# design 1

design_1/congestion.png
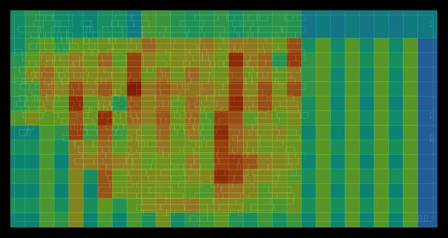

<file path="config.mk">
export PLATFORM = sky130hd
export DESIGN_NAME = fifo_stat
export DESIGN_NICKNAME = d
export VERILOG_FILES = /design/src/rtl/fifo_stat.sv
export SDC_FILE = /design/constraint.sdc
export NUM_CORES = 1
export LEC_CHECK = 0
export CORE_ASPECT_RATIO = 0.5
export CORE_MARGIN = 1.5
export CORE_UTILIZATION = 30
export CTS_CLUSTER_SIZE = 40
export DETAILED_ROUTE_END_ITERATION = 10
export SLEW_MARGIN = 20
export SYNTH_ARGS = -nofsm -noshare
export SYNTH_HDL_FRONTEND = slang
export SYNTH_SLANG_ARGS = --single-unit
</file>
<file path="constraint.sdc">
create_clock -name clk -period 2.38 [get_ports clk]
set_clock_uncertainty 0.1 [all_clocks]
set_input_delay 0.595 -clock clk [delete_from_list [all_inputs] [get_ports clk]]
set_output_delay 0.595 -clock clk [all_outputs]
set_load 0.02 [all_outputs]
</file>
<file path="src/rtl/fifo_stat.sv">
// Parametrised FWFT FIFO with occupancy count, almost-full/empty and sticky error flags.
// Define FIFO_STAT_PEAK_EN to track peak occupancy; otherwise peak is tied to 0.
module fifo_stat #(
  parameter int unsigned B        = 8,
  parameter int unsigned W        = 4,
  parameter int unsigned AF_LEVEL = (1 << W) - 1,
  parameter int unsigned AE_LEVEL = 1
) (
  input  logic         clk,
  input  logic         reset,
  input  logic         wr,
  input  logic         rd,
  input  logic [B-1:0] w_data,
  input  logic         clr_err,
  output logic [B-1:0] r_data,
  output logic         full,
  output logic         empty,
  output logic         almost_full,
  output logic         almost_empty,
  output logic [W:0]   count,
  output logic         overflow,
  output logic         underflow,
  output logic [W:0]   peak
);

  localparam int unsigned Depth    = 1 << W;
  localparam logic [W:0]  DepthCnt = {1'b1, {W{1'b0}}};
  localparam logic [W:0]  AfCnt    = (W+1)'(AF_LEVEL);
  localparam logic [W:0]  AeCnt    = (W+1)'(AE_LEVEL);
  localparam logic        AfRst    = (AF_LEVEL == 0);

  logic [B-1:0] mem_q [Depth];

  logic [W-1:0] w_ptr_q, w_ptr_d;
  logic [W-1:0] r_ptr_q, r_ptr_d;
  logic [W:0]   count_q, count_d;
  logic         full_q, full_d;
  logic         empty_q, empty_d;
  logic         af_q, af_d;
  logic         ae_q, ae_d;
  logic         ovf_q, ovf_d;
  logic         udf_q, udf_d;
  logic         wr_ok, rd_ok;

  // A write into a full FIFO is still accepted when a read frees the head slot.
  assign rd_ok = rd & ~empty_q;
  assign wr_ok = wr & (~full_q | rd_ok);

  always_comb begin
    w_ptr_d = wr_ok ? w_ptr_q + W'(1) : w_ptr_q;
    r_ptr_d = rd_ok ? r_ptr_q + W'(1) : r_ptr_q;
    count_d = count_q + (W+1)'(wr_ok) - (W+1)'(rd_ok);
    full_d  = (count_d == DepthCnt);
    empty_d = (count_d == '0);
    af_d    = (count_d >= AfCnt);
    ae_d    = (count_d <= AeCnt);
    // Clear wins over a same-cycle set.
    ovf_d   = clr_err ? 1'b0 : (ovf_q | (wr & ~wr_ok));
    udf_d   = clr_err ? 1'b0 : (udf_q | (rd & ~rd_ok & ~wr));
  end

  always_ff @(posedge clk or posedge reset) begin
    if (reset) begin
      w_ptr_q <= '0;
      r_ptr_q <= '0;
      count_q <= '0;
      full_q  <= 1'b0;
      empty_q <= 1'b1;
      af_q    <= AfRst;
      ae_q    <= 1'b1;
      ovf_q   <= 1'b0;
      udf_q   <= 1'b0;
    end else begin
      w_ptr_q <= w_ptr_d;
      r_ptr_q <= r_ptr_d;
      count_q <= count_d;
      full_q  <= full_d;
      empty_q <= empty_d;
      af_q    <= af_d;
      ae_q    <= ae_d;
      ovf_q   <= ovf_d;
      udf_q   <= udf_d;
    end
  end

  // Storage is deliberately not reset.
  always_ff @(posedge clk) begin
    if (wr_ok) begin
      mem_q[w_ptr_q] <= w_data;
    end
  end

  assign r_data       = mem_q[r_ptr_q];
  assign full         = full_q;
  assign empty        = empty_q;
  assign almost_full  = af_q;
  assign almost_empty = ae_q;
  assign count        = count_q;
  assign overflow     = ovf_q;
  assign underflow    = udf_q;

`ifdef FIFO_STAT_PEAK_EN
  logic [W:0] peak_q, peak_d;

  // Clear restarts tracking from the post-edge occupancy rather than zero.
  always_comb begin
    if (clr_err) begin
      peak_d = count_d;
    end else begin
      peak_d = (count_d > peak_q) ? count_d : peak_q;
    end
  end

  always_ff @(posedge clk or posedge reset) begin
    if (reset) begin
      peak_q <= '0;
    end else begin
      peak_q <= peak_d;
    end
  end

  assign peak = peak_q;
`else
  assign peak = '0;
`endif

endmodule

</file>
# design 2

## config.mk

```make
export PLATFORM = sky130hd
export DESIGN_NAME = address_sequencer
export DESIGN_NICKNAME = d
export VERILOG_FILES = /design/src/rtl/address_sequencer.sv
export SDC_FILE = /design/constraint.sdc
export NUM_CORES = 1
export LEC_CHECK = 0
export ABC_AREA = 0
export CAP_MARGIN = 0
export CORE_MARGIN = 2
export CORE_UTILIZATION = 40
export CTS_BUF_LIST = sky130_fd_sc_hd__clkbuf_4 sky130_fd_sc_hd__clkbuf_8
export DETAILED_ROUTE_END_ITERATION = 8
export PLACE_DENSITY = 0.77
export SYNTH_ARGS = -nofsm -noshare
export SYNTH_HDL_FRONTEND = slang
export SYNTH_SLANG_ARGS = --single-unit
```

## constraint.sdc

```tcl
create_clock -name clk -period 2.05 [get_ports clk]
set_input_delay 0.205 -clock clk [delete_from_list [all_inputs] [get_ports clk]]
set_output_delay 0.205 -clock clk [all_outputs]
set_load 0.01 [all_outputs]
```

## src/rtl/address_sequencer.sv

```systemverilog
// Control FSM for the PC / address-register datapath: fetches opcode plus optional
// little-endian address operand over req/ack, then jumps or loads AR and runs EXEC.
module address_sequencer #(
  parameter int ACK_TIMEOUT = 16
) (
  input  logic       clk,
  input  logic       rst,
  input  logic       run,
  input  logic       mem_ack,
  input  logic [1:0] op_mode,
  input  logic       ar_step,
  input  logic       exec_done,
  output logic       mem_rd,
  output logic       mem_addr_sel,
  output logic       ir_load,
  output logic       pcLoad,
  output logic       pcInc,
  output logic       arLoad,
  output logic       arInc,
  output logic       tlLoad,
  output logic       thLoad,
  output logic       sel,
  output logic       exec_go,
  output logic       busy,
  output logic       fault
);

  typedef enum logic [2:0] {
    S_IDLE,
    S_FETCH_OP,
    S_FETCH_LO,
    S_FETCH_HI,
    S_LOAD,
    S_EXEC,
    S_FAULT
  } state_e;

  localparam int WDW = (ACK_TIMEOUT > 1) ? $clog2(ACK_TIMEOUT + 1) : 1;
  localparam logic [WDW-1:0] WD_LAST = WDW'((ACK_TIMEOUT > 0) ? ACK_TIMEOUT - 1 : 0);

  state_e         state_q, state_d;
  logic [1:0]     mode_q, mode_d;
  logic [WDW-1:0] wd_q, wd_d;
  logic           fetch_st;
  logic           wd_expire;

  assign fetch_st  = (state_q == S_FETCH_OP) || (state_q == S_FETCH_LO) || (state_q == S_FETCH_HI);
  // An ack on the last allowed cycle is serviced instead of faulting.
  assign wd_expire = (ACK_TIMEOUT > 0) && fetch_st && !mem_ack && (wd_q == WD_LAST);

  always_comb begin
    state_d      = state_q;
    mode_d       = mode_q;
    mem_rd       = 1'b0;
    mem_addr_sel = 1'b0;
    ir_load      = 1'b0;
    pcLoad       = 1'b0;
    pcInc        = 1'b0;
    arLoad       = 1'b0;
    arInc        = 1'b0;
    tlLoad       = 1'b0;
    thLoad       = 1'b0;
    sel          = 1'b1;
    exec_go      = 1'b0;
    case (state_q)
      S_IDLE: begin
        if (run) state_d = S_FETCH_OP;
      end
      S_FETCH_OP: begin
        mem_rd = 1'b1;
        if (mem_ack) begin
          ir_load = 1'b1;
          pcInc   = 1'b1;
          mode_d  = (op_mode == 2'b11) ? 2'b00 : op_mode;
          state_d = (op_mode == 2'b01 || op_mode == 2'b10) ? S_FETCH_LO : S_EXEC;
        end
      end
      S_FETCH_LO: begin
        mem_rd = 1'b1;
        if (mem_ack) begin
          tlLoad  = 1'b1;
          pcInc   = 1'b1;
          state_d = S_FETCH_HI;
        end
      end
      S_FETCH_HI: begin
        mem_rd = 1'b1;
        if (mem_ack) begin
          thLoad  = 1'b1;
          pcInc   = 1'b1;
          state_d = S_LOAD;
        end
      end
      S_LOAD: begin
        sel = 1'b0;
        if (mode_q == 2'b10) begin
          pcLoad  = 1'b1;
          state_d = run ? S_FETCH_OP : S_IDLE;
        end else begin
          arLoad  = 1'b1;
          state_d = S_EXEC;
        end
      end
      S_EXEC: begin
        exec_go      = 1'b1;
        mem_addr_sel = 1'b1;
        arInc        = ar_step;
        if (exec_done) state_d = run ? S_FETCH_OP : S_IDLE;
      end
      S_FAULT: begin
        state_d = S_FAULT;
      end
      default: state_d = S_IDLE;
    endcase
    if (wd_expire) state_d = S_FAULT;
  end

  always_comb begin
    if (!fetch_st || mem_ack || (state_d != state_q)) wd_d = '0;
    else                                              wd_d = wd_q + WDW'(1);
  end

  always_ff @(posedge clk or posedge rst) begin
    if (rst) begin
      state_q <= S_IDLE;
      mode_q  <= 2'b00;
      wd_q    <= '0;
    end else begin
      state_q <= state_d;
      mode_q  <= mode_d;
      wd_q    <= wd_d;
    end
  end

  assign busy  = (state_q != S_IDLE) && (state_q != S_FAULT);
  assign fault = (state_q == S_FAULT);

endmodule
```

# design 3

## src/rtl/ternary_word_decoder.sv

```systemverilog
// Trit-serial balanced-ternary to two's-complement converter (Horner, MSB first).
// Optional invalid-trit flagging: define TERNARY_DEC_ERRCHK_EN.
module ternary_word_decoder #(
  parameter int NTRITS = 9,
  parameter int OUT_W  = 16
) (
  input  logic                    clk,
  input  logic                    rst,
  input  logic                    in_valid,
  output logic                    in_ready,
  input  logic [2*NTRITS-1:0]     in_word,
  output logic                    out_valid,
  input  logic                    out_ready,
  output logic signed [OUT_W-1:0] out_value,
  output logic                    out_err
);

  localparam int AW = OUT_W + 2;
  localparam int CW = (NTRITS > 1) ? $clog2(NTRITS) : 1;

  typedef enum logic [1:0] {
    IDLE,
    CONV,
    DONE
  } state_t;

  state_t                state;
  logic [2*NTRITS-1:0]   sreg;
  logic signed [AW-1:0]  acc;
  logic [CW-1:0]         cnt;

  logic [1:0]            top;
  logic signed [AW-1:0]  t;
  logic signed [AW-1:0]  acc_next;
  logic                  last;

  // Decode the leading trit and form the next Horner step
  always_comb begin
    top      = sreg[2*NTRITS-1 -: 2];
    t        = '0;
    unique case (1'b1)
      (top == 2'b01): t = AW'(1);
      (top == 2'b10): t = '1;
      default:        t = '0;
    endcase
    acc_next = (acc <<< 1) + acc + t;
    last     = (cnt == CW'(NTRITS - 1));
  end

`ifdef TERNARY_DEC_ERRCHK_EN
  logic err;
  logic out_err_q;
  logic bad;

  // Code 11 has no ternary meaning; it is counted as 0 but flagged
  always_comb begin
    bad = (top == 2'b11);
  end

  // Sticky error bit, published together with the value
  always_ff @(posedge clk) begin
    if (rst) begin
      err       <= 1'b0;
      out_err_q <= 1'b0;
    end else begin
      unique case (state)
        IDLE: begin
          if (in_valid) begin
            err <= 1'b0;
          end
        end
        CONV: begin
          err <= err | bad;
          if (last) begin
            out_err_q <= err | bad;
          end
        end
        default: begin
          err <= err;
        end
      endcase
    end
  end

  assign out_err = out_err_q;
`else
  assign out_err = 1'b0;
`endif

  // Control FSM with registered handshake outputs and result
  always_ff @(posedge clk) begin
    if (rst) begin
      state     <= IDLE;
      sreg      <= '0;
      acc       <= '0;
      cnt       <= '0;
      in_ready  <= 1'b1;
      out_valid <= 1'b0;
      out_value <= '0;
    end else begin
      unique case (state)
        IDLE: begin
          if (in_valid) begin
            sreg     <= in_word;
            acc      <= '0;
            cnt      <= '0;
            in_ready <= 1'b0;
            state    <= CONV;
          end
        end
        CONV: begin
          acc  <= acc_next;
          sreg <= sreg << 2;
          cnt  <= cnt + CW'(1);
          if (last) begin
            out_value <= acc_next[OUT_W-1:0];
            out_valid <= 1'b1;
            state     <= DONE;
          end
        end
        DONE: begin
          if (out_ready) begin
            out_valid <= 1'b0;
            in_ready  <= 1'b1;
            state     <= IDLE;
          end
        end
        default: begin
          state     <= IDLE;
          in_ready  <= 1'b1;
          out_valid <= 1'b0;
        end
      endcase
    end
  end

endmodule

```

## config.mk

```make
export PLATFORM = sky130hd
export DESIGN_NAME = ternary_word_decoder
export DESIGN_NICKNAME = d
export VERILOG_FILES = /design/src/rtl/ternary_word_decoder.sv
export SDC_FILE = /design/constraint.sdc
export NUM_CORES = 1
export LEC_CHECK = 0
export CAP_MARGIN = 10
export CORE_ASPECT_RATIO = 1.75
export CORE_UTILIZATION = 35
export CTS_BUF_LIST = sky130_fd_sc_hd__clkbuf_4
export CTS_CLUSTER_DIAMETER = 50
export DETAILED_ROUTE_END_ITERATION = 16
export PLACE_DENSITY_LB_ADDON = 0.05
export SETUP_SLACK_MARGIN = 0.02
export SYNTH_ARGS = -nofsm -noshare
export SYNTH_HDL_FRONTEND = slang
export SYNTH_SLANG_ARGS = --single-unit
```

## constraint.sdc

```tcl
create_clock -name clk -period 5.8 [get_ports clk]
set_input_delay 0.87 -clock clk [delete_from_list [all_inputs] [get_ports clk]]
set_output_delay 0.87 -clock clk [all_outputs]
set_load 0.01 [all_outputs]
```

# design 4

==> src/rtl/nibble_serial_adder_ctrl_if.sv <==
`default_nettype none
// ============================================================================
// Module      : nibble_serial_adder_ctrl_if
// Description : Handshake/data bundle for the nibble-serial adder sequencer.
//               The producer drives in_valid, a, b and cin. The consumer
//               drives out_ready. The sequencer returns the result, status
//               and debug signals.
//               master : producer/consumer side (testbench or system)
//               slave  : sequencer side
// Revision    : 1.0 - initial release
// ============================================================================
interface nibble_serial_adder_ctrl_if #(
  parameter int NIBBLES = 4
);
  localparam int W     = 4 * NIBBLES;
  localparam int IDX_W = (NIBBLES > 1) ? $clog2(NIBBLES) : 1;

  logic             in_valid;
  logic             in_ready;
  logic [W-1:0]     a;
  logic [W-1:0]     b;
  logic             cin;
  logic             out_valid;
  logic             out_ready;
  logic [W-1:0]     sum;
  logic             cout;
  logic             busy;
  logic [IDX_W-1:0] nib_idx;
  logic [7:0]       done_count;

  modport master (
    output in_valid, a, b, cin, out_ready,
    input  in_ready, out_valid, sum, cout, busy, nib_idx, done_count
  );

  modport slave (
    input  in_valid, a, b, cin, out_ready,
    output in_ready, out_valid, sum, cout, busy, nib_idx, done_count
  );
endinterface
`default_nettype wire

==> src/rtl/nibble_serial_adder_ctrl.sv <==
`default_nettype none
// ============================================================================
// Module      : nibble_serial_adder_ctrl
// Description : Wide unsigned adder (4*NIBBLES bits) built from one 4-bit add
//               slice reused once per cycle, least-significant nibble first.
//               The inter-slice carry lives in a register. Operands arrive
//               and results leave over valid/ready handshakes.
// Ports       : clk   - clock, rising edge
//               rst_n - asynchronous active-low reset
//               bus   - slave modport of nibble_serial_adder_ctrl_if:
//                       in_valid/in_ready/a/b/cin   operand handshake
//                       out_valid/out_ready/sum/cout result handshake
//                       busy, nib_idx, done_count   status and debug
// Revision    : 1.0 - initial release
// ============================================================================
module nibble_serial_adder_ctrl #(
  parameter int NIBBLES = 4
) (
  input  logic                        clk,
  input  logic                        rst_n,
  nibble_serial_adder_ctrl_if.slave   bus
);

  localparam int W     = 4 * NIBBLES;
  localparam int IDX_W = (NIBBLES > 1) ? $clog2(NIBBLES) : 1;
  localparam logic [IDX_W-1:0] LAST_IDX = IDX_W'(NIBBLES - 1);

  typedef enum logic [1:0] {
    ST_IDLE = 2'd0,
    ST_RUN  = 2'd1,
    ST_DONE = 2'd2
  } state_t;

  state_t           state_q,      state_d;
  logic [W-1:0]     a_q,          a_d;
  logic [W-1:0]     b_q,          b_d;
  logic             carry_q,      carry_d;
  logic [IDX_W-1:0] idx_q,        idx_d;
  logic [W-1:0]     sum_q,        sum_d;
  logic             cout_q,       cout_d;
  logic [7:0]       done_count_q, done_count_d;
  logic             in_ready_q,   in_ready_d;
  logic             out_valid_q,  out_valid_d;
  logic             busy_q,       busy_d;

  // The single shared 4-bit slice: operand nibbles picked by the current index.
  logic [3:0] a_nib;
  logic [3:0] b_nib;
  logic [4:0] slice;

  always_comb begin
    a_nib = '0;
    b_nib = '0;
    for (int n = 0; n < NIBBLES; n++) begin
      if (idx_q == n[IDX_W-1:0]) begin
        a_nib = a_q[4*n +: 4];
        b_nib = b_q[4*n +: 4];
      end
    end
    slice = {1'b0, a_nib} + {1'b0, b_nib} + {4'b0000, carry_q};
  end

  always_comb begin
    state_d      = state_q;
    a_d          = a_q;
    b_d          = b_q;
    carry_d      = carry_q;
    idx_d        = idx_q;
    sum_d        = sum_q;
    cout_d       = cout_q;
    done_count_d = done_count_q;
    in_ready_d   = in_ready_q;
    out_valid_d  = out_valid_q;
    busy_d       = busy_q;

    case (state_q)
      ST_IDLE: begin
        if (bus.in_valid) begin
          a_d        = bus.a;
          b_d        = bus.b;
          carry_d    = bus.cin;
          idx_d      = '0;
          sum_d      = '0;
          state_d    = ST_RUN;
          in_ready_d = 1'b0;
          busy_d     = 1'b1;
        end
      end

      ST_RUN: begin
        for (int n = 0; n < NIBBLES; n++) begin
          if (idx_q == n[IDX_W-1:0]) begin
            sum_d[4*n +: 4] = slice[3:0];
          end
        end
        carry_d = slice[4];
        if (idx_q == LAST_IDX) begin
          cout_d      = slice[4];
          idx_d       = '0;
          state_d     = ST_DONE;
          busy_d      = 1'b0;
          out_valid_d = 1'b1;
        end else begin
          idx_d = idx_q + IDX_W'(1);
        end
      end

      ST_DONE: begin
        // Result held until the consumer takes it; in_valid is ignored here.
        if (bus.out_ready) begin
          done_count_d = done_count_q + 8'd1;
          state_d      = ST_IDLE;
          out_valid_d  = 1'b0;
          in_ready_d   = 1'b1;
        end
      end

      default: begin
        // Unreachable encoding: recover to a clean idle.
        state_d     = ST_IDLE;
        idx_d       = '0;
        in_ready_d  = 1'b1;
        out_valid_d = 1'b0;
        busy_d      = 1'b0;
      end
    endcase
  end

  always_ff @(posedge clk or negedge rst_n) begin
    if (!rst_n) begin
      state_q      <= ST_IDLE;
      a_q          <= '0;
      b_q          <= '0;
      carry_q      <= 1'b0;
      idx_q        <= '0;
      sum_q        <= '0;
      cout_q       <= 1'b0;
      done_count_q <= 8'd0;
      in_ready_q   <= 1'b1;
      out_valid_q  <= 1'b0;
      busy_q       <= 1'b0;
    end else begin
      state_q      <= state_d;
      a_q          <= a_d;
      b_q          <= b_d;
      carry_q      <= carry_d;
      idx_q        <= idx_d;
      sum_q        <= sum_d;
      cout_q       <= cout_d;
      done_count_q <= done_count_d;
      in_ready_q   <= in_ready_d;
      out_valid_q  <= out_valid_d;
      busy_q       <= busy_d;
    end
  end

  assign bus.in_ready   = in_ready_q;
  assign bus.out_valid  = out_valid_q;
  assign bus.sum        = sum_q;
  assign bus.cout       = cout_q;
  assign bus.busy       = busy_q;
  assign bus.nib_idx    = idx_q;
  assign bus.done_count = done_count_q;

endmodule
`default_nettype wire
==> src/flat_wrapper.sv <==
// flat-port wrapper written by rule: the top's interface ports become plain ports
module nibble_serial_adder_ctrl_flat 
#(
  parameter int NIBBLES = 4
)
  (clk, rst_n, bus_in_valid, bus_a, bus_b, bus_cin, bus_out_ready, bus_in_ready, bus_out_valid, bus_sum, bus_cout, bus_busy, bus_nib_idx, bus_done_count);
  nibble_serial_adder_ctrl_if #(.NIBBLES(NIBBLES)) bus_i ();
  input  logic clk;
  input  logic rst_n;
  input wire logic [$bits(bus_i.in_valid)-1:0] bus_in_valid;
  input wire logic [$bits(bus_i.a)-1:0] bus_a;
  input wire logic [$bits(bus_i.b)-1:0] bus_b;
  input wire logic [$bits(bus_i.cin)-1:0] bus_cin;
  input wire logic [$bits(bus_i.out_ready)-1:0] bus_out_ready;
  output wire logic [$bits(bus_i.in_ready)-1:0] bus_in_ready;
  output wire logic [$bits(bus_i.out_valid)-1:0] bus_out_valid;
  output wire logic [$bits(bus_i.sum)-1:0] bus_sum;
  output wire logic [$bits(bus_i.cout)-1:0] bus_cout;
  output wire logic [$bits(bus_i.busy)-1:0] bus_busy;
  output wire logic [$bits(bus_i.nib_idx)-1:0] bus_nib_idx;
  output wire logic [$bits(bus_i.done_count)-1:0] bus_done_count;
  assign bus_i.in_valid = bus_in_valid;
  assign bus_i.a = bus_a;
  assign bus_i.b = bus_b;
  assign bus_i.cin = bus_cin;
  assign bus_i.out_ready = bus_out_ready;
  assign bus_in_ready = bus_i.in_ready;
  assign bus_out_valid = bus_i.out_valid;
  assign bus_sum = bus_i.sum;
  assign bus_cout = bus_i.cout;
  assign bus_busy = bus_i.busy;
  assign bus_nib_idx = bus_i.nib_idx;
  assign bus_done_count = bus_i.done_count;
  nibble_serial_adder_ctrl #(.NIBBLES(NIBBLES)) u_core (.clk(clk), .rst_n(rst_n), .bus(bus_i));
endmodule
==> config.mk <==
export PLATFORM = sky130hd
export DESIGN_NAME = nibble_serial_adder_ctrl_flat
export DESIGN_NICKNAME = d
export VERILOG_FILES = /design/src/rtl/nibble_serial_adder_ctrl_if.sv /design/src/rtl/nibble_serial_adder_ctrl.sv /design/src/flat_wrapper.sv
export SDC_FILE = /design/constraint.sdc
export NUM_CORES = 1
export LEC_CHECK = 0
export CAP_MARGIN = 20
export CORE_MARGIN = 5
export CORE_UTILIZATION = 40
export DETAILED_ROUTE_END_ITERATION = 8
export PLACE_DENSITY = 0.66
export SLEW_MARGIN = 20
export SYNTH_ARGS = -nofsm -noshare
export SYNTH_HDL_FRONTEND = slang
export SYNTH_SLANG_ARGS = --single-unit
==> constraint.sdc <==
create_clock -name clk -period 3.27 [get_ports clk]
set_input_delay 0.654 -clock clk [delete_from_list [all_inputs] [get_ports clk]]
set_output_delay 0.654 -clock clk [all_outputs]
set_load 0.005 [all_outputs]
design_1/layer_met1.png
(2 px per um)
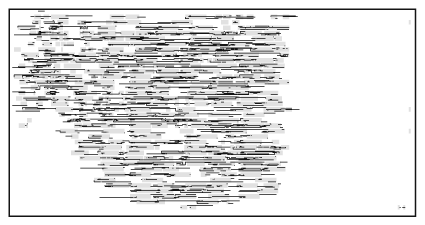
The longest straight run is 38.2 um. The layer carries 5510 um of wire. 397 nets have wire on it. The wires run mostly horizontal.

About design_1/congestion.png:
post-layout util: 40.4%
GRT Util Overall: 12.3%
met1 Track Usage GR: 15.8%

==> results.toml, design 1 <==
# synthesis and place-and-route metrics
[power_and_ir_drop]
p_seq_uw = 3440
p_comb_uw = 4370

[worst_setup_path]
worstPathCellList = "buf_12 > buf_16 > mux4_2 > a22oi_2 > nand2_2 > buf_6"
required_ps = 1680

[timing]
finalSetupViolCount = 12
setup_slack_ps = -443
hold_violations = 0

[clocking]
clock_sinks = 147
path_clk_slew_ps = 60
cts_max_path_buffers = 2

[finish]
diodes = 0
fin_cells = 679

[run_status]
violations = "setup timing"
status = "complete, but fails checks"

[detailed_routing]
drtPass1Iterations = 6

[die]
fp-utilization_pct = 30.7

[logic_synthesis]
async_flop_share_pct = 12.9
synth_seq_share_pct = 72.5
edf_count = 128
yosys_warnings = 0
synth_area_leader_cell = "edfxtp_1"

[placed_design]
detailed_place_hpwl_um = 7710
dp_slack_ps = -844

[global_routing]
grt_overflow = 0
## design 1: worst reg2reg max path, cell delays in order, from the launching register on
cell	delay [ps]
dfstp_2	540
nand2b_4	140
buf_6	100
inv_4	30
ha_4	250
inv_2	40
ha_4	150
fa_2	340
a21o_1	170
a21oi_2	160
xnor2_2	120
nor4_1	270
## design 1: cell families (layout without fill, tap and decap cells)
group / count (synthesis) / count (layout) / synth area share (%)
and+or+nand+nor: 47 / 47 / 4.38
DFF: 147 / 147 / 72.5
other: 1 / 5 / 0.0629
muxes: 32 / 32 / 12.9
AOI/OAI and AO/OA: 25 / 25 / 3.17
buffers and inverters: 27 / 136 / 3.13
adders and majority gates: 11 / 11 / 2.43
xor gates and xnor gates: 10 / 10 / 1.47
## design 1: state kept, by name, summed over array words and instances (netlist names)
name          count
mem_q           128
count             5
r_ptr_q           4
w_ptr_q           4
almost_empty      1
almost_full       1
empty             1
full              1
overflow          1
underflow         1
## design 1: area by class of cell
class                   count  area, sq um
clock inverters            15          148
fillers                  1746        11600
repair buffers             93         1030
inverters                  11         43.8
well taps                 266          333
flip-flops and latches    147         4320
clock buffers              17          425
multi-input cells         130         1560
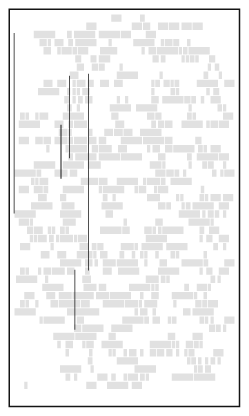
design_3/layer_met4.png
(3 px per um)
The longest straight run is 65.3 um. The wires run mostly vertical. The layer holds 2.3% of the routed length. 4 nets have wire on it. The layer carries 190 um of wire.

==> results.toml, design 3 <==
# synthesis and place-and-route metrics
[run_status]
status = "complete, no violations"

[logic_synthesis]
synth_adder_area_share_pct = 15.6
syn_area_sq_mm = 0.00338
top_logic_kind = "simple AND/OR/NAND/NOR gates"
synth_top_area_share_pct = 34.4

[global_routing]
grtUsageMet1_pct = 19.4
grt_use_met2_pct = 31.9

[finish]
nonClkBufAreaFrac_pct = 11.0
area_growth_syn_to_layout_pct = 17.7

[detailed_routing]
via_per_inst = 5.00
wl_um = 8310
vias = 2813
drtPass1Iterations = 4

[timing]
finalSetupViolCount = 0
rsz0062_at_grt = "false"
clock_skew_ps = 7.35

[power_and_ir_drop]
finalPower_uw = 955
p_comb_uw = 230

[die]
fp-utilization_pct = 35.9

[clocking]
cts_resized = 0
path_clk_slew_ps = 100
cts_max_path_buffers = 2

[placed_design]
io_buffers = 39

[worst_setup_path]
regToRegSetupSlack_ps = 1970
==> design 3: cell usage in the layout, fill, tap and decap left out, drive strengths merged, types with 4 or more instances in the layout <==
cell type      netlist  final
ha                  18     18
o21ai                5      5
a211oi               6      6
nor3                17     17
a21o                 5      5
clkinv               0      4
a22o                 7      7
xnor2                9      9
a31oi                4      4
nor2b               19     19
fa                  15     15
inv                 12     12
a22oi               13     13
clkdlybuf4s50        0     38
a21oi               40     40
nor2                76     76
buf                  8      8
dfxtp               58     58
nand2               37     37
xor2                 6      6
clkbuf              20     10
==> design 3: tightest hold or removal path, cell delays in order (launching register included) <==
cell	delay, ps
dfxtp_1	320
nand2_1	50
a21oi_1	50
==> design 3: how the worst max path moves through the flow <==
| stage | startpoint | end | slack (ps) | depth (start not counted) |
|---|---|---|---|---|
| 3_5_place_dp | sreg[16] | acc[9] | 2000 | 12 |
| 5_1_grt | sreg[16] | out_value[11] | 1750 | 13 |
| 6_report | sreg[16] | acc[9] | 1970 | 12 |
| 4_1_cts | sreg[16] | acc[9] | 1970 | 12 |
| 2_1_floorplan | sreg[16] | acc[9] | 2500 | 12 |
| 3_3_place_gp | sreg[16] | acc[9] | 2060 | 12 |
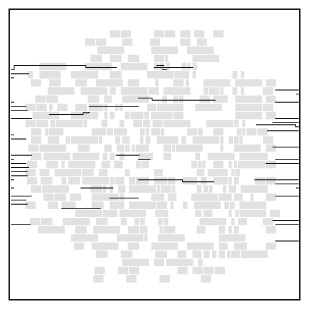
design_4/layer_met3.png
(3 px per um)
The layer holds 6.2% of the routed length. The longest straight run is 23.9 um. 43 nets have wire on it. The wires run mostly horizontal.

==> results.toml, design 4 <==
# synthesis and place-and-route metrics
[run_status]
status = "complete, no violations"

[timing]
hold_violations = 0

[logic_synthesis]
xor_share_pct = 2.64
synthCells = 259

[global_routing]
grt.total_usage_pct = 15.6

[clocking]
cts_max_path_buffers = 2
cts_resized = 0

[die]
die_y_um = 96.4
fp.dieW_um = 96.4
rows = 31

[worst_setup_path]
slowest_delay_ps = 470

[finish]
drive_above_1_share_pct = 11.7
layout_top_cell = "clkdlybuf4s50_1"
inverters_excl_clock = 10
area_growth_syn_to_layout_pct = 31.4

[detailed_routing]
avgRoutedWirePerCell_um = 15.1

[power_and_ir_drop]
combPwrFrac_pct = 48.7

[placed_design]
io_buffers = 66
[design 4: worst reg2reg max path: stages (launching register included)]
cell and delay (ps):
dfrtp_1 410, inv_1 80, ha_1 290, nor2b_1 280, a221oi_1 120, nor3_1 190, a21oi_1 90, fa_1 470
fa_1 420, xnor2_1 360, a32o_1 230
[design 4: routing by layer]
layer	track usage (%)	part of all wire, %
met4	4.21	0.95
met5	0	0
met1	20.5	46
met3	5.27	6.1
met2	24.6	47
[design 4: flip-flops by register name, indices dropped and copies added (netlist names), 2 cells and up]
register,cells
u_core.a_q,16
u_core.b_q,16
u_core.bus.sum,16
u_core.bus.done_count,8
u_core.bus.nib_idx,2
u_core.state_q,2
[design 4: power by group through the flow]
stage | combinational [uW] | sequential (uW) | clock (uW)
floorplan | 1280 | 1300 | 0
global placement | 1840 | 1380 | 0
detailed placement | 1890 | 1390 | 0
CTS | 1900 | 1370 | 626
global route | 2110 | 1410 | 667
finish | 1870 | 1370 | 610
[design 4: through the flow]
step	hold slack (ps)	instances	setup slack, ps
after global placement	466	416	406
after floorplan	358	259	535
after detailed placement	465	416	299
final	306	432	280
after CTS	322	432	289
after global routing	320	432	49.9
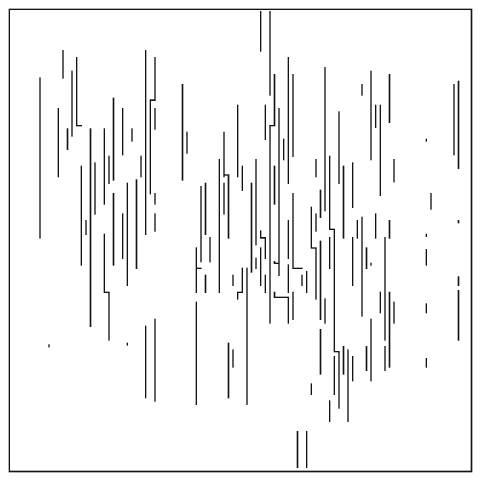
design_2/layer_met2.png
(10 px per um)
The wires run mostly vertical. The layer holds 49% of the routed length. The layer carries 669 um of wire. 94 nets have wire on it. The longest straight run is 19.7 um.

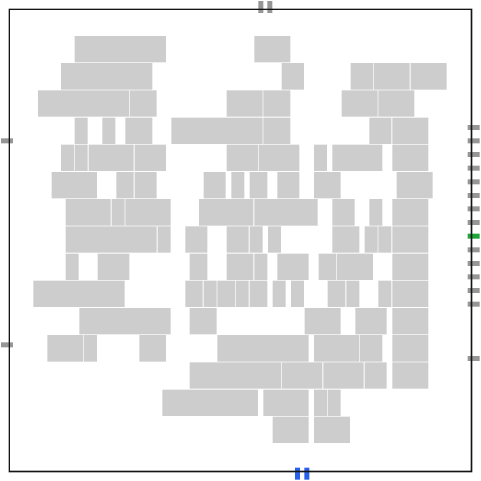
design_2/io_placement.png
(10 px per um) Pins as bars across the die edge, other pins in gray.
`op_mode`: in blue, pins 2, direction input, edge south. `pcLoad`: in green, pins 1, direction output, edge east.

==> results.toml, design 2 <==
# synthesis and place-and-route metrics
[die]
rows = 15
die_y_um = 46.1
fp.dieW_um = 46.1

[logic_synthesis]
synthCells = 78
synth_adder_area_share_pct = 7.07
synth_seq_share_pct = 35.3
async_flop_share_pct = 100
yosysChipArea_sq_um = 708

[timing]
max_freq_ghz = 0.513
hold_violations = 0

[finish]
drive_above_1_share_pct = 17.0
final-seq-area_sq_um = 251
logic_area_sq_um = 408
fin_cells = 117
layout_top_cell = "clkdlybuf4s50_1"
inverters_excl_clock = 6
diodes = 0

[detailed_routing]
drt-initial-drc-count = 4
drc = 0
maxUsedRoutingLayer = "met4"

[clocking]
cts_resized = 1
cts_setup_buffers = 0
cts_buffers = 3

[global_routing]
grt.total_usage_pct = 15.1
grt_max_degree = 11
grtUsageMet1_pct = 19.2
busiest_layer = "met2"

[worst_setup_path]
cp_max_fo = 9
required_ps = 1850
cp-startpoint = "state_q[1]"
reg2reg_depth = 5
crit_buf_inv = 1

[placed_design]
detailed_place_hpwl_um = 1130
gp_congestion = 0.790
dp.cells = 114

[power_and_ir_drop]
p_int_uw = 654
seqPwrFrac_pct = 28.8
combPwrFrac_pct = 59.6

[run_status]
status = "complete, no violations"
==> design 2: sequential cells by signal (all words and copies together), names as in the netlist <==
register  flops
wd_q          5
mode_q        2
state_q       3
==> design 2: synthesized netlist by cell type (2+ instances only) <==
cell type  number  area share (%)
dfrtp_1        10              35
buf_6           2             3.2
nor2_1         12             6.4
o21ai_0         2             1.4
nand2_1         7             3.7
nand2b_1        4             3.5
and3_1          4             3.5
nor2b_1         2             1.8
a21oi_1         3             2.1
ha_1            4             7.1
inv_1           5             2.7
nor3b_2         2             3.5
mux2_2          2             3.2
nor3_1          2             1.4
xnor2_1         2             2.5
==> design 2: stage by stage <==
stage / hold WS, ps / cell area, sq um / setup WS, ps
floorplan: 45.2 / 708 / 312
global placement: 459 / 917 / 173
detailed placement: 471 / 917 / 169
CTS: 225 / 942 / 48.5
global route: 255 / 948 / -24.8
finish: 213 / 948 / 99.5
==> design 2: cell families (layout without fill, tap and decap cells) <==
logic type / after synthesis / in the layout
simple gates: 38 / 38
compound gates: 11 / 11
flops: 10 / 10
buf+inv: 10 / 32
fa+ha+maj: 4 / 4
xor+xnor: 3 / 3
mux: 2 / 2

# design 5

design_5/layer_met3.png
(3 px per um)
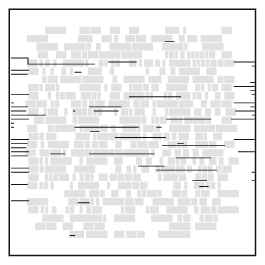

File: src/rtl/bus_pkg.sv
// Shared definitions for the serial master/slave bus: frame mode encodings and
// the master port state machine encoding.
package bus_pkg;

  localparam logic MODE_READ  = 1'b0;
  localparam logic MODE_WRITE = 1'b1;

  typedef enum logic [2:0] {
    ST_IDLE,
    ST_TX,
    ST_RD_WAIT,
    ST_RX,
    ST_RESP
  } master_state_e;

endpackage

File: src/rtl/serial_shift_reg.sv
// Left-shifting register with parallel load, serial input and MSB tap.
// Load takes priority over shift.
module serial_shift_reg #(
  parameter int WIDTH = 8
) (
  input  logic             clk,
  input  logic             resetn,
  input  logic             load_i,
  input  logic [WIDTH-1:0] load_data_i,
  input  logic             shift_i,
  input  logic             serial_i,
  output logic [WIDTH-1:0] data_o,
  output logic             msb_o
);

  logic [WIDTH-1:0] data_q;

  always_ff @(posedge clk) begin
    if (!resetn) begin
      data_q <= '0;
    end else if (load_i) begin
      data_q <= load_data_i;
    end else if (shift_i) begin
      data_q <= (data_q << 1) | WIDTH'(serial_i);
    end
  end

  assign data_o = data_q;
  assign msb_o  = data_q[WIDTH-1];

endmodule

File: src/rtl/serial_master_port.sv
// Serial bus master: serialises a parallel read/write request into an
// address+data frame and collects the serial read response, with a read timeout.
import bus_pkg::*;

module serial_master_port #(
  parameter int ADDR_WIDTH = 16,
  parameter int DATA_WIDTH = 8,
  parameter int TIMEOUT    = 64
) (
  input  logic                  clk,
  input  logic                  resetn,
  input  logic                  req_valid,
  output logic                  req_ready,
  input  logic                  req_mode,
  input  logic [ADDR_WIDTH-1:0] req_addr,
  input  logic [DATA_WIDTH-1:0] req_wdata,
  output logic                  resp_valid,
  output logic [DATA_WIDTH-1:0] resp_rdata,
  output logic                  resp_err,
  output logic                  mode,
  output logic                  wr_bus,
  output logic                  master_valid,
  output logic                  master_ready,
  input  logic                  rd_bus,
  input  logic                  slave_ready,
  input  logic                  slave_valid,
  output master_state_e         dbg_state
);

  localparam int FW = ADDR_WIDTH + DATA_WIDTH;
  localparam int CW = $clog2(FW + 1);
  localparam int RW = $clog2(DATA_WIDTH + 1);
  localparam int TW = $clog2(TIMEOUT + 1);
  localparam logic [CW-1:0] LAST_BIT  = CW'(FW - 1);
  localparam logic [RW-1:0] LAST_RX   = RW'(DATA_WIDTH - 1);
  localparam logic [TW-1:0] LAST_TICK = TW'(TIMEOUT - 1);

  master_state_e   state_q;
  logic [CW-1:0]   bit_cnt_q;
  logic [RW-1:0]   rx_cnt_q;
  logic [TW-1:0]   timer_q;
  logic            mode_lat_q;
  logic            err_q;
  logic            req_ready_q;
  logic            master_valid_q;
  logic            master_ready_q;
  logic            mode_q;
  logic            resp_valid_q;

  logic            tx_load;
  logic            tx_shift;
  logic            rx_shift;
  logic            tx_msb;
  logic [FW-1:0]   tx_par_unused;
  logic [DATA_WIDTH-1:0] rx_data;
  logic            rx_msb_unused;

  assign tx_load  = (state_q == ST_IDLE) && req_valid;
  assign tx_shift = (state_q == ST_TX) && slave_ready;
  assign rx_shift = ((state_q == ST_RD_WAIT) || (state_q == ST_RX)) && slave_valid;

  serial_shift_reg #(.WIDTH(FW)) u_tx (
    .clk         (clk),
    .resetn      (resetn),
    .load_i      (tx_load),
    .load_data_i ({req_addr, (req_mode == MODE_WRITE) ? req_wdata : {DATA_WIDTH{1'b0}}}),
    .shift_i     (tx_shift),
    .serial_i    (1'b0),
    .data_o      (tx_par_unused),
    .msb_o       (tx_msb)
  );

  // RX register is cleared at request accept so writes always report zero.
  serial_shift_reg #(.WIDTH(DATA_WIDTH)) u_rx (
    .clk         (clk),
    .resetn      (resetn),
    .load_i      (tx_load),
    .load_data_i ({DATA_WIDTH{1'b0}}),
    .shift_i     (rx_shift),
    .serial_i    (rd_bus),
    .data_o      (rx_data),
    .msb_o       (rx_msb_unused)
  );

  always_ff @(posedge clk) begin
    if (!resetn) begin
      state_q        <= ST_IDLE;
      bit_cnt_q      <= '0;
      rx_cnt_q       <= '0;
      timer_q        <= '0;
      mode_lat_q     <= MODE_READ;
      err_q          <= 1'b0;
      req_ready_q    <= 1'b1;
      master_valid_q <= 1'b0;
      master_ready_q <= 1'b0;
      mode_q         <= 1'b0;
      resp_valid_q   <= 1'b0;
    end else begin
      resp_valid_q <= 1'b0;
      case (state_q)
        ST_IDLE: begin
          if (req_valid) begin
            state_q        <= ST_TX;
            mode_lat_q     <= req_mode;
            mode_q         <= req_mode;
            bit_cnt_q      <= '0;
            err_q          <= 1'b0;
            req_ready_q    <= 1'b0;
            master_valid_q <= 1'b1;
          end
        end
        ST_TX: begin
          if (slave_ready) begin
            bit_cnt_q <= bit_cnt_q + 1'b1;
            if (bit_cnt_q == LAST_BIT) begin
              master_valid_q <= 1'b0;
              if (mode_lat_q == MODE_WRITE) begin
                state_q      <= ST_RESP;
                mode_q       <= 1'b0;
                resp_valid_q <= 1'b1;
              end else begin
                state_q        <= ST_RD_WAIT;
                master_ready_q <= 1'b1;
                timer_q        <= '0;
              end
            end
          end
        end
        ST_RD_WAIT, ST_RX: begin
          // A data bit beats the timeout; the timer only advances on idle cycles.
          if (slave_valid) begin
            rx_cnt_q <= rx_cnt_q + 1'b1;
            if (rx_cnt_q == LAST_RX) begin
              state_q        <= ST_RESP;
              master_ready_q <= 1'b0;
              mode_q         <= 1'b0;
              resp_valid_q   <= 1'b1;
            end else begin
              state_q <= ST_RX;
            end
          end else if (timer_q == LAST_TICK) begin
            state_q        <= ST_RESP;
            err_q          <= 1'b1;
            master_ready_q <= 1'b0;
            mode_q         <= 1'b0;
            resp_valid_q   <= 1'b1;
          end else begin
            timer_q <= timer_q + 1'b1;
          end
        end
        ST_RESP: begin
          state_q     <= ST_IDLE;
          req_ready_q <= 1'b1;
          bit_cnt_q   <= '0;
          rx_cnt_q    <= '0;
          timer_q     <= '0;
        end
        default: state_q <= ST_IDLE;
      endcase
    end
  end

  assign req_ready    = req_ready_q;
  assign master_valid = master_valid_q;
  assign master_ready = master_ready_q;
  assign mode         = mode_q;
  assign wr_bus       = master_valid_q & tx_msb;
  assign resp_valid   = resp_valid_q;
  assign resp_err     = resp_valid_q & err_q;
  assign resp_rdata   = (resp_valid_q && !err_q && (mode_lat_q == MODE_READ)) ? rx_data
                                                                               : '0;
  assign dbg_state    = state_q;

endmodule
File: config.mk
export PLATFORM = sky130hd
export DESIGN_NAME = serial_master_port
export DESIGN_NICKNAME = d
export VERILOG_FILES = /design/src/rtl/bus_pkg.sv /design/src/rtl/serial_shift_reg.sv /design/src/rtl/serial_master_port.sv
export SDC_FILE = /design/constraint.sdc
export NUM_CORES = 1
export LEC_CHECK = 0
export CORE_MARGIN = 5
export CORE_UTILIZATION = 55
export CTS_CLUSTER_SIZE = 25
export DETAILED_ROUTE_END_ITERATION = 10
export PLACE_DENSITY = 0.83
export SLEW_MARGIN = 20
export SYNTH_ARGS = -nofsm -noshare
export SYNTH_HDL_FRONTEND = slang
export SYNTH_SLANG_ARGS = --single-unit
export TNS_END_PERCENT = 100
File: constraint.sdc
create_clock -name clk -period 5 [get_ports clk]
set_clock_uncertainty 0.15 [all_clocks]
set_input_delay 1 -clock clk [delete_from_list [all_inputs] [get_ports clk]]
set_output_delay 1 -clock clk [all_outputs]
set_load 0.05 [all_outputs]
# design 6

===== src/rtl/axi_wr_pkg.sv =====
// Shared types and constants for the AXI burst write master.
// State encoding, AXI burst/response constants and the AWSIZE helper.
package axi_wr_pkg;

   typedef enum logic [2:0] {
      IDLE = 3'd0,
      AW   = 3'd1,
      W    = 3'd2,
      B    = 3'd3,
      NEXT = 3'd4,
      DONE = 3'd5
   } wr_state_t;

   localparam logic [1:0] AXI_BURST_INCR = 2'b01;
   localparam logic [1:0] AXI_RESP_OKAY  = 2'b00;

   // log2 of the bus width in bytes, as carried on AWSIZE
   function automatic logic [2:0] axi_size(input int unsigned data_width);
      case (data_width)
         16:      axi_size = 3'd1;
         32:      axi_size = 3'd2;
         64:      axi_size = 3'd3;
         default: axi_size = 3'd0;
      endcase
   endfunction

endpackage


===== src/rtl/axi_burst_wr_master_if.sv =====
// AXI write-channel bundle (AW, W, B) between the burst master and a slave.
interface axi_burst_wr_master_if #(
   parameter int ADDR_WIDTH = 27,
   parameter int DATA_WIDTH = 16,
   parameter int ID_WIDTH   = 4
);
   logic [ID_WIDTH-1:0]     axi_awid;
   logic                    axi_awvalid;
   logic                    axi_awready;
   logic [ADDR_WIDTH-1:0]   axi_awaddr;
   logic [7:0]              axi_awlen;
   logic [2:0]              axi_awsize;
   logic [1:0]              axi_awburst;
   logic                    axi_wvalid;
   logic                    axi_wready;
   logic [DATA_WIDTH-1:0]   axi_wdata;
   logic [DATA_WIDTH/8-1:0] axi_wstrb;
   logic                    axi_wlast;
   logic                    axi_bvalid;
   logic                    axi_bready;
   logic [1:0]              axi_bresp;

   modport master (
      output axi_awid, axi_awvalid, axi_awaddr, axi_awlen, axi_awsize, axi_awburst,
      output axi_wvalid, axi_wdata, axi_wstrb, axi_wlast, axi_bready,
      input  axi_awready, axi_wready, axi_bvalid, axi_bresp
   );

   modport slave (
      input  axi_awid, axi_awvalid, axi_awaddr, axi_awlen, axi_awsize, axi_awburst,
      input  axi_wvalid, axi_wdata, axi_wstrb, axi_wlast, axi_bready,
      output axi_awready, axi_wready, axi_bvalid, axi_bresp
   );
endinterface


===== src/rtl/axi_burst_calc.sv =====
// Burst length for the next AXI burst: the smallest of the beats still to
// send, MAX_BURST, and the beats left before the next 4 KB boundary.
module axi_burst_calc
   import axi_wr_pkg::*;
#(
   parameter int DATA_WIDTH = 16,
   parameter int MAX_BURST  = 16
) (
   input  logic [11:0] addr_lo,
   input  logic [15:0] remaining,
   output logic [15:0] burst_len
);

   localparam int SIZE = int'(axi_size(DATA_WIDTH));

   logic [12:0] to_4k_bytes;
   logic [12:0] to_4k_beats;

   // Clamp the remaining beat count by the burst cap and the 4 KB page edge
   always_comb begin
      to_4k_bytes = 13'd4096 - {1'b0, addr_lo};
      to_4k_beats = to_4k_bytes >> SIZE;
      burst_len   = remaining;
      if (burst_len > 16'(MAX_BURST))
         burst_len = 16'(MAX_BURST);
      if (burst_len > {3'b000, to_4k_beats})
         burst_len = {3'b000, to_4k_beats};
   end

endmodule


===== src/rtl/axi_burst_wr_master.sv =====
// AXI4 burst write master: splits a user write of wr_len beats into INCR
// bursts that respect MAX_BURST and 4 KB boundaries, streams wr_data as
// W beats and collects B responses into a sticky error flag.
// Optional feature macro: AXI_WR_TIMEOUT_EN (B-channel watchdog).
module axi_burst_wr_master
   import axi_wr_pkg::*;
#(
   parameter int                ADDR_WIDTH  = 27,
   parameter int                DATA_WIDTH  = 16,
   parameter int                MAX_BURST   = 16,
   parameter int                ID_WIDTH    = 4,
   parameter logic [ID_WIDTH-1:0] AXI_ID    = '0,
   parameter int                TIMEOUT_CYC = 1024
) (
   input  logic                  clk,
   input  logic                  rst_n,
   input  logic                  init_end,
   input  logic                  wr_trig,
   input  logic [15:0]           wr_len,
   input  logic [ADDR_WIDTH-1:0] wr_addr,
   input  logic [DATA_WIDTH-1:0] wr_data,
   output logic                  wr_data_en,
   output logic                  wr_ready,
   output logic                  wr_done,
   output logic                  wr_err,
   axi_burst_wr_master_if.master axi
);

   localparam int SIZE = int'(axi_size(DATA_WIDTH));
   localparam logic [ADDR_WIDTH-1:0] ALIGN_MASK = ~ADDR_WIDTH'(DATA_WIDTH / 8 - 1);

   wr_state_t             state, nxt;
   logic [ADDR_WIDTH-1:0] addr_r;
   logic [15:0]           rem_r;
   logic [15:0]           blen_r;
   logic [7:0]            awlen_r;
   logic [15:0]           beat_cnt;
   logic                  err_r;

   logic                  accept;
   logic                  last_beat;
   logic [ADDR_WIDTH-1:0] burst_bytes;
   logic [ADDR_WIDTH-1:0] next_addr;
   logic [15:0]           next_rem;
   logic [ADDR_WIDTH-1:0] calc_addr;
   logic [15:0]           calc_rem;
   logic [15:0]           calc_len;
   logic                  to_hit;

   assign accept      = wr_trig & init_end;
   assign last_beat   = (beat_cnt == blen_r - 16'd1);
   assign burst_bytes = ADDR_WIDTH'(blen_r) << SIZE;
   assign next_addr   = addr_r + burst_bytes;
   assign next_rem    = rem_r - blen_r;

   // Burst planner input: the new request in IDLE, the advanced position in NEXT
   always_comb begin
      calc_addr = addr_r;
      calc_rem  = rem_r;
      if (state == IDLE) begin
         calc_addr = wr_addr & ALIGN_MASK;
         calc_rem  = wr_len;
      end else if (state == NEXT) begin
         calc_addr = next_addr;
         calc_rem  = next_rem;
      end
   end

   axi_burst_calc #(
      .DATA_WIDTH (DATA_WIDTH),
      .MAX_BURST  (MAX_BURST)
   ) u_calc (
      .addr_lo   (calc_addr[11:0]),
      .remaining (calc_rem),
      .burst_len (calc_len)
   );

`ifdef AXI_WR_TIMEOUT_EN
   localparam int TO_W = $clog2(TIMEOUT_CYC + 1);
   logic [TO_W-1:0] to_cnt;

   assign to_hit = (state == B) && !axi.axi_bvalid && (to_cnt == TO_W'(TIMEOUT_CYC - 1));

   // Watchdog: count cycles spent in B waiting for a response
   always_ff @(posedge clk) begin
      if (!rst_n || state != B)
         to_cnt <= '0;
      else if (!axi.axi_bvalid)
         to_cnt <= to_cnt + 1'b1;
   end
`else
   assign to_hit = 1'b0;
`endif

   // State register
   always_ff @(posedge clk) begin
      if (!rst_n)
         state <= IDLE;
      else
         state <= nxt;
   end

   // Next-state decode and handshake strobes
   always_comb begin
      nxt             = state;
      wr_ready        = 1'b0;
      wr_done         = 1'b0;
      axi.axi_awvalid = 1'b0;
      axi.axi_wvalid  = 1'b0;
      axi.axi_bready  = 1'b0;
      case (state)
         IDLE: begin
            wr_ready = 1'b1;
            if (accept)
               nxt = (wr_len == 16'd0) ? DONE : AW;
         end
         AW: begin
            axi.axi_awvalid = 1'b1;
            if (axi.axi_awready)
               nxt = W;
         end
         W: begin
            axi.axi_wvalid = 1'b1;
            if (axi.axi_wready && last_beat)
               nxt = B;
         end
         B: begin
            axi.axi_bready = 1'b1;
            if (axi.axi_bvalid)
               nxt = NEXT;
            else if (to_hit)
               nxt = DONE;
         end
         NEXT: nxt = (next_rem != 16'd0) ? AW : DONE;
         DONE: begin
            wr_done = 1'b1;
            nxt     = IDLE;
         end
         default: nxt = IDLE;
      endcase
   end

   // Burst position, beat counter and sticky error flag
   always_ff @(posedge clk) begin
      if (!rst_n) begin
         addr_r   <= '0;
         rem_r    <= '0;
         blen_r   <= '0;
         awlen_r  <= '0;
         beat_cnt <= '0;
         err_r    <= 1'b0;
      end else begin
         if (state == IDLE && accept)
            err_r <= 1'b0;
         if ((state == IDLE || state == NEXT) && nxt == AW) begin
            addr_r  <= calc_addr;
            rem_r   <= calc_rem;
            blen_r  <= calc_len;
            awlen_r <= 8'(calc_len - 16'd1);
         end
         if (state == W && axi.axi_wready)
            beat_cnt <= last_beat ? 16'd0 : beat_cnt + 16'd1;
         if (state == B && axi.axi_bvalid && axi.axi_bresp != AXI_RESP_OKAY)
            err_r <= 1'b1;
         if (to_hit)
            err_r <= 1'b1;
      end
   end

   assign axi.axi_awid    = AXI_ID;
   assign axi.axi_awaddr  = addr_r;
   assign axi.axi_awlen   = awlen_r;
   assign axi.axi_awsize  = axi_size(DATA_WIDTH);
   assign axi.axi_awburst = AXI_BURST_INCR;
   assign axi.axi_wdata   = wr_data;
   assign axi.axi_wstrb   = '1;
   assign axi.axi_wlast   = (state == W) && last_beat;
   assign wr_data_en      = axi.axi_wvalid & axi.axi_wready;
   assign wr_err          = err_r;

endmodule


===== src/flat_wrapper.sv =====
// flat-port wrapper written by rule: the top's interface ports become plain ports
module axi_burst_wr_master_flat import axi_wr_pkg::*;
#(
   parameter int                ADDR_WIDTH  = 27,
   parameter int                DATA_WIDTH  = 16,
   parameter int                MAX_BURST   = 16,
   parameter int                ID_WIDTH    = 4,
   parameter logic [ID_WIDTH-1:0] AXI_ID    = '0,
   parameter int                TIMEOUT_CYC = 1024
)
  (clk, rst_n, init_end, wr_trig, wr_len, wr_addr, wr_data, wr_data_en, wr_ready, wr_done, wr_err, axi_axi_awid, axi_axi_awvalid, axi_axi_awaddr, axi_axi_awlen, axi_axi_awsize, axi_axi_awburst, axi_axi_wvalid, axi_axi_wdata, axi_axi_wstrb, axi_axi_wlast, axi_axi_bready, axi_axi_awready, axi_axi_wready, axi_axi_bvalid, axi_axi_bresp);
  axi_burst_wr_master_if #(.ADDR_WIDTH(ADDR_WIDTH), .DATA_WIDTH(DATA_WIDTH), .ID_WIDTH(ID_WIDTH)) axi_i ();
  input  logic clk;
  input  logic rst_n;
  input  logic init_end;
  input  logic wr_trig;
  input  logic [15:0] wr_len;
  input  logic [ADDR_WIDTH-1:0] wr_addr;
  input  logic [DATA_WIDTH-1:0] wr_data;
  output logic wr_data_en;
  output logic wr_ready;
  output logic wr_done;
  output logic wr_err;
  output wire logic [$bits(axi_i.axi_awid)-1:0] axi_axi_awid;
  output wire logic [$bits(axi_i.axi_awvalid)-1:0] axi_axi_awvalid;
  output wire logic [$bits(axi_i.axi_awaddr)-1:0] axi_axi_awaddr;
  output wire logic [$bits(axi_i.axi_awlen)-1:0] axi_axi_awlen;
  output wire logic [$bits(axi_i.axi_awsize)-1:0] axi_axi_awsize;
  output wire logic [$bits(axi_i.axi_awburst)-1:0] axi_axi_awburst;
  output wire logic [$bits(axi_i.axi_wvalid)-1:0] axi_axi_wvalid;
  output wire logic [$bits(axi_i.axi_wdata)-1:0] axi_axi_wdata;
  output wire logic [$bits(axi_i.axi_wstrb)-1:0] axi_axi_wstrb;
  output wire logic [$bits(axi_i.axi_wlast)-1:0] axi_axi_wlast;
  output wire logic [$bits(axi_i.axi_bready)-1:0] axi_axi_bready;
  input wire logic [$bits(axi_i.axi_awready)-1:0] axi_axi_awready;
  input wire logic [$bits(axi_i.axi_wready)-1:0] axi_axi_wready;
  input wire logic [$bits(axi_i.axi_bvalid)-1:0] axi_axi_bvalid;
  input wire logic [$bits(axi_i.axi_bresp)-1:0] axi_axi_bresp;
  assign axi_axi_awid = axi_i.axi_awid;
  assign axi_axi_awvalid = axi_i.axi_awvalid;
  assign axi_axi_awaddr = axi_i.axi_awaddr;
  assign axi_axi_awlen = axi_i.axi_awlen;
  assign axi_axi_awsize = axi_i.axi_awsize;
  assign axi_axi_awburst = axi_i.axi_awburst;
  assign axi_axi_wvalid = axi_i.axi_wvalid;
  assign axi_axi_wdata = axi_i.axi_wdata;
  assign axi_axi_wstrb = axi_i.axi_wstrb;
  assign axi_axi_wlast = axi_i.axi_wlast;
  assign axi_axi_bready = axi_i.axi_bready;
  assign axi_i.axi_awready = axi_axi_awready;
  assign axi_i.axi_wready = axi_axi_wready;
  assign axi_i.axi_bvalid = axi_axi_bvalid;
  assign axi_i.axi_bresp = axi_axi_bresp;
  axi_burst_wr_master #(.ADDR_WIDTH(ADDR_WIDTH), .DATA_WIDTH(DATA_WIDTH), .MAX_BURST(MAX_BURST), .ID_WIDTH(ID_WIDTH), .AXI_ID(AXI_ID), .TIMEOUT_CYC(TIMEOUT_CYC)) u_core (.clk(clk), .rst_n(rst_n), .init_end(init_end), .wr_trig(wr_trig), .wr_len(wr_len), .wr_addr(wr_addr), .wr_data(wr_data), .wr_data_en(wr_data_en), .wr_ready(wr_ready), .wr_done(wr_done), .wr_err(wr_err), .axi(axi_i));
endmodule

===== config.mk =====
export PLATFORM = sky130hd
export DESIGN_NAME = axi_burst_wr_master_flat
export DESIGN_NICKNAME = d
export VERILOG_FILES = /design/src/rtl/axi_wr_pkg.sv /design/src/rtl/axi_burst_wr_master_if.sv /design/src/rtl/axi_burst_calc.sv /design/src/rtl/axi_burst_wr_master.sv /design/src/flat_wrapper.sv
export SDC_FILE = /design/constraint.sdc
export NUM_CORES = 1
export LEC_CHECK = 0
export CAP_MARGIN = 20
export CORE_ASPECT_RATIO = 0.7
export CORE_MARGIN = 2
export CORE_UTILIZATION = 36
export CTS_CLUSTER_SIZE = 25
export DETAILED_ROUTE_END_ITERATION = 16
export GPL_ROUTABILITY_DRIVEN = 0
export PLACE_DENSITY_LB_ADDON = 0.08
export SYNTH_ARGS = -nofsm -noshare
export SYNTH_HDL_FRONTEND = slang
export SYNTH_HIERARCHICAL = 1
export SYNTH_SLANG_ARGS = --single-unit

===== constraint.sdc =====
create_clock -name clk -period 5.69 [get_ports clk]
set_input_delay 1.707 -clock clk [delete_from_list [all_inputs] [get_ports clk]]
set_output_delay 1.707 -clock clk [all_outputs]
set_load 0.02 [all_outputs]

# design 7

`src/rtl/exmm_mem_ctrl.sv`:
```
// EX/MEM pipeline latch with the memory-stage request/dhit handshake toward the
// data cache, a held copy of the last load result and a saturating stall counter.
module exmm_mem_ctrl #(
    parameter int OPW  = 6,
    parameter int CNTW = 16
) (
    input  logic            CLK,
    input  logic            RST,
    input  logic            en,
    input  logic            flush,
    input  logic [OPW-1:0]  ex_opfunc,
    input  logic [1:0]      ex_MemtoReg,
    input  logic            ex_RegWEN,
    input  logic            ex_dWENi,
    input  logic            ex_dRENi,
    input  logic            ex_equal,
    input  logic            ex_halt,
    input  logic [4:0]      ex_rd,
    input  logic [31:0]     ex_portB,
    input  logic [31:0]     ex_npc,
    input  logic [31:0]     ex_ALUOut,
    input  logic [31:0]     ex_store,
    output logic [OPW-1:0]  mm_opfunc,
    output logic [1:0]      mm_MemtoReg,
    output logic            mm_RegWEN,
    output logic            mm_dWENi,
    output logic            mm_dRENi,
    output logic            mm_equal,
    output logic            mm_halt,
    output logic [4:0]      mm_rd,
    output logic [31:0]     mm_portB,
    output logic [31:0]     mm_npc,
    output logic [31:0]     mm_ALUOut,
    output logic [31:0]     mm_store,
    output logic            dmemREN,
    output logic            dmemWEN,
    output logic [31:0]     dmemaddr,
    output logic [31:0]     dmemstore,
    input  logic            dhit,
    input  logic [31:0]     dmemload,
    output logic [31:0]     mm_loaddata,
    output logic            mm_stall,
    output logic [CNTW-1:0] stall_cnt
);

    typedef enum logic [1:0] {IDLE, REQ, DONE} state_t;

    state_t          r_state;
    state_t          w_next_state;
    logic [31:0]     r_loaddata;
    logic [CNTW-1:0] r_stall_cnt;
    logic            w_advance;
    logic            w_load_hit;
    logic            w_new_dren;
    logic            w_new_dwen;

    assign w_advance  = en & ~mm_stall;
    assign w_load_hit = (r_state == REQ) & dhit & mm_dRENi;
    // A write wins over a read when EX asserts both.
    assign w_new_dwen = ~flush & ex_dWENi;
    assign w_new_dren = ~flush & ex_dRENi & ~ex_dWENi;

    // NOTE: sequential state uses non-blocking assignments so every register
    // samples the pre-edge values regardless of statement order.
    always_ff @(posedge CLK or posedge RST) begin
        if (RST) begin
            mm_opfunc   <= '0;
            mm_MemtoReg <= '0;
            mm_RegWEN   <= 1'b0;
            mm_dWENi    <= 1'b0;
            mm_dRENi    <= 1'b0;
            mm_equal    <= 1'b0;
            mm_halt     <= 1'b0;
            mm_rd       <= '0;
            mm_portB    <= '0;
            mm_npc      <= '0;
            mm_ALUOut   <= '0;
            mm_store    <= '0;
        end else if (w_advance) begin
            mm_opfunc   <= flush ? '0 : ex_opfunc;
            mm_MemtoReg <= flush ? '0 : ex_MemtoReg;
            mm_RegWEN   <= ~flush & ex_RegWEN;
            mm_dWENi    <= w_new_dwen;
            mm_dRENi    <= w_new_dren;
            mm_equal    <= ~flush & ex_equal;
            mm_halt     <= ~flush & ex_halt;
            mm_rd       <= flush ? '0 : ex_rd;
            mm_portB    <= flush ? '0 : ex_portB;
            mm_npc      <= flush ? '0 : ex_npc;
            mm_ALUOut   <= flush ? '0 : ex_ALUOut;
            mm_store    <= flush ? '0 : ex_store;
        end
    end

    always_ff @(posedge CLK or posedge RST) begin
        if (RST) r_state <= IDLE;
        else     r_state <= w_next_state;
    end

    // NOTE: every comb output gets a default first so no path leaves it unassigned
    // and no latch is inferred.
    always_comb begin
        w_next_state = r_state;
        if (w_advance)
            w_next_state = (w_new_dren | w_new_dwen) ? REQ : IDLE;
        else if (r_state == REQ && dhit)
            w_next_state = DONE;
        else if (r_state != REQ && r_state != DONE)
            w_next_state = IDLE;
    end

    always_comb begin
        dmemREN  = 1'b0;
        dmemWEN  = 1'b0;
        mm_stall = 1'b0;
        if (r_state == REQ) begin
            dmemREN  = mm_dRENi;
            dmemWEN  = mm_dWENi;
            mm_stall = ~dhit;
        end
    end

    always_ff @(posedge CLK or posedge RST) begin
        if (RST)             r_loaddata <= '0;
        else if (w_load_hit) r_loaddata <= dmemload;
    end

    always_ff @(posedge CLK or posedge RST) begin
        if (RST)
            r_stall_cnt <= '0;
        else if (mm_stall && r_stall_cnt != {CNTW{1'b1}})
            r_stall_cnt <= r_stall_cnt + CNTW'(1);
    end

    assign mm_loaddata = w_load_hit ? dmemload : r_loaddata;
    assign dmemaddr    = mm_ALUOut;
    assign dmemstore   = mm_store;
    assign stall_cnt   = r_stall_cnt;

endmodule

```
`config.mk`:
```
export PLATFORM = sky130hd
export DESIGN_NAME = exmm_mem_ctrl
export DESIGN_NICKNAME = d
export VERILOG_FILES = /design/src/rtl/exmm_mem_ctrl.sv
export SDC_FILE = /design/constraint.sdc
export NUM_CORES = 1
export LEC_CHECK = 0
export CAP_MARGIN = 20
export CORE_AREA = 10 10 163 165
export CTS_CLUSTER_DIAMETER = 60
export CTS_CLUSTER_SIZE = 20
export DETAILED_ROUTE_END_ITERATION = 6
export DIE_AREA = 0 0 173 175
export PLACE_DENSITY = 0.81
export SLEW_MARGIN = 30
export SYNTH_ARGS = -nofsm -noshare
export SYNTH_HDL_FRONTEND = slang
export SYNTH_SLANG_ARGS = --single-unit
```
`constraint.sdc`:
```
create_clock -name CLK -period 6.9 [get_ports CLK]
set_input_delay 1.035 -clock CLK [delete_from_list [all_inputs] [get_ports CLK]]
set_output_delay 1.035 -clock CLK [all_outputs]
set_load 0.05 [all_outputs]
```
# design 8

[src/rtl/regex_match_reporter.sv]
`default_nettype none
// ============================================================================
// Module   : regex_match_reporter
// Brief    : Counts characters fed to a regex matcher and queues the offset
//            of every character on which the matcher accepted. Matches that
//            arrive while the queue is full are dropped and counted.
// Revision : 1.0 - initial release
// ============================================================================
module regex_match_reporter #(
  parameter int DEPTH = 8,   // queue depth, power of two, at least 2
  parameter int OFF_W = 32   // width of the character offset counter
) (
  input  logic                     clk,
  input  logic                     rst_n,
  input  logic                     char_vld,
  input  logic                     accept_in,
  input  logic                     stream_start,
  input  logic                     clear_ovf,
  input  logic                     match_rdy,
  output logic                     match_vld,
  output logic [OFF_W-1:0]         match_off,
  output logic [$clog2(DEPTH):0]   fifo_cnt,
  output logic                     overflow,
  output logic [7:0]               drop_cnt
);

  localparam int AW = $clog2(DEPTH);
  localparam logic [AW:0]      C_FULL    = (AW+1)'(DEPTH);
  localparam logic [AW-1:0]    C_PTR_ONE = AW'(1);
  localparam logic [AW:0]      C_CNT_ONE = (AW+1)'(1);
  localparam logic [OFF_W-1:0] C_OFF_ONE = OFF_W'(1);
  localparam logic [7:0]       C_DROP_MAX = 8'hFF;

  logic [OFF_W-1:0] r_off;
  logic [OFF_W-1:0] r_mem [DEPTH];
  logic [AW-1:0]    r_wptr;
  logic [AW-1:0]    r_rptr;
  logic [AW:0]      r_cnt;
  logic             r_overflow;
  logic [7:0]       r_drop;

  logic w_push_req;
  logic w_pop;
  logic w_full;
  logic w_push;
  logic w_drop;

  // A character loaded on the same cycle as stream_start belongs to nothing,
  // so it can never produce a match. A pop only happens when there is a head.
  // When full, a simultaneous pop frees the slot the push needs.
  always_comb begin
    w_push_req = !stream_start && char_vld && accept_in;
    w_pop      = (r_cnt != '0) && match_rdy;
    w_full     = (r_cnt == C_FULL);
    w_push     = w_push_req && (!w_full || w_pop);
    w_drop     = w_push_req && w_full && !w_pop;
  end

  // Outputs come straight from registered state and queue storage.
  assign match_vld = (r_cnt != '0);
  assign match_off = r_mem[r_rptr];
  assign fifo_cnt  = r_cnt;
  assign overflow  = r_overflow;
  assign drop_cnt  = r_drop;

  // Character offset counter: restarts on a new stream, wraps naturally.
  always_ff @(posedge clk) begin
    if (!rst_n) begin
      r_off <= '0;
    end else if (stream_start) begin
      r_off <= '0;
    end else if (char_vld) begin
      r_off <= r_off + C_OFF_ONE;
    end
  end

  // Queue storage; contents need no reset since they are only read when valid.
  always_ff @(posedge clk) begin
    if (rst_n && w_push) begin
      r_mem[r_wptr] <= r_off;
    end
  end

  // Queue pointers and occupancy; pointers wrap because DEPTH is a power of two.
  always_ff @(posedge clk) begin
    if (!rst_n) begin
      r_wptr <= '0;
      r_rptr <= '0;
      r_cnt  <= '0;
    end else begin
      if (w_push) begin
        r_wptr <= r_wptr + C_PTR_ONE;
      end
      if (w_pop) begin
        r_rptr <= r_rptr + C_PTR_ONE;
      end
      if (w_push && !w_pop) begin
        r_cnt <= r_cnt + C_CNT_ONE;
      end else if (w_pop && !w_push) begin
        r_cnt <= r_cnt - C_CNT_ONE;
      end
    end
  end

  // Drop bookkeeping; a drop on the clearing cycle is kept rather than lost.
  always_ff @(posedge clk) begin
    if (!rst_n) begin
      r_overflow <= 1'b0;
      r_drop     <= '0;
    end else if (clear_ovf) begin
      r_overflow <= w_drop;
      r_drop     <= w_drop ? 8'd1 : 8'd0;
    end else if (w_drop) begin
      r_overflow <= 1'b1;
      r_drop     <= (r_drop == C_DROP_MAX) ? C_DROP_MAX : r_drop + 8'd1;
    end
  end

endmodule
`default_nettype wire

[config.mk]
export PLATFORM = sky130hd
export DESIGN_NAME = regex_match_reporter
export DESIGN_NICKNAME = d
export VERILOG_FILES = /design/src/rtl/regex_match_reporter.sv
export SDC_FILE = /design/constraint.sdc
export NUM_CORES = 1
export LEC_CHECK = 0
export ABC_CLOCK_PERIOD_IN_PS = 7300
export CAP_MARGIN = 20
export CORE_ASPECT_RATIO = 0.7
export CORE_MARGIN = 2
export CORE_UTILIZATION = 38
export CTS_CLUSTER_SIZE = 25
export DETAILED_ROUTE_END_ITERATION = 8
export GPL_TIMING_DRIVEN = 0
export PLACE_DENSITY = 0.63
export SLEW_MARGIN = 10
export SYNTH_ARGS = -nofsm -noshare
export SYNTH_HDL_FRONTEND = slang
export SYNTH_SLANG_ARGS = --single-unit
export TNS_END_PERCENT = 10
[constraint.sdc]
create_clock -name clk -period 7.3 [get_ports clk]
set_clock_uncertainty 0.05 [all_clocks]
set_input_delay 1.46 -clock clk [delete_from_list [all_inputs] [get_ports clk]]
set_output_delay 1.46 -clock clk [all_outputs]
set_load 0.05 [all_outputs]
design_8/layer_met3.png
(1 px per um)
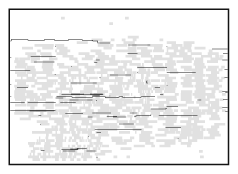
47 nets have wire on it. The longest straight run is 46.5 um. The layer carries 1020 um of wire. The layer holds 4.2% of the routed length. The wires run mostly horizontal.

==> results.toml, design 8 <==
# synthesis and place-and-route metrics
[detailed_routing]
via_per_inst = 5.20
drc = 0
ant_nets = 0
drt-initial-drc-count = 386
avgRoutedWirePerCell_um = 20.0
vias = 6282

[power_and_ir_drop]
finalPower_uw = 4180
maxPowerGroup = "sequential cells"
power_frac_clock_pct = 35.2
seqPwrFrac_pct = 46.0
p_switching_uw = 1110
p_per_area_mw_per_mm2 = 291

[timing]
final_max_slew_viol_count = 0
setup_slack_ps = 2390
fin_crit_ps = 4910

[placed_design]
detailed_place_hpwl_um = 15400
gp_congestion = 0.773
dp_slack_ps = 2810

[clocking]
holdBufCountCts = 0
cts_resized = 0

[finish]
lay_top_cells = "edfxtp_1, mux4_2, dfxtp_1"
nFillCells = 2687
fin_nets = 780
layout_top_cell = "edfxtp_1"

[die]
die-area_sq_mm = 0.0335
io_pins = 53

[global_routing]
grt_util_met3_pct = 2.89
grt.total_usage_pct = 14.6
grt_pass1_vias = 6212
grt_overflow = 0

[logic_synthesis]
synth-main-ff-cell = "edfxtp_1"
aoi_share_pct = 2.95
avgSynthCellArea_sq_um = 18.2
synth_adder_area_share_pct = 0.885
syn_area_sq_mm = 0.0122
async_flop_share_pct = 0
numSynthFlops = 310
synth_seq_share_pct = 72.1

[flow_run]
warnings = 26

[run_status]
status = "complete, no violations"

[worst_setup_path]
slowest_stage = "clkbuf_1"
crit_top_cell = "clkbuf_1"
criticalPathCategory = "reg2out"

[min_path]
hold_end = "overflow"
-- design 8: worst max-delay path by stage --
stage | startpoint | slack (ps) | cells after the start | end
2_1_floorplan | stream_start | 2530 | 5 | r_mem[0][0]
3_3_place_gp | rst_n | -410 | 6 | r_mem[0][19]
3_5_place_dp | rst_n | 2810 | 8 | r_mem[1][18]
4_1_cts | flip-flop | 2310 | 5 | match_off[27]
5_1_grt | flip-flop | 2170 | 5 | match_off[24]
6_report | flip-flop | 2390 | 5 | match_off[24]
-- design 8: area by class of cell --
| class | instances | area, sq um | share of cell area [%] |
|---|---|---|---|
| inverter | 9 | 33.8 | 0.235 |
| buffer | 32 | 141 | 0.982 |
| timing repair buffer | 65 | 728 | 5.06 |
| clock buffer | 34 | 744 | 5.17 |
| sequential | 310 | 8770 | 60.9 |
| tap | 420 | 526 | 3.65 |
| multi-input combinational | 318 | 3270 | 22.7 |
| clock inverter | 20 | 178 | 1.23 |
-- design 8: state kept, by name (all words and copies together) (netlist names), named ones only --
signal / flops
r_wptr: 3
r_off: 32
r_mem: 256
overflow: 1
fifo_cnt: 4
r_rptr: 3
drop_cnt: 8
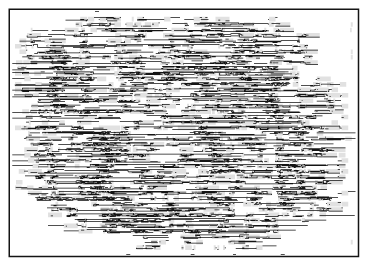
design_6/layer_met1.png
(2 px per um)
The wires run mostly horizontal. The longest straight run is 58.0 um. The layer carries 12400 um of wire.

==> results.toml, design 6 <==
# synthesis and place-and-route metrics
[run_status]
status = "complete, no violations"

[detailed_routing]
wl_met2_um = 9760
met1Wirelength_um = 12400
drtPass1Iterations = 5

[placed_design]
detailed_place_hpwl_um = 18100
dp_slack_ps = -210
dp.cells = 1342

[die]
fp-utilization_pct = 36.7
nWellTaps = 270
rows = 43

[logic_synthesis]
syn_area_sq_mm = 0.00727
synth.mux.area_fraction_pct = 2.51
ys_sh_simple_pct = 23.7
topCellsByArea = "dfxtp_1, ha_1, xor2_1, nand2_1, nor2_1"

[global_routing]
grt_pass1_wl_um = 36800

[finish]
inverters_excl_clock = 41
ff_count = 87
final_area_sq_mm = 0.00918

[worst_setup_path]
criticalPathCategory = "reg2reg"

[timing]
clock_skew_ps = 7.29

[min_path]
hold_class = "reg2reg"

[clocking]
cts_max_path_buffers = 2
==> design 6: repair_timing <==
item                       CTS  global route
pin swaps                    0             7
setup endpoints to repair    2             8
hold endpoints to repair     0             0
gates resized                3            22
buffers inserted             0             1
==> design 6: critical path: cells and delay by family (launching register included) <==
family,cells,cell delay (ps)
AOI/OAI and AO/OA,9,1920
xor gates and xnor gates,2,330
adders and majority gates,4,1060
buffers and inverters,6,570
DFF,1,310
muxes,1,270
and+or+nand+nor,6,920
==> design 6: how the worst max path moves through the flow <==
stage | to | slack, ps
after floorplan | u_core/axi.axi_awlen[7] | 630
after global placement | u_core/axi.axi_awlen[6] | -190
after detailed placement | u_core/axi.axi_awlen[6] | -210
after CTS | u_core/axi.axi_awlen[6] | 10
after global routing | u_core/axi.axi_awlen[7] | -90
final | u_core/axi.axi_awlen[4] | 170
==> design 6: power by group <==
part	total (uW)	leakage, uW	switching, uW	internal (uW)
logic	781	0.00274	433	347
registers	669	0.000709	30.4	639
clock network	626	0.000141	275	351
total	2080	0.00359	739	1340
==> design 6: per-layer routing <==
layer  vias up  track usage [%]
met1      3381             32.8
met4         2             5.09
met2       206             33.4
met3        22             4.34
met5         -                0
li1       3664                -
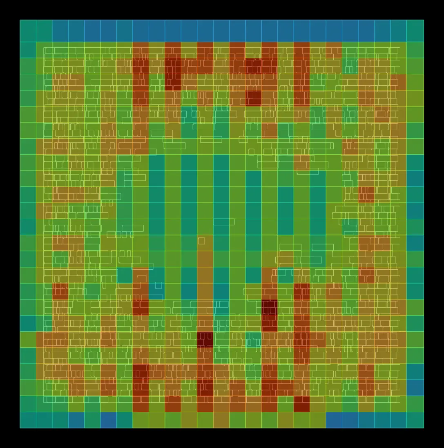
design_7/congestion.png
GRT Util Overall: 18.6%
GRT busiest layer: met2
met1 Track Usage GR: 19.8%
M2 GR Usage: 32.3%
post-layout util: 57.9%

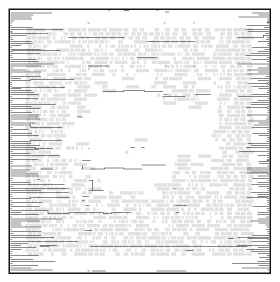
design_7/layer_met3.png
(1.5 px per um)
The wires run mostly horizontal. The layer holds 11% of the routed length. The longest straight run is 104 um.

==> results.toml, design 7 <==
# synthesis and place-and-route metrics
[run_status]
status = "complete, no violations"

[logic_synthesis]
fp_nets = 1039
yosys_warnings = 0

[power_and_ir_drop]
p_per_area_mw_per_mm2 = 276
p_comb_uw = 1330
power_frac_clock_pct = 27.6

[clocking]
worstSkewPairLatency_ps = 440
root_buffer = "clkbuf_16"

[detailed_routing]
avgRoutedWirePerCell_um = 18.9
ant_nets = 0
drtPass1Iterations = 7
drc = 0
via_per_inst = 4.57
wl_met2_um = 14300

[placed_design]
postPlaceCellArea_sq_mm = 0.0129
gp_congestion = 0.827

[worst_setup_path]
reg2reg_depth = 6

[finish]
final_area_sq_mm = 0.0135
fin_cells = 1539
final-seq-area_sq_mm = 0.00490

[flow_run]
cap_violations = 0

[die]
core_sq_mm = 0.0233
rows = 56

[timing]
maxSlewHeadroom_pct = 43.6
setup-tns-final_ps = 0
max_freq_ghz = 0.243
[design 7: worst register-to-register path, stage by stage, from the launching register on]
cell	delay [ps]
dfrtp_1	390
inv_1	60
ha_1	230
nand2b_2	170
nand2_4	530
buf_4	780
o21ai_0	300
[design 7: synth_stat cells]
master	n	share of area [%]
dfrtp_1	196	56
nand2_1	153	6.6
nand2b_1	145	10
o21ai_0	135	7.8
buf_4	72	6.2
mux2_2	32	4.1
clkbuf_1	30	1.3
buf_2	12	0.69
o21ai_1	11	0.63
xor2_1	9	0.91
nand4_1	6	0.43
nand3_1	5	0.29
inv_1	4	0.17
nor2_1	4	0.17
nor3_1	4	0.23
xnor2_1	4	0.40
and2_1	3	0.22
and3_1	3	0.22
nand3b_1	3	0.26
a21oi_1	2	0.12
and4_1	2	0.20
ha_1	2	0.29
and3_2	1	0.086
and4_2	1	0.12
and4b_1	1	0.12
buf_6	1	0.13
mux2_4	1	0.17
nand2b_2	1	0.10
nand4_2	1	0.14
nor2_2	1	0.072
nor2b_1	1	0.072
nor4_1	1	0.072
nor4_4	1	0.24
o211ai_1	1	0.086
o21a_1	1	0.086
o31ai_1	1	0.086
o41ai_1	1	0.10
or2_2	1	0.072
or3b_4	1	0.13
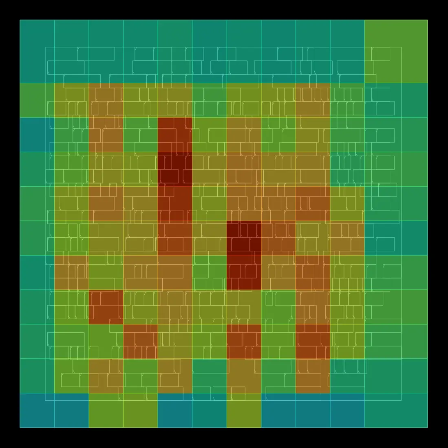
design_5/congestion.png
met1 Track Usage GR: 25.0%
GRT busiest layer: met2
grt met3 use: 3.84%
post-layout util: 69.5%

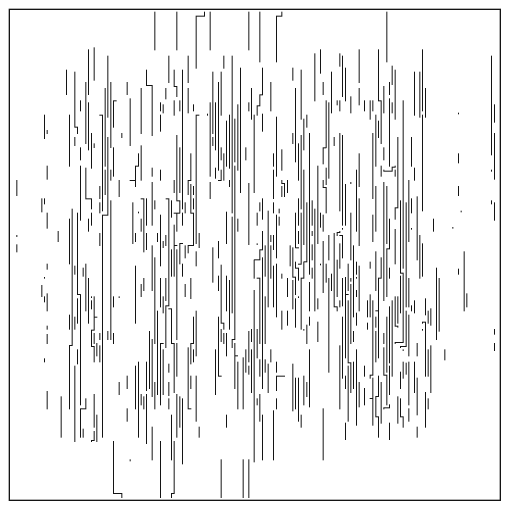
design_5/layer_met2.png
(6 px per um)
The wires run mostly vertical. The layer carries 2920 um of wire. The layer holds 47% of the routed length. 326 nets have wire on it.

Notes on design_5/layer_met3.png above:
47 nets have wire on it. The wires run mostly horizontal. The longest straight run is 22.1 um.

==> results.toml, design 5 <==
# synthesis and place-and-route metrics
[global_routing]
antenna_found_initial = 0
grt_overflow = 0

[finish]
clk_share_pct = 6.54
seq_share_pct = 33.2
logic_area_sq_mm = 0.00151
final_area_sq_mm = 0.00350
diodes = 0
fin_nets = 408
drive_above_1_share_pct = 6.33

[worst_setup_path]
r2r-end = "u_rx.data_o[7]"
reg2reg_from = "dbg_state[1]"
cp_top_family = "buffers and inverters"
slowest_delay_ps = 810
criticalPathCategory = "reg2out"
crit_path_start_kind = "flip-flop"
reg2reg_depth = 3

[clocking]
htree_levels = 3
cts_resized = 0
worstSkewPairLatency_ps = 340

[logic_synthesis]
yosys_warnings = 0
common_cells = "nand2_1, dfxtp_1, nand3_1"
edf_count = 0
synth_seq_share_pct = 41.2
synth_top_area_share_pct = 41.2
aoi_share_pct = 20.9

[timing]
final_max_slew_viol_count = 0
setup_slack_ps = 1590
hold_violations = 0
rsz0062_at_grt = "false"
tightest_slew_ps = 908

[min_path]
worstHoldStart = "req_ready"
hold_class = "reg2reg"
hold_end = "req_ready"

[detailed_routing]
vias = 2485
drc = 0
avgRoutedWirePerCell_um = 13.7

[power_and_ir_drop]
seqPwrFrac_pct = 40.2

[die]
io_pins = 49

[run_status]
status = "complete, no violations"
## design 5: power groups by stage
stage	logic, uW	registers (uW)	clock network [uW]
floorplan	295	600	0
global placement	371	594	0
detailed placement	382	597	0
CTS	384	587	504
global route	428	596	523
finish	380	588	494
## design 5: how the worst max path moves through the flow
| stage | slack (ps) | start | cells past startpoint | end |
|---|---|---|---|---|
| floorplan | 2300 | resp_valid | 2 | resp_rdata[0] |
| global placement | 1820 | req_valid | 5 | u_tx.data_o[19] |
| detailed placement | 1770 | req_valid | 7 | u_tx.data_o[16] |
| CTS | 1520 | mode_lat_q | 3 | resp_rdata[4] |
| global route | 1300 | mode_lat_q | 3 | resp_rdata[4] |
| finish | 1590 | mode_lat_q | 3 | resp_rdata[4] |
## design 5: metal layers
| layer | vias to the layer above | GRT usage [%] | wire [um] |
|---|---|---|---|
| li1 | 1271 | - | - |
| met1 | 1128 | 25.0 | 2750 |
| met2 | 76 | 32.3 | 2920 |
| met3 | 10 | 3.84 | 385 |
| met4 | 0 | 10.6 | 101 |
| met5 | - | 0 | 0 |

# design 9

design_9/layer_met4.png
(1 px per um)
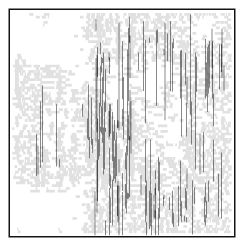

`src/rtl/forward_select_unit.sv`:
```
// Operand forwarding select with load-use stall; zero-latency combinational select from a registered tag pipeline.
// Optional counters are built only when FWD_STATS_EN is defined; stall inserts an EX bubble and ignores issue.
module forward_select_unit #(
  parameter int WIDTH  = 32,
  parameter int LANES  = 2,
  parameter int STAGES = 3,
  parameter int SRCS   = 4,
  parameter int REG_AW = 5,
  parameter int SW     = $clog2(STAGES*LANES+1)
) (
  input  logic                            clk,
  input  logic                            rst_n,
  input  logic [LANES-1:0]                iss_valid,
  input  logic [LANES*REG_AW-1:0]         iss_rd,
  input  logic [LANES-1:0]                iss_load,
  input  logic                            adv,
  input  logic                            flush,
  input  logic [SRCS-1:0]                 src_valid,
  input  logic [SRCS*REG_AW-1:0]          src_rs,
  input  logic [SRCS*WIDTH-1:0]           src_rf_data,
  input  logic [STAGES*LANES*WIDTH-1:0]   stg_data,
  input  logic [STAGES*LANES-1:0]         stg_ok,
  output logic [SRCS*SW-1:0]              fwd_sel,
  output logic [SRCS*WIDTH-1:0]           fwd_data,
  output logic                            stall,
  output logic [31:0]                     stat_fwd_cnt,
  output logic [31:0]                     stat_stall_cnt
);

  typedef struct packed {
    logic              vld;
    logic [REG_AW-1:0] rd;
    logic              load;
  } tag_t;

  typedef enum logic {RUN, HOLD} state_t;

  tag_t [STAGES-1:0][LANES-1:0] tag_q, tag_d;
  state_t                       state_q, state_d;
  logic [SRCS-1:0]              win_ok;

  // Later hits in the scan overwrite earlier ones, so scan from lowest to highest priority.
  always_comb begin
    fwd_sel  = '0;
    fwd_data = src_rf_data;
    win_ok   = '1;
    for (int s = 0; s < SRCS; s++) begin
      for (int st = STAGES-1; st >= 0; st--) begin
        for (int ln = 0; ln < LANES; ln++) begin
          if (tag_q[st][ln].vld && src_valid[s] &&
              (tag_q[st][ln].rd == src_rs[s*REG_AW +: REG_AW]) &&
              (tag_q[st][ln].rd != '0)) begin
            fwd_sel[s*SW +: SW]        = SW'(st*LANES + ln + 1);
            fwd_data[s*WIDTH +: WIDTH] = stg_data[(st*LANES + ln)*WIDTH +: WIDTH];
            win_ok[s]                  = stg_ok[st*LANES + ln];
          end
        end
      end
    end
    stall = ~&win_ok;
  end

  always_comb begin
    tag_d = tag_q;
    if (flush) begin
      tag_d = '0;
    end else if (adv) begin
      for (int st = STAGES-1; st >= 1; st--) begin
        tag_d[st] = tag_q[st-1];
      end
      for (int ln = 0; ln < LANES; ln++) begin
        if (stall) begin
          tag_d[0][ln] = '0;
        end else begin
          tag_d[0][ln].vld  = iss_valid[ln];
          tag_d[0][ln].rd   = iss_rd[ln*REG_AW +: REG_AW];
          tag_d[0][ln].load = iss_load[ln] & iss_valid[ln];
        end
      end
    end
  end

  always_comb begin
    state_d = state_q;
    case (state_q)
      RUN:  if (!flush && stall) state_d = HOLD;
      HOLD: if (flush || !stall) state_d = RUN;
    endcase
  end

  always_ff @(posedge clk or negedge rst_n) begin
    if (!rst_n) begin
      tag_q   <= '0;
      state_q <= RUN;
    end else begin
      tag_q   <= tag_d;
      state_q <= state_d;
    end
  end

`ifdef FWD_STATS_EN
  logic [31:0] fwd_cnt_q, fwd_cnt_d;
  logic [31:0] stall_cnt_q, stall_cnt_d;

  always_comb begin
    fwd_cnt_d   = fwd_cnt_q;
    stall_cnt_d = stall_cnt_q;
    if (adv && !stall && (|fwd_sel) && (fwd_cnt_q != 32'hFFFF_FFFF))
      fwd_cnt_d = fwd_cnt_q + 32'd1;
    if ((state_q == HOLD) && (stall_cnt_q != 32'hFFFF_FFFF))
      stall_cnt_d = stall_cnt_q + 32'd1;
  end

  always_ff @(posedge clk or negedge rst_n) begin
    if (!rst_n) begin
      fwd_cnt_q   <= '0;
      stall_cnt_q <= '0;
    end else begin
      fwd_cnt_q   <= fwd_cnt_d;
      stall_cnt_q <= stall_cnt_d;
    end
  end

  assign stat_fwd_cnt   = fwd_cnt_q;
  assign stat_stall_cnt = stall_cnt_q;
`else
  assign stat_fwd_cnt   = '0;
  assign stat_stall_cnt = '0;
`endif

  // Invariants: a load flag never outlives its valid bit; an unflushed stall always lands in HOLD.
  for (genvar gs = 0; gs < STAGES; gs++) begin : g_inv_st
    for (genvar gl = 0; gl < LANES; gl++) begin : g_inv_ln
      a_load_vld: assert property (@(posedge clk) disable iff (!rst_n)
        !(tag_q[gs][gl].load && !tag_q[gs][gl].vld));
    end
  end

  a_hold: assert property (@(posedge clk) disable iff (!rst_n)
    (stall && !flush) |=> (state_q == HOLD));

endmodule
```
`config.mk`:
```
export PLATFORM = sky130hd
export DESIGN_NAME = forward_select_unit
export DESIGN_NICKNAME = d
export VERILOG_FILES = /design/src/rtl/forward_select_unit.sv
export SDC_FILE = /design/constraint.sdc
export NUM_CORES = 1
export LEC_CHECK = 0
export CORE_AREA = 2 2 222 224
export CTS_BUF_LIST = sky130_fd_sc_hd__clkbuf_8
export DETAILED_ROUTE_END_ITERATION = 10
export DIE_AREA = 0 0 224 226
export GPL_TIMING_DRIVEN = 0
export MAX_ROUTING_LAYER = met4
export PLACE_DENSITY = 0.62
export RECOVER_POWER = 25
export SYNTH_ARGS = -nofsm -noshare
export SYNTH_HDL_FRONTEND = slang
export SYNTH_SLANG_ARGS = --single-unit
export TNS_END_PERCENT = 100
```
`constraint.sdc`:
```
create_clock -name clk -period 3.8 [get_ports clk]
set_clock_uncertainty 0.2 [all_clocks]
set_input_delay 0.76 -clock clk [delete_from_list [all_inputs] [get_ports clk]]
set_output_delay 0.76 -clock clk [all_outputs]
set_load 0.02 [all_outputs]
```
# design 10

**config.mk**
```make
export PLATFORM = sky130hd
export DESIGN_NAME = fifo_drain
export DESIGN_NICKNAME = d
export VERILOG_FILES = /design/src/rtl/fifo_pkg.sv /design/src/rtl/fifo_skid2.sv /design/src/rtl/fifo_drain.sv
export SDC_FILE = /design/constraint.sdc
export NUM_CORES = 1
export LEC_CHECK = 0
export CAP_MARGIN = 0
export CORE_MARGIN = 2
export CORE_UTILIZATION = 49
export DETAILED_ROUTE_END_ITERATION = 12
export PLACE_DENSITY_LB_ADDON = 0.12
export SYNTH_ARGS = -nofsm -noshare
export SYNTH_HDL_FRONTEND = slang
export SYNTH_SLANG_ARGS = --single-unit
```
**constraint.sdc**
```tcl
create_clock -name clk -period 1.61 [get_ports clk]
set_input_delay 0.4025 -clock clk [delete_from_list [all_inputs] [get_ports clk]]
set_output_delay 0.4025 -clock clk [all_outputs]
set_load 0.01 [all_outputs]
```
**src/rtl/fifo_pkg.sv**
```systemverilog
// fifo_pkg: shared definitions for the FIFO read-side slice.
//   DW      - default byte width of the FIFO data path
//   state_e - fifo_drain control states
package fifo_pkg;

  localparam int unsigned DW = 8;

  typedef enum logic [1:0] {
    IDLE = 2'd0,
    RUN  = 2'd1,
    STOP = 2'd2
  } state_e;

endpackage

```
**src/rtl/fifo_skid2.sv**
```systemverilog
// fifo_skid2: two-entry in-order holding buffer with a registered head entry.
// Ports:
//   clk, rst     clock, async active-low reset (empties the buffer)
//   push, din    write one entry (caller guarantees no push into a full buffer
//                unless the same cycle pops)
//   pop          remove the head entry (caller guarantees occ != 0)
//   head         current head entry, straight from a register
//   occ          number of valid entries, 0..2
module fifo_skid2 #(
  parameter int unsigned W = 9
) (
  input  logic         clk,
  input  logic         rst,
  input  logic         push,
  input  logic [W-1:0] din,
  input  logic         pop,
  output logic [W-1:0] head,
  output logic [1:0]   occ
);

  logic [W-1:0] tail;

  // Head is always entry 0; tail shifts into head on a pop so head stays a flop.
  always_ff @(posedge clk or negedge rst) begin
    if (!rst) begin
      occ  <= 2'd0;
      head <= '0;
      tail <= '0;
    end else begin
      unique case (occ)
        2'd0: begin
          if (push) begin
            head <= din;
            occ  <= 2'd1;
          end
        end
        2'd1: begin
          if (push && pop) begin
            head <= din;
          end else if (push) begin
            tail <= din;
            occ  <= 2'd2;
          end else if (pop) begin
            occ  <= 2'd0;
          end
        end
        2'd2: begin
          if (pop) begin
            head <= tail;
            if (push) tail <= din;
            else      occ  <= 2'd1;
          end
        end
        default: occ <= 2'd0;
      endcase
    end
  end

endmodule

```
**src/rtl/fifo_drain.sv**
```systemverilog
// fifo_drain: read-side engine for the byte FIFO. Issues fifo_rden while the FIFO
// has data and the output buffer has credit, absorbs the FIFO's one-cycle read
// latency and presents bytes on a valid/ready stream with a burst-last flag.
// Ports:
//   clk, rst          clock, async active-low reset
//   en                1 = keep fetching; 0 = stop fetching, finish buffered bytes
//   fifo_empty        FIFO empty flag
//   fifo_data         FIFO data_out, valid the cycle after an accepted read
//   fifo_rden         FIFO read strobe (combinational)
//   m_data, m_valid   output stream payload / valid
//   m_ready           output stream ready
//   m_last            m_data is the last byte of a BURST_LEN-byte burst
//   busy              engine is not idle
//   byte_cnt          bytes delivered since reset, wrapping
module fifo_drain
  import fifo_pkg::*;
#(
  parameter int unsigned DW        = fifo_pkg::DW,
  parameter int unsigned BURST_LEN = 4,
  parameter int unsigned CW        = 16
) (
  input  logic          clk,
  input  logic          rst,
  input  logic          en,
  input  logic          fifo_empty,
  input  logic [DW-1:0] fifo_data,
  output logic          fifo_rden,
  output logic [DW-1:0] m_data,
  output logic          m_valid,
  input  logic          m_ready,
  output logic          m_last,
  output logic          busy,
  output logic [CW-1:0] byte_cnt
);

  localparam int unsigned BW = (BURST_LEN > 1) ? $clog2(BURST_LEN) : 1;

  state_e        state;
  logic          in_flight;
  logic [BW-1:0] beat;
  logic [1:0]    occ;
  logic [DW:0]   head;
  logic          pop;
  logic          fetch_ok;
  logic          tag_last;

  assign pop      = m_valid & m_ready;
  assign m_valid  = (occ != 2'd0);
  assign m_data   = head[DW-1:0];
  assign m_last   = head[DW];
  assign busy     = (state != IDLE);
  assign fetch_ok = (state == RUN) & en;

  // Credit: bytes held plus the one possibly in flight must leave room after this cycle's pop.
  assign fifo_rden = fetch_ok & ~fifo_empty &
                     ((3'(occ) + 3'(in_flight)) < (3'd2 + 3'(pop)));

  // Burst position is tagged at capture; capture order equals delivery order.
  assign tag_last = (beat == BW'(BURST_LEN - 1));

  fifo_skid2 #(.W(DW + 1)) u_skid (
    .clk  (clk),
    .rst  (rst),
    .push (in_flight),
    .din  ({tag_last, fifo_data}),
    .pop  (pop),
    .head (head),
    .occ  (occ)
  );

  // Control state, in-flight tracking and counters.
  always_ff @(posedge clk or negedge rst) begin
    if (!rst) begin
      state     <= IDLE;
      in_flight <= 1'b0;
      beat      <= '0;
      byte_cnt  <= '0;
    end else begin
      in_flight <= fifo_rden;
      if (in_flight) beat <= tag_last ? '0 : beat + BW'(1);
      if (pop)       byte_cnt <= byte_cnt + CW'(1);
      unique case (state)
        IDLE: if (en) state <= RUN;
        RUN:  if (!en) state <= STOP;
        STOP: begin
          if (en)                                 state <= RUN;
          else if ((occ == 2'd0) && !in_flight)   state <= IDLE;
        end
        default: state <= IDLE;
      endcase
    end
  end

endmodule

```
design_9/layer_met3.png
(1 px per um)
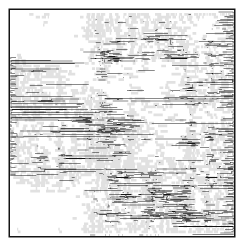
The layer carries 8750 um of wire. The wires run mostly horizontal. The longest straight run is 93.8 um. 600 nets have wire on it.

Notes on design_9/layer_met4.png above:
128 nets have wire on it. The layer holds 6.1% of the routed length.

==> results.toml, design 9 <==
# synthesis and place-and-route metrics
[power_and_ir_drop]
p_int_uw = 1400
seqPwrFrac_pct = 17.7
p_per_area_mw_per_mm2 = 101
swShare_pct = 39.8
p_seq_uw = 413

[logic_synthesis]
async_flop_share_pct = 100

[die]
fp.dieW_um = 224

[timing]
setup_slack_ps = -199
final_max_slew_viol_count = 37
finalSetupViolCount = 100
setup-tns-final_ps = -9270

[flow_run]
cap_violations = 1
warnings = 30

[run_status]
violations = "capacitance limit, slew limit, setup timing"
status = "complete, but fails checks"

[worst_setup_path]
endpoint_kind = "primary output"
slowest_delay_ps = 520

[clocking]
cts_resized = 1484
root_buffer = "clkbuf_8"

[detailed_routing]
avgRoutedWirePerCell_um = 31.1
ant_nets = 0
==> design 9: critical path: cells and delay by family (launching register included) <==
kind / cells / cell delay (ps)
and+or+nand+nor: 4 / 1000
buffers and inverters: 5 / 710
AOI/OAI and AO/OA: 3 / 630
DFF: 1 / 380
==> design 9: final timing paths <==
path / slack (ps) / cells past startpoint / end
setup / recovery: -200 / 12 / fwd_data[28]
hold / removal: 350 / 2 / tag_q[13]
setup reg to reg: 660 / 14 / tag_q[4]
hold reg to reg: 350 / 2 / tag_q[13]
max in group asynchronous: 1150 / 1 / tag_q[26]
min in group asynchronous: 870 / 1 / tag_q[19]
==> design 9: final cells by class <==
| type | instances | share of cell area, % |
|---|---|---|
| multi-input cells | 1329 | 48.7 |
| repair buffers | 671 | 31.0 |
| plain buffers | 237 | 12.1 |
| flip-flops and latches | 36 | 3.93 |
| well taps | 622 | 3.36 |
| diodes | 28 | 0.302 |
| clock buffers | 5 | 0.297 |
| clock inverters | 3 | 0.184 |
| inverters | 6 | 0.0972 |
==> design 9: logic make-up after synthesis <==
kind of cell	count (synthesis)	synth area share, %
compound gates	543	36.2
xor+xnor	120	9.20
mux	176	15.7
flops	36	7.89
other cells	1	0.0328
simple gates	426	17.3
buf+inv	269	13.7
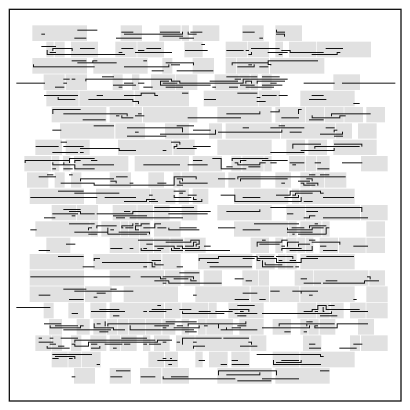
design_10/layer_met1.png
(6 px per um)
The longest straight run is 17.9 um. The wires run mostly horizontal.

==> results.toml, design 10 <==
# synthesis and place-and-route metrics
[finish]
diodes = 0
fin_util_pct = 72.3
nFillCells = 269

[detailed_routing]
met1Wirelength_um = 1580
drt-initial-drc-count = 55
vias = 1383
drtPass1Iterations = 4
ant_nets = 0

[clocking]
holdBufCountCts = 0
path_clk_slew_ps = 80
cts_setup_buffers = 11
clock_sinks = 41
cts_resized = 24

[global_routing]
grt_max_degree = 25
grt_overflow = 0

[power_and_ir_drop]
p_int_uw = 2000
p_clk_uw = 641
seqPwrFrac_pct = 49.0
maxPowerGroup = "sequential cells"
p_comb_uw = 790

[worst_setup_path]
cp_top_family = "simple AND/OR/NAND/NOR gates"
worstPathCellList = "or2_2 > nand2_1 > o21ai_1 > and3_1 > buf_2"
slowest_stage = "dfrtp_1"
criticalPathCategory = "reg2out"
crit_path_start_kind = "flip-flop"
crit_end = "fifo_rden"

[logic_synthesis]
syn_area_sq_mm = 0.00183
synth_top_area_share_pct = 56.2
yosys_warnings = 0
fp_nets = 172
yosysChipArea_sq_mm = 0.00183
synth_seq_share_pct = 56.2

[timing]
setup-tns-final_ps = -539
setup_slack_ps = -259
finalSetupViolCount = 6
clock_skew_ps = 4.94
fin_crit_ps = 1870

[run_status]
status = "complete, but fails checks"
violations = "setup timing"

[die]
fp.dieW_um = 65.1
io_pins = 41
rows = 22
-- design 10: area by class of cell --
class	count	area, sq um	area share (%)
multi-input combinational	108	825	31.4
sequential	41	1030	39.0
clock buffer	5	68.8	2.62
tap	48	60.1	2.28
clock inverter	3	17.5	0.666
inverter	2	7.51	0.286
timing repair buffer	65	624	23.8
-- design 10: cell usage after synthesis, drive strengths merged --
cell type	count
nand4	3
nor3	2
buf	4
nand2b	2
and2b	1
ha	4
mux2	11
a21oi	10
a21boi	1
mux2i	9
o21ai	5
dfrtp	41
xnor2	15
nor2	11
and3	2
o211a	1
and4	1
xor2	1
and2	2
clkbuf	1
nor2b	2
nand3b	1
nand3	6
inv	2
or2	2
nor3b	1
a21o	1
nand2	12
o22ai	1
-- design 10: flip-flops by register name, indices dropped and copies added (netlist names) --
name         flops
in_flight        1
u_skid.head      9
state            2
byte_cnt        16
u_skid.tail      9
beat             2
u_skid.occ       2
-- design 10: cell families after synthesis --
family | share of synthesized area [%]
simple gates | 13.5
fa+ha+maj | 2.74
flops | 56.2
xor+xnor | 7.67
compound gates | 6.03
buf+inv | 2.19
mux | 11.7


## Gallery

Congestion heat map.
picture 1
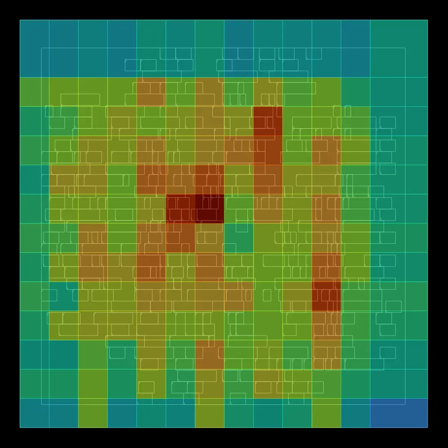
picture 2
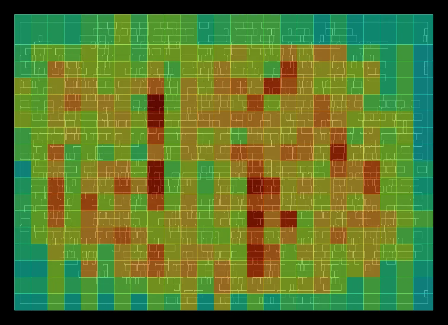
picture 3
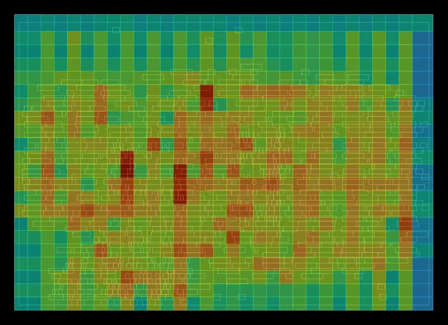
picture 4
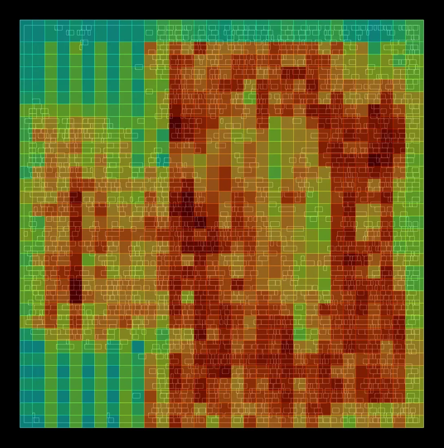
picture 5
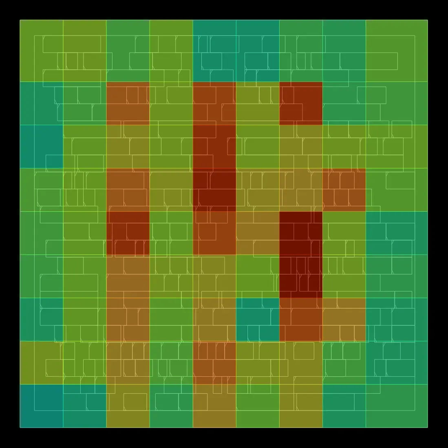
picture 6
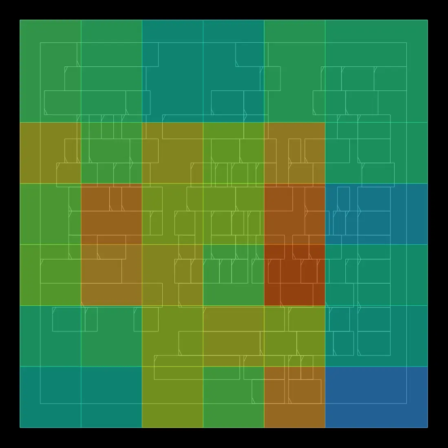
picture 5: design 10
picture 4: design 9
picture 1: design 4
picture 2: design 6
picture 3: design 8
picture 6: design 2
Of these, highest track usage: picture 4
Of these, highest utilization: picture 5


==> screenshots <==
Pin map.
Plate I
(8 px per um) Pins as bars across the die edge, other pins in gray.
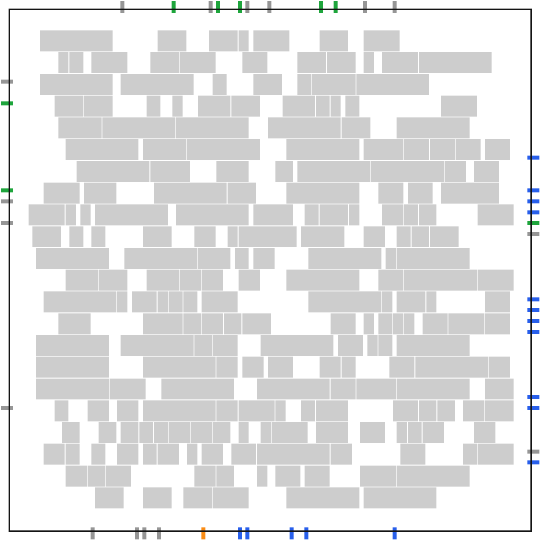
Plate II
(6 px per um) Pins as bars across the die edge, other pins in gray.
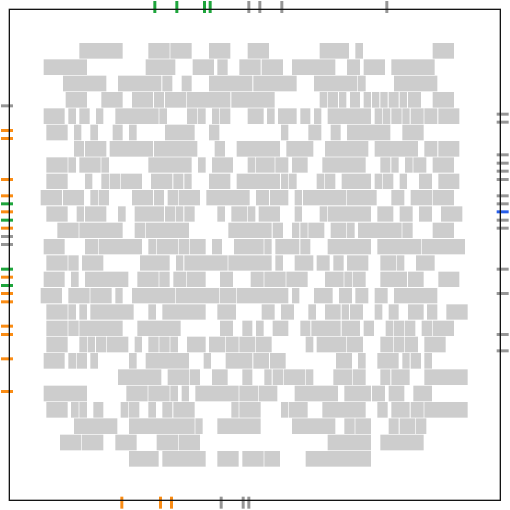
Plate III
(4 px per um) Pins as bars across the die edge, other pins in gray.
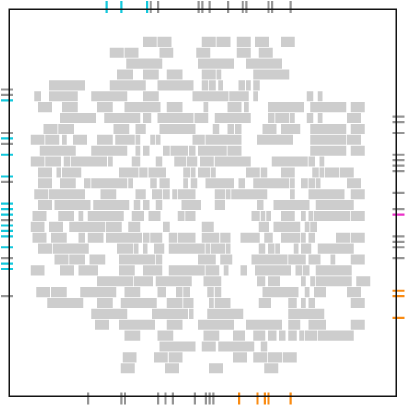
Plate IV
(3 px per um) Pins as bars across the die edge, other pins in gray.
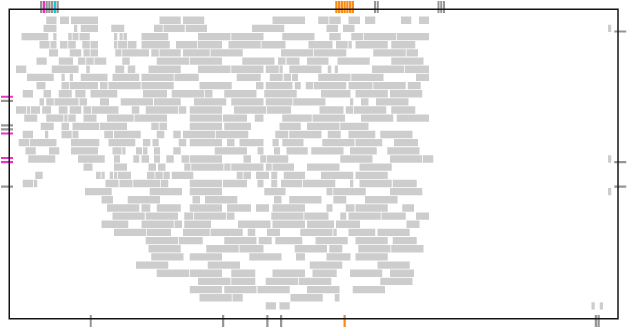
Design 4 is Plate III.
Design 1 is Plate IV.
Design 10 is Plate I.
Design 5 is Plate II.
- largest die: Plate IV

Key to Plate IV:
`r_data`: in orange, pins 8, direction output, edge 7 north, 1 south. `empty`: in cyan, pins 1, direction output, edge north. `count`: in magenta, pins 5, direction output, edge 4 west, 1 north.
All pins by edge: 19 north, 8 west, 7 south, 3 east.

Power and IR drop assume default switching activity.
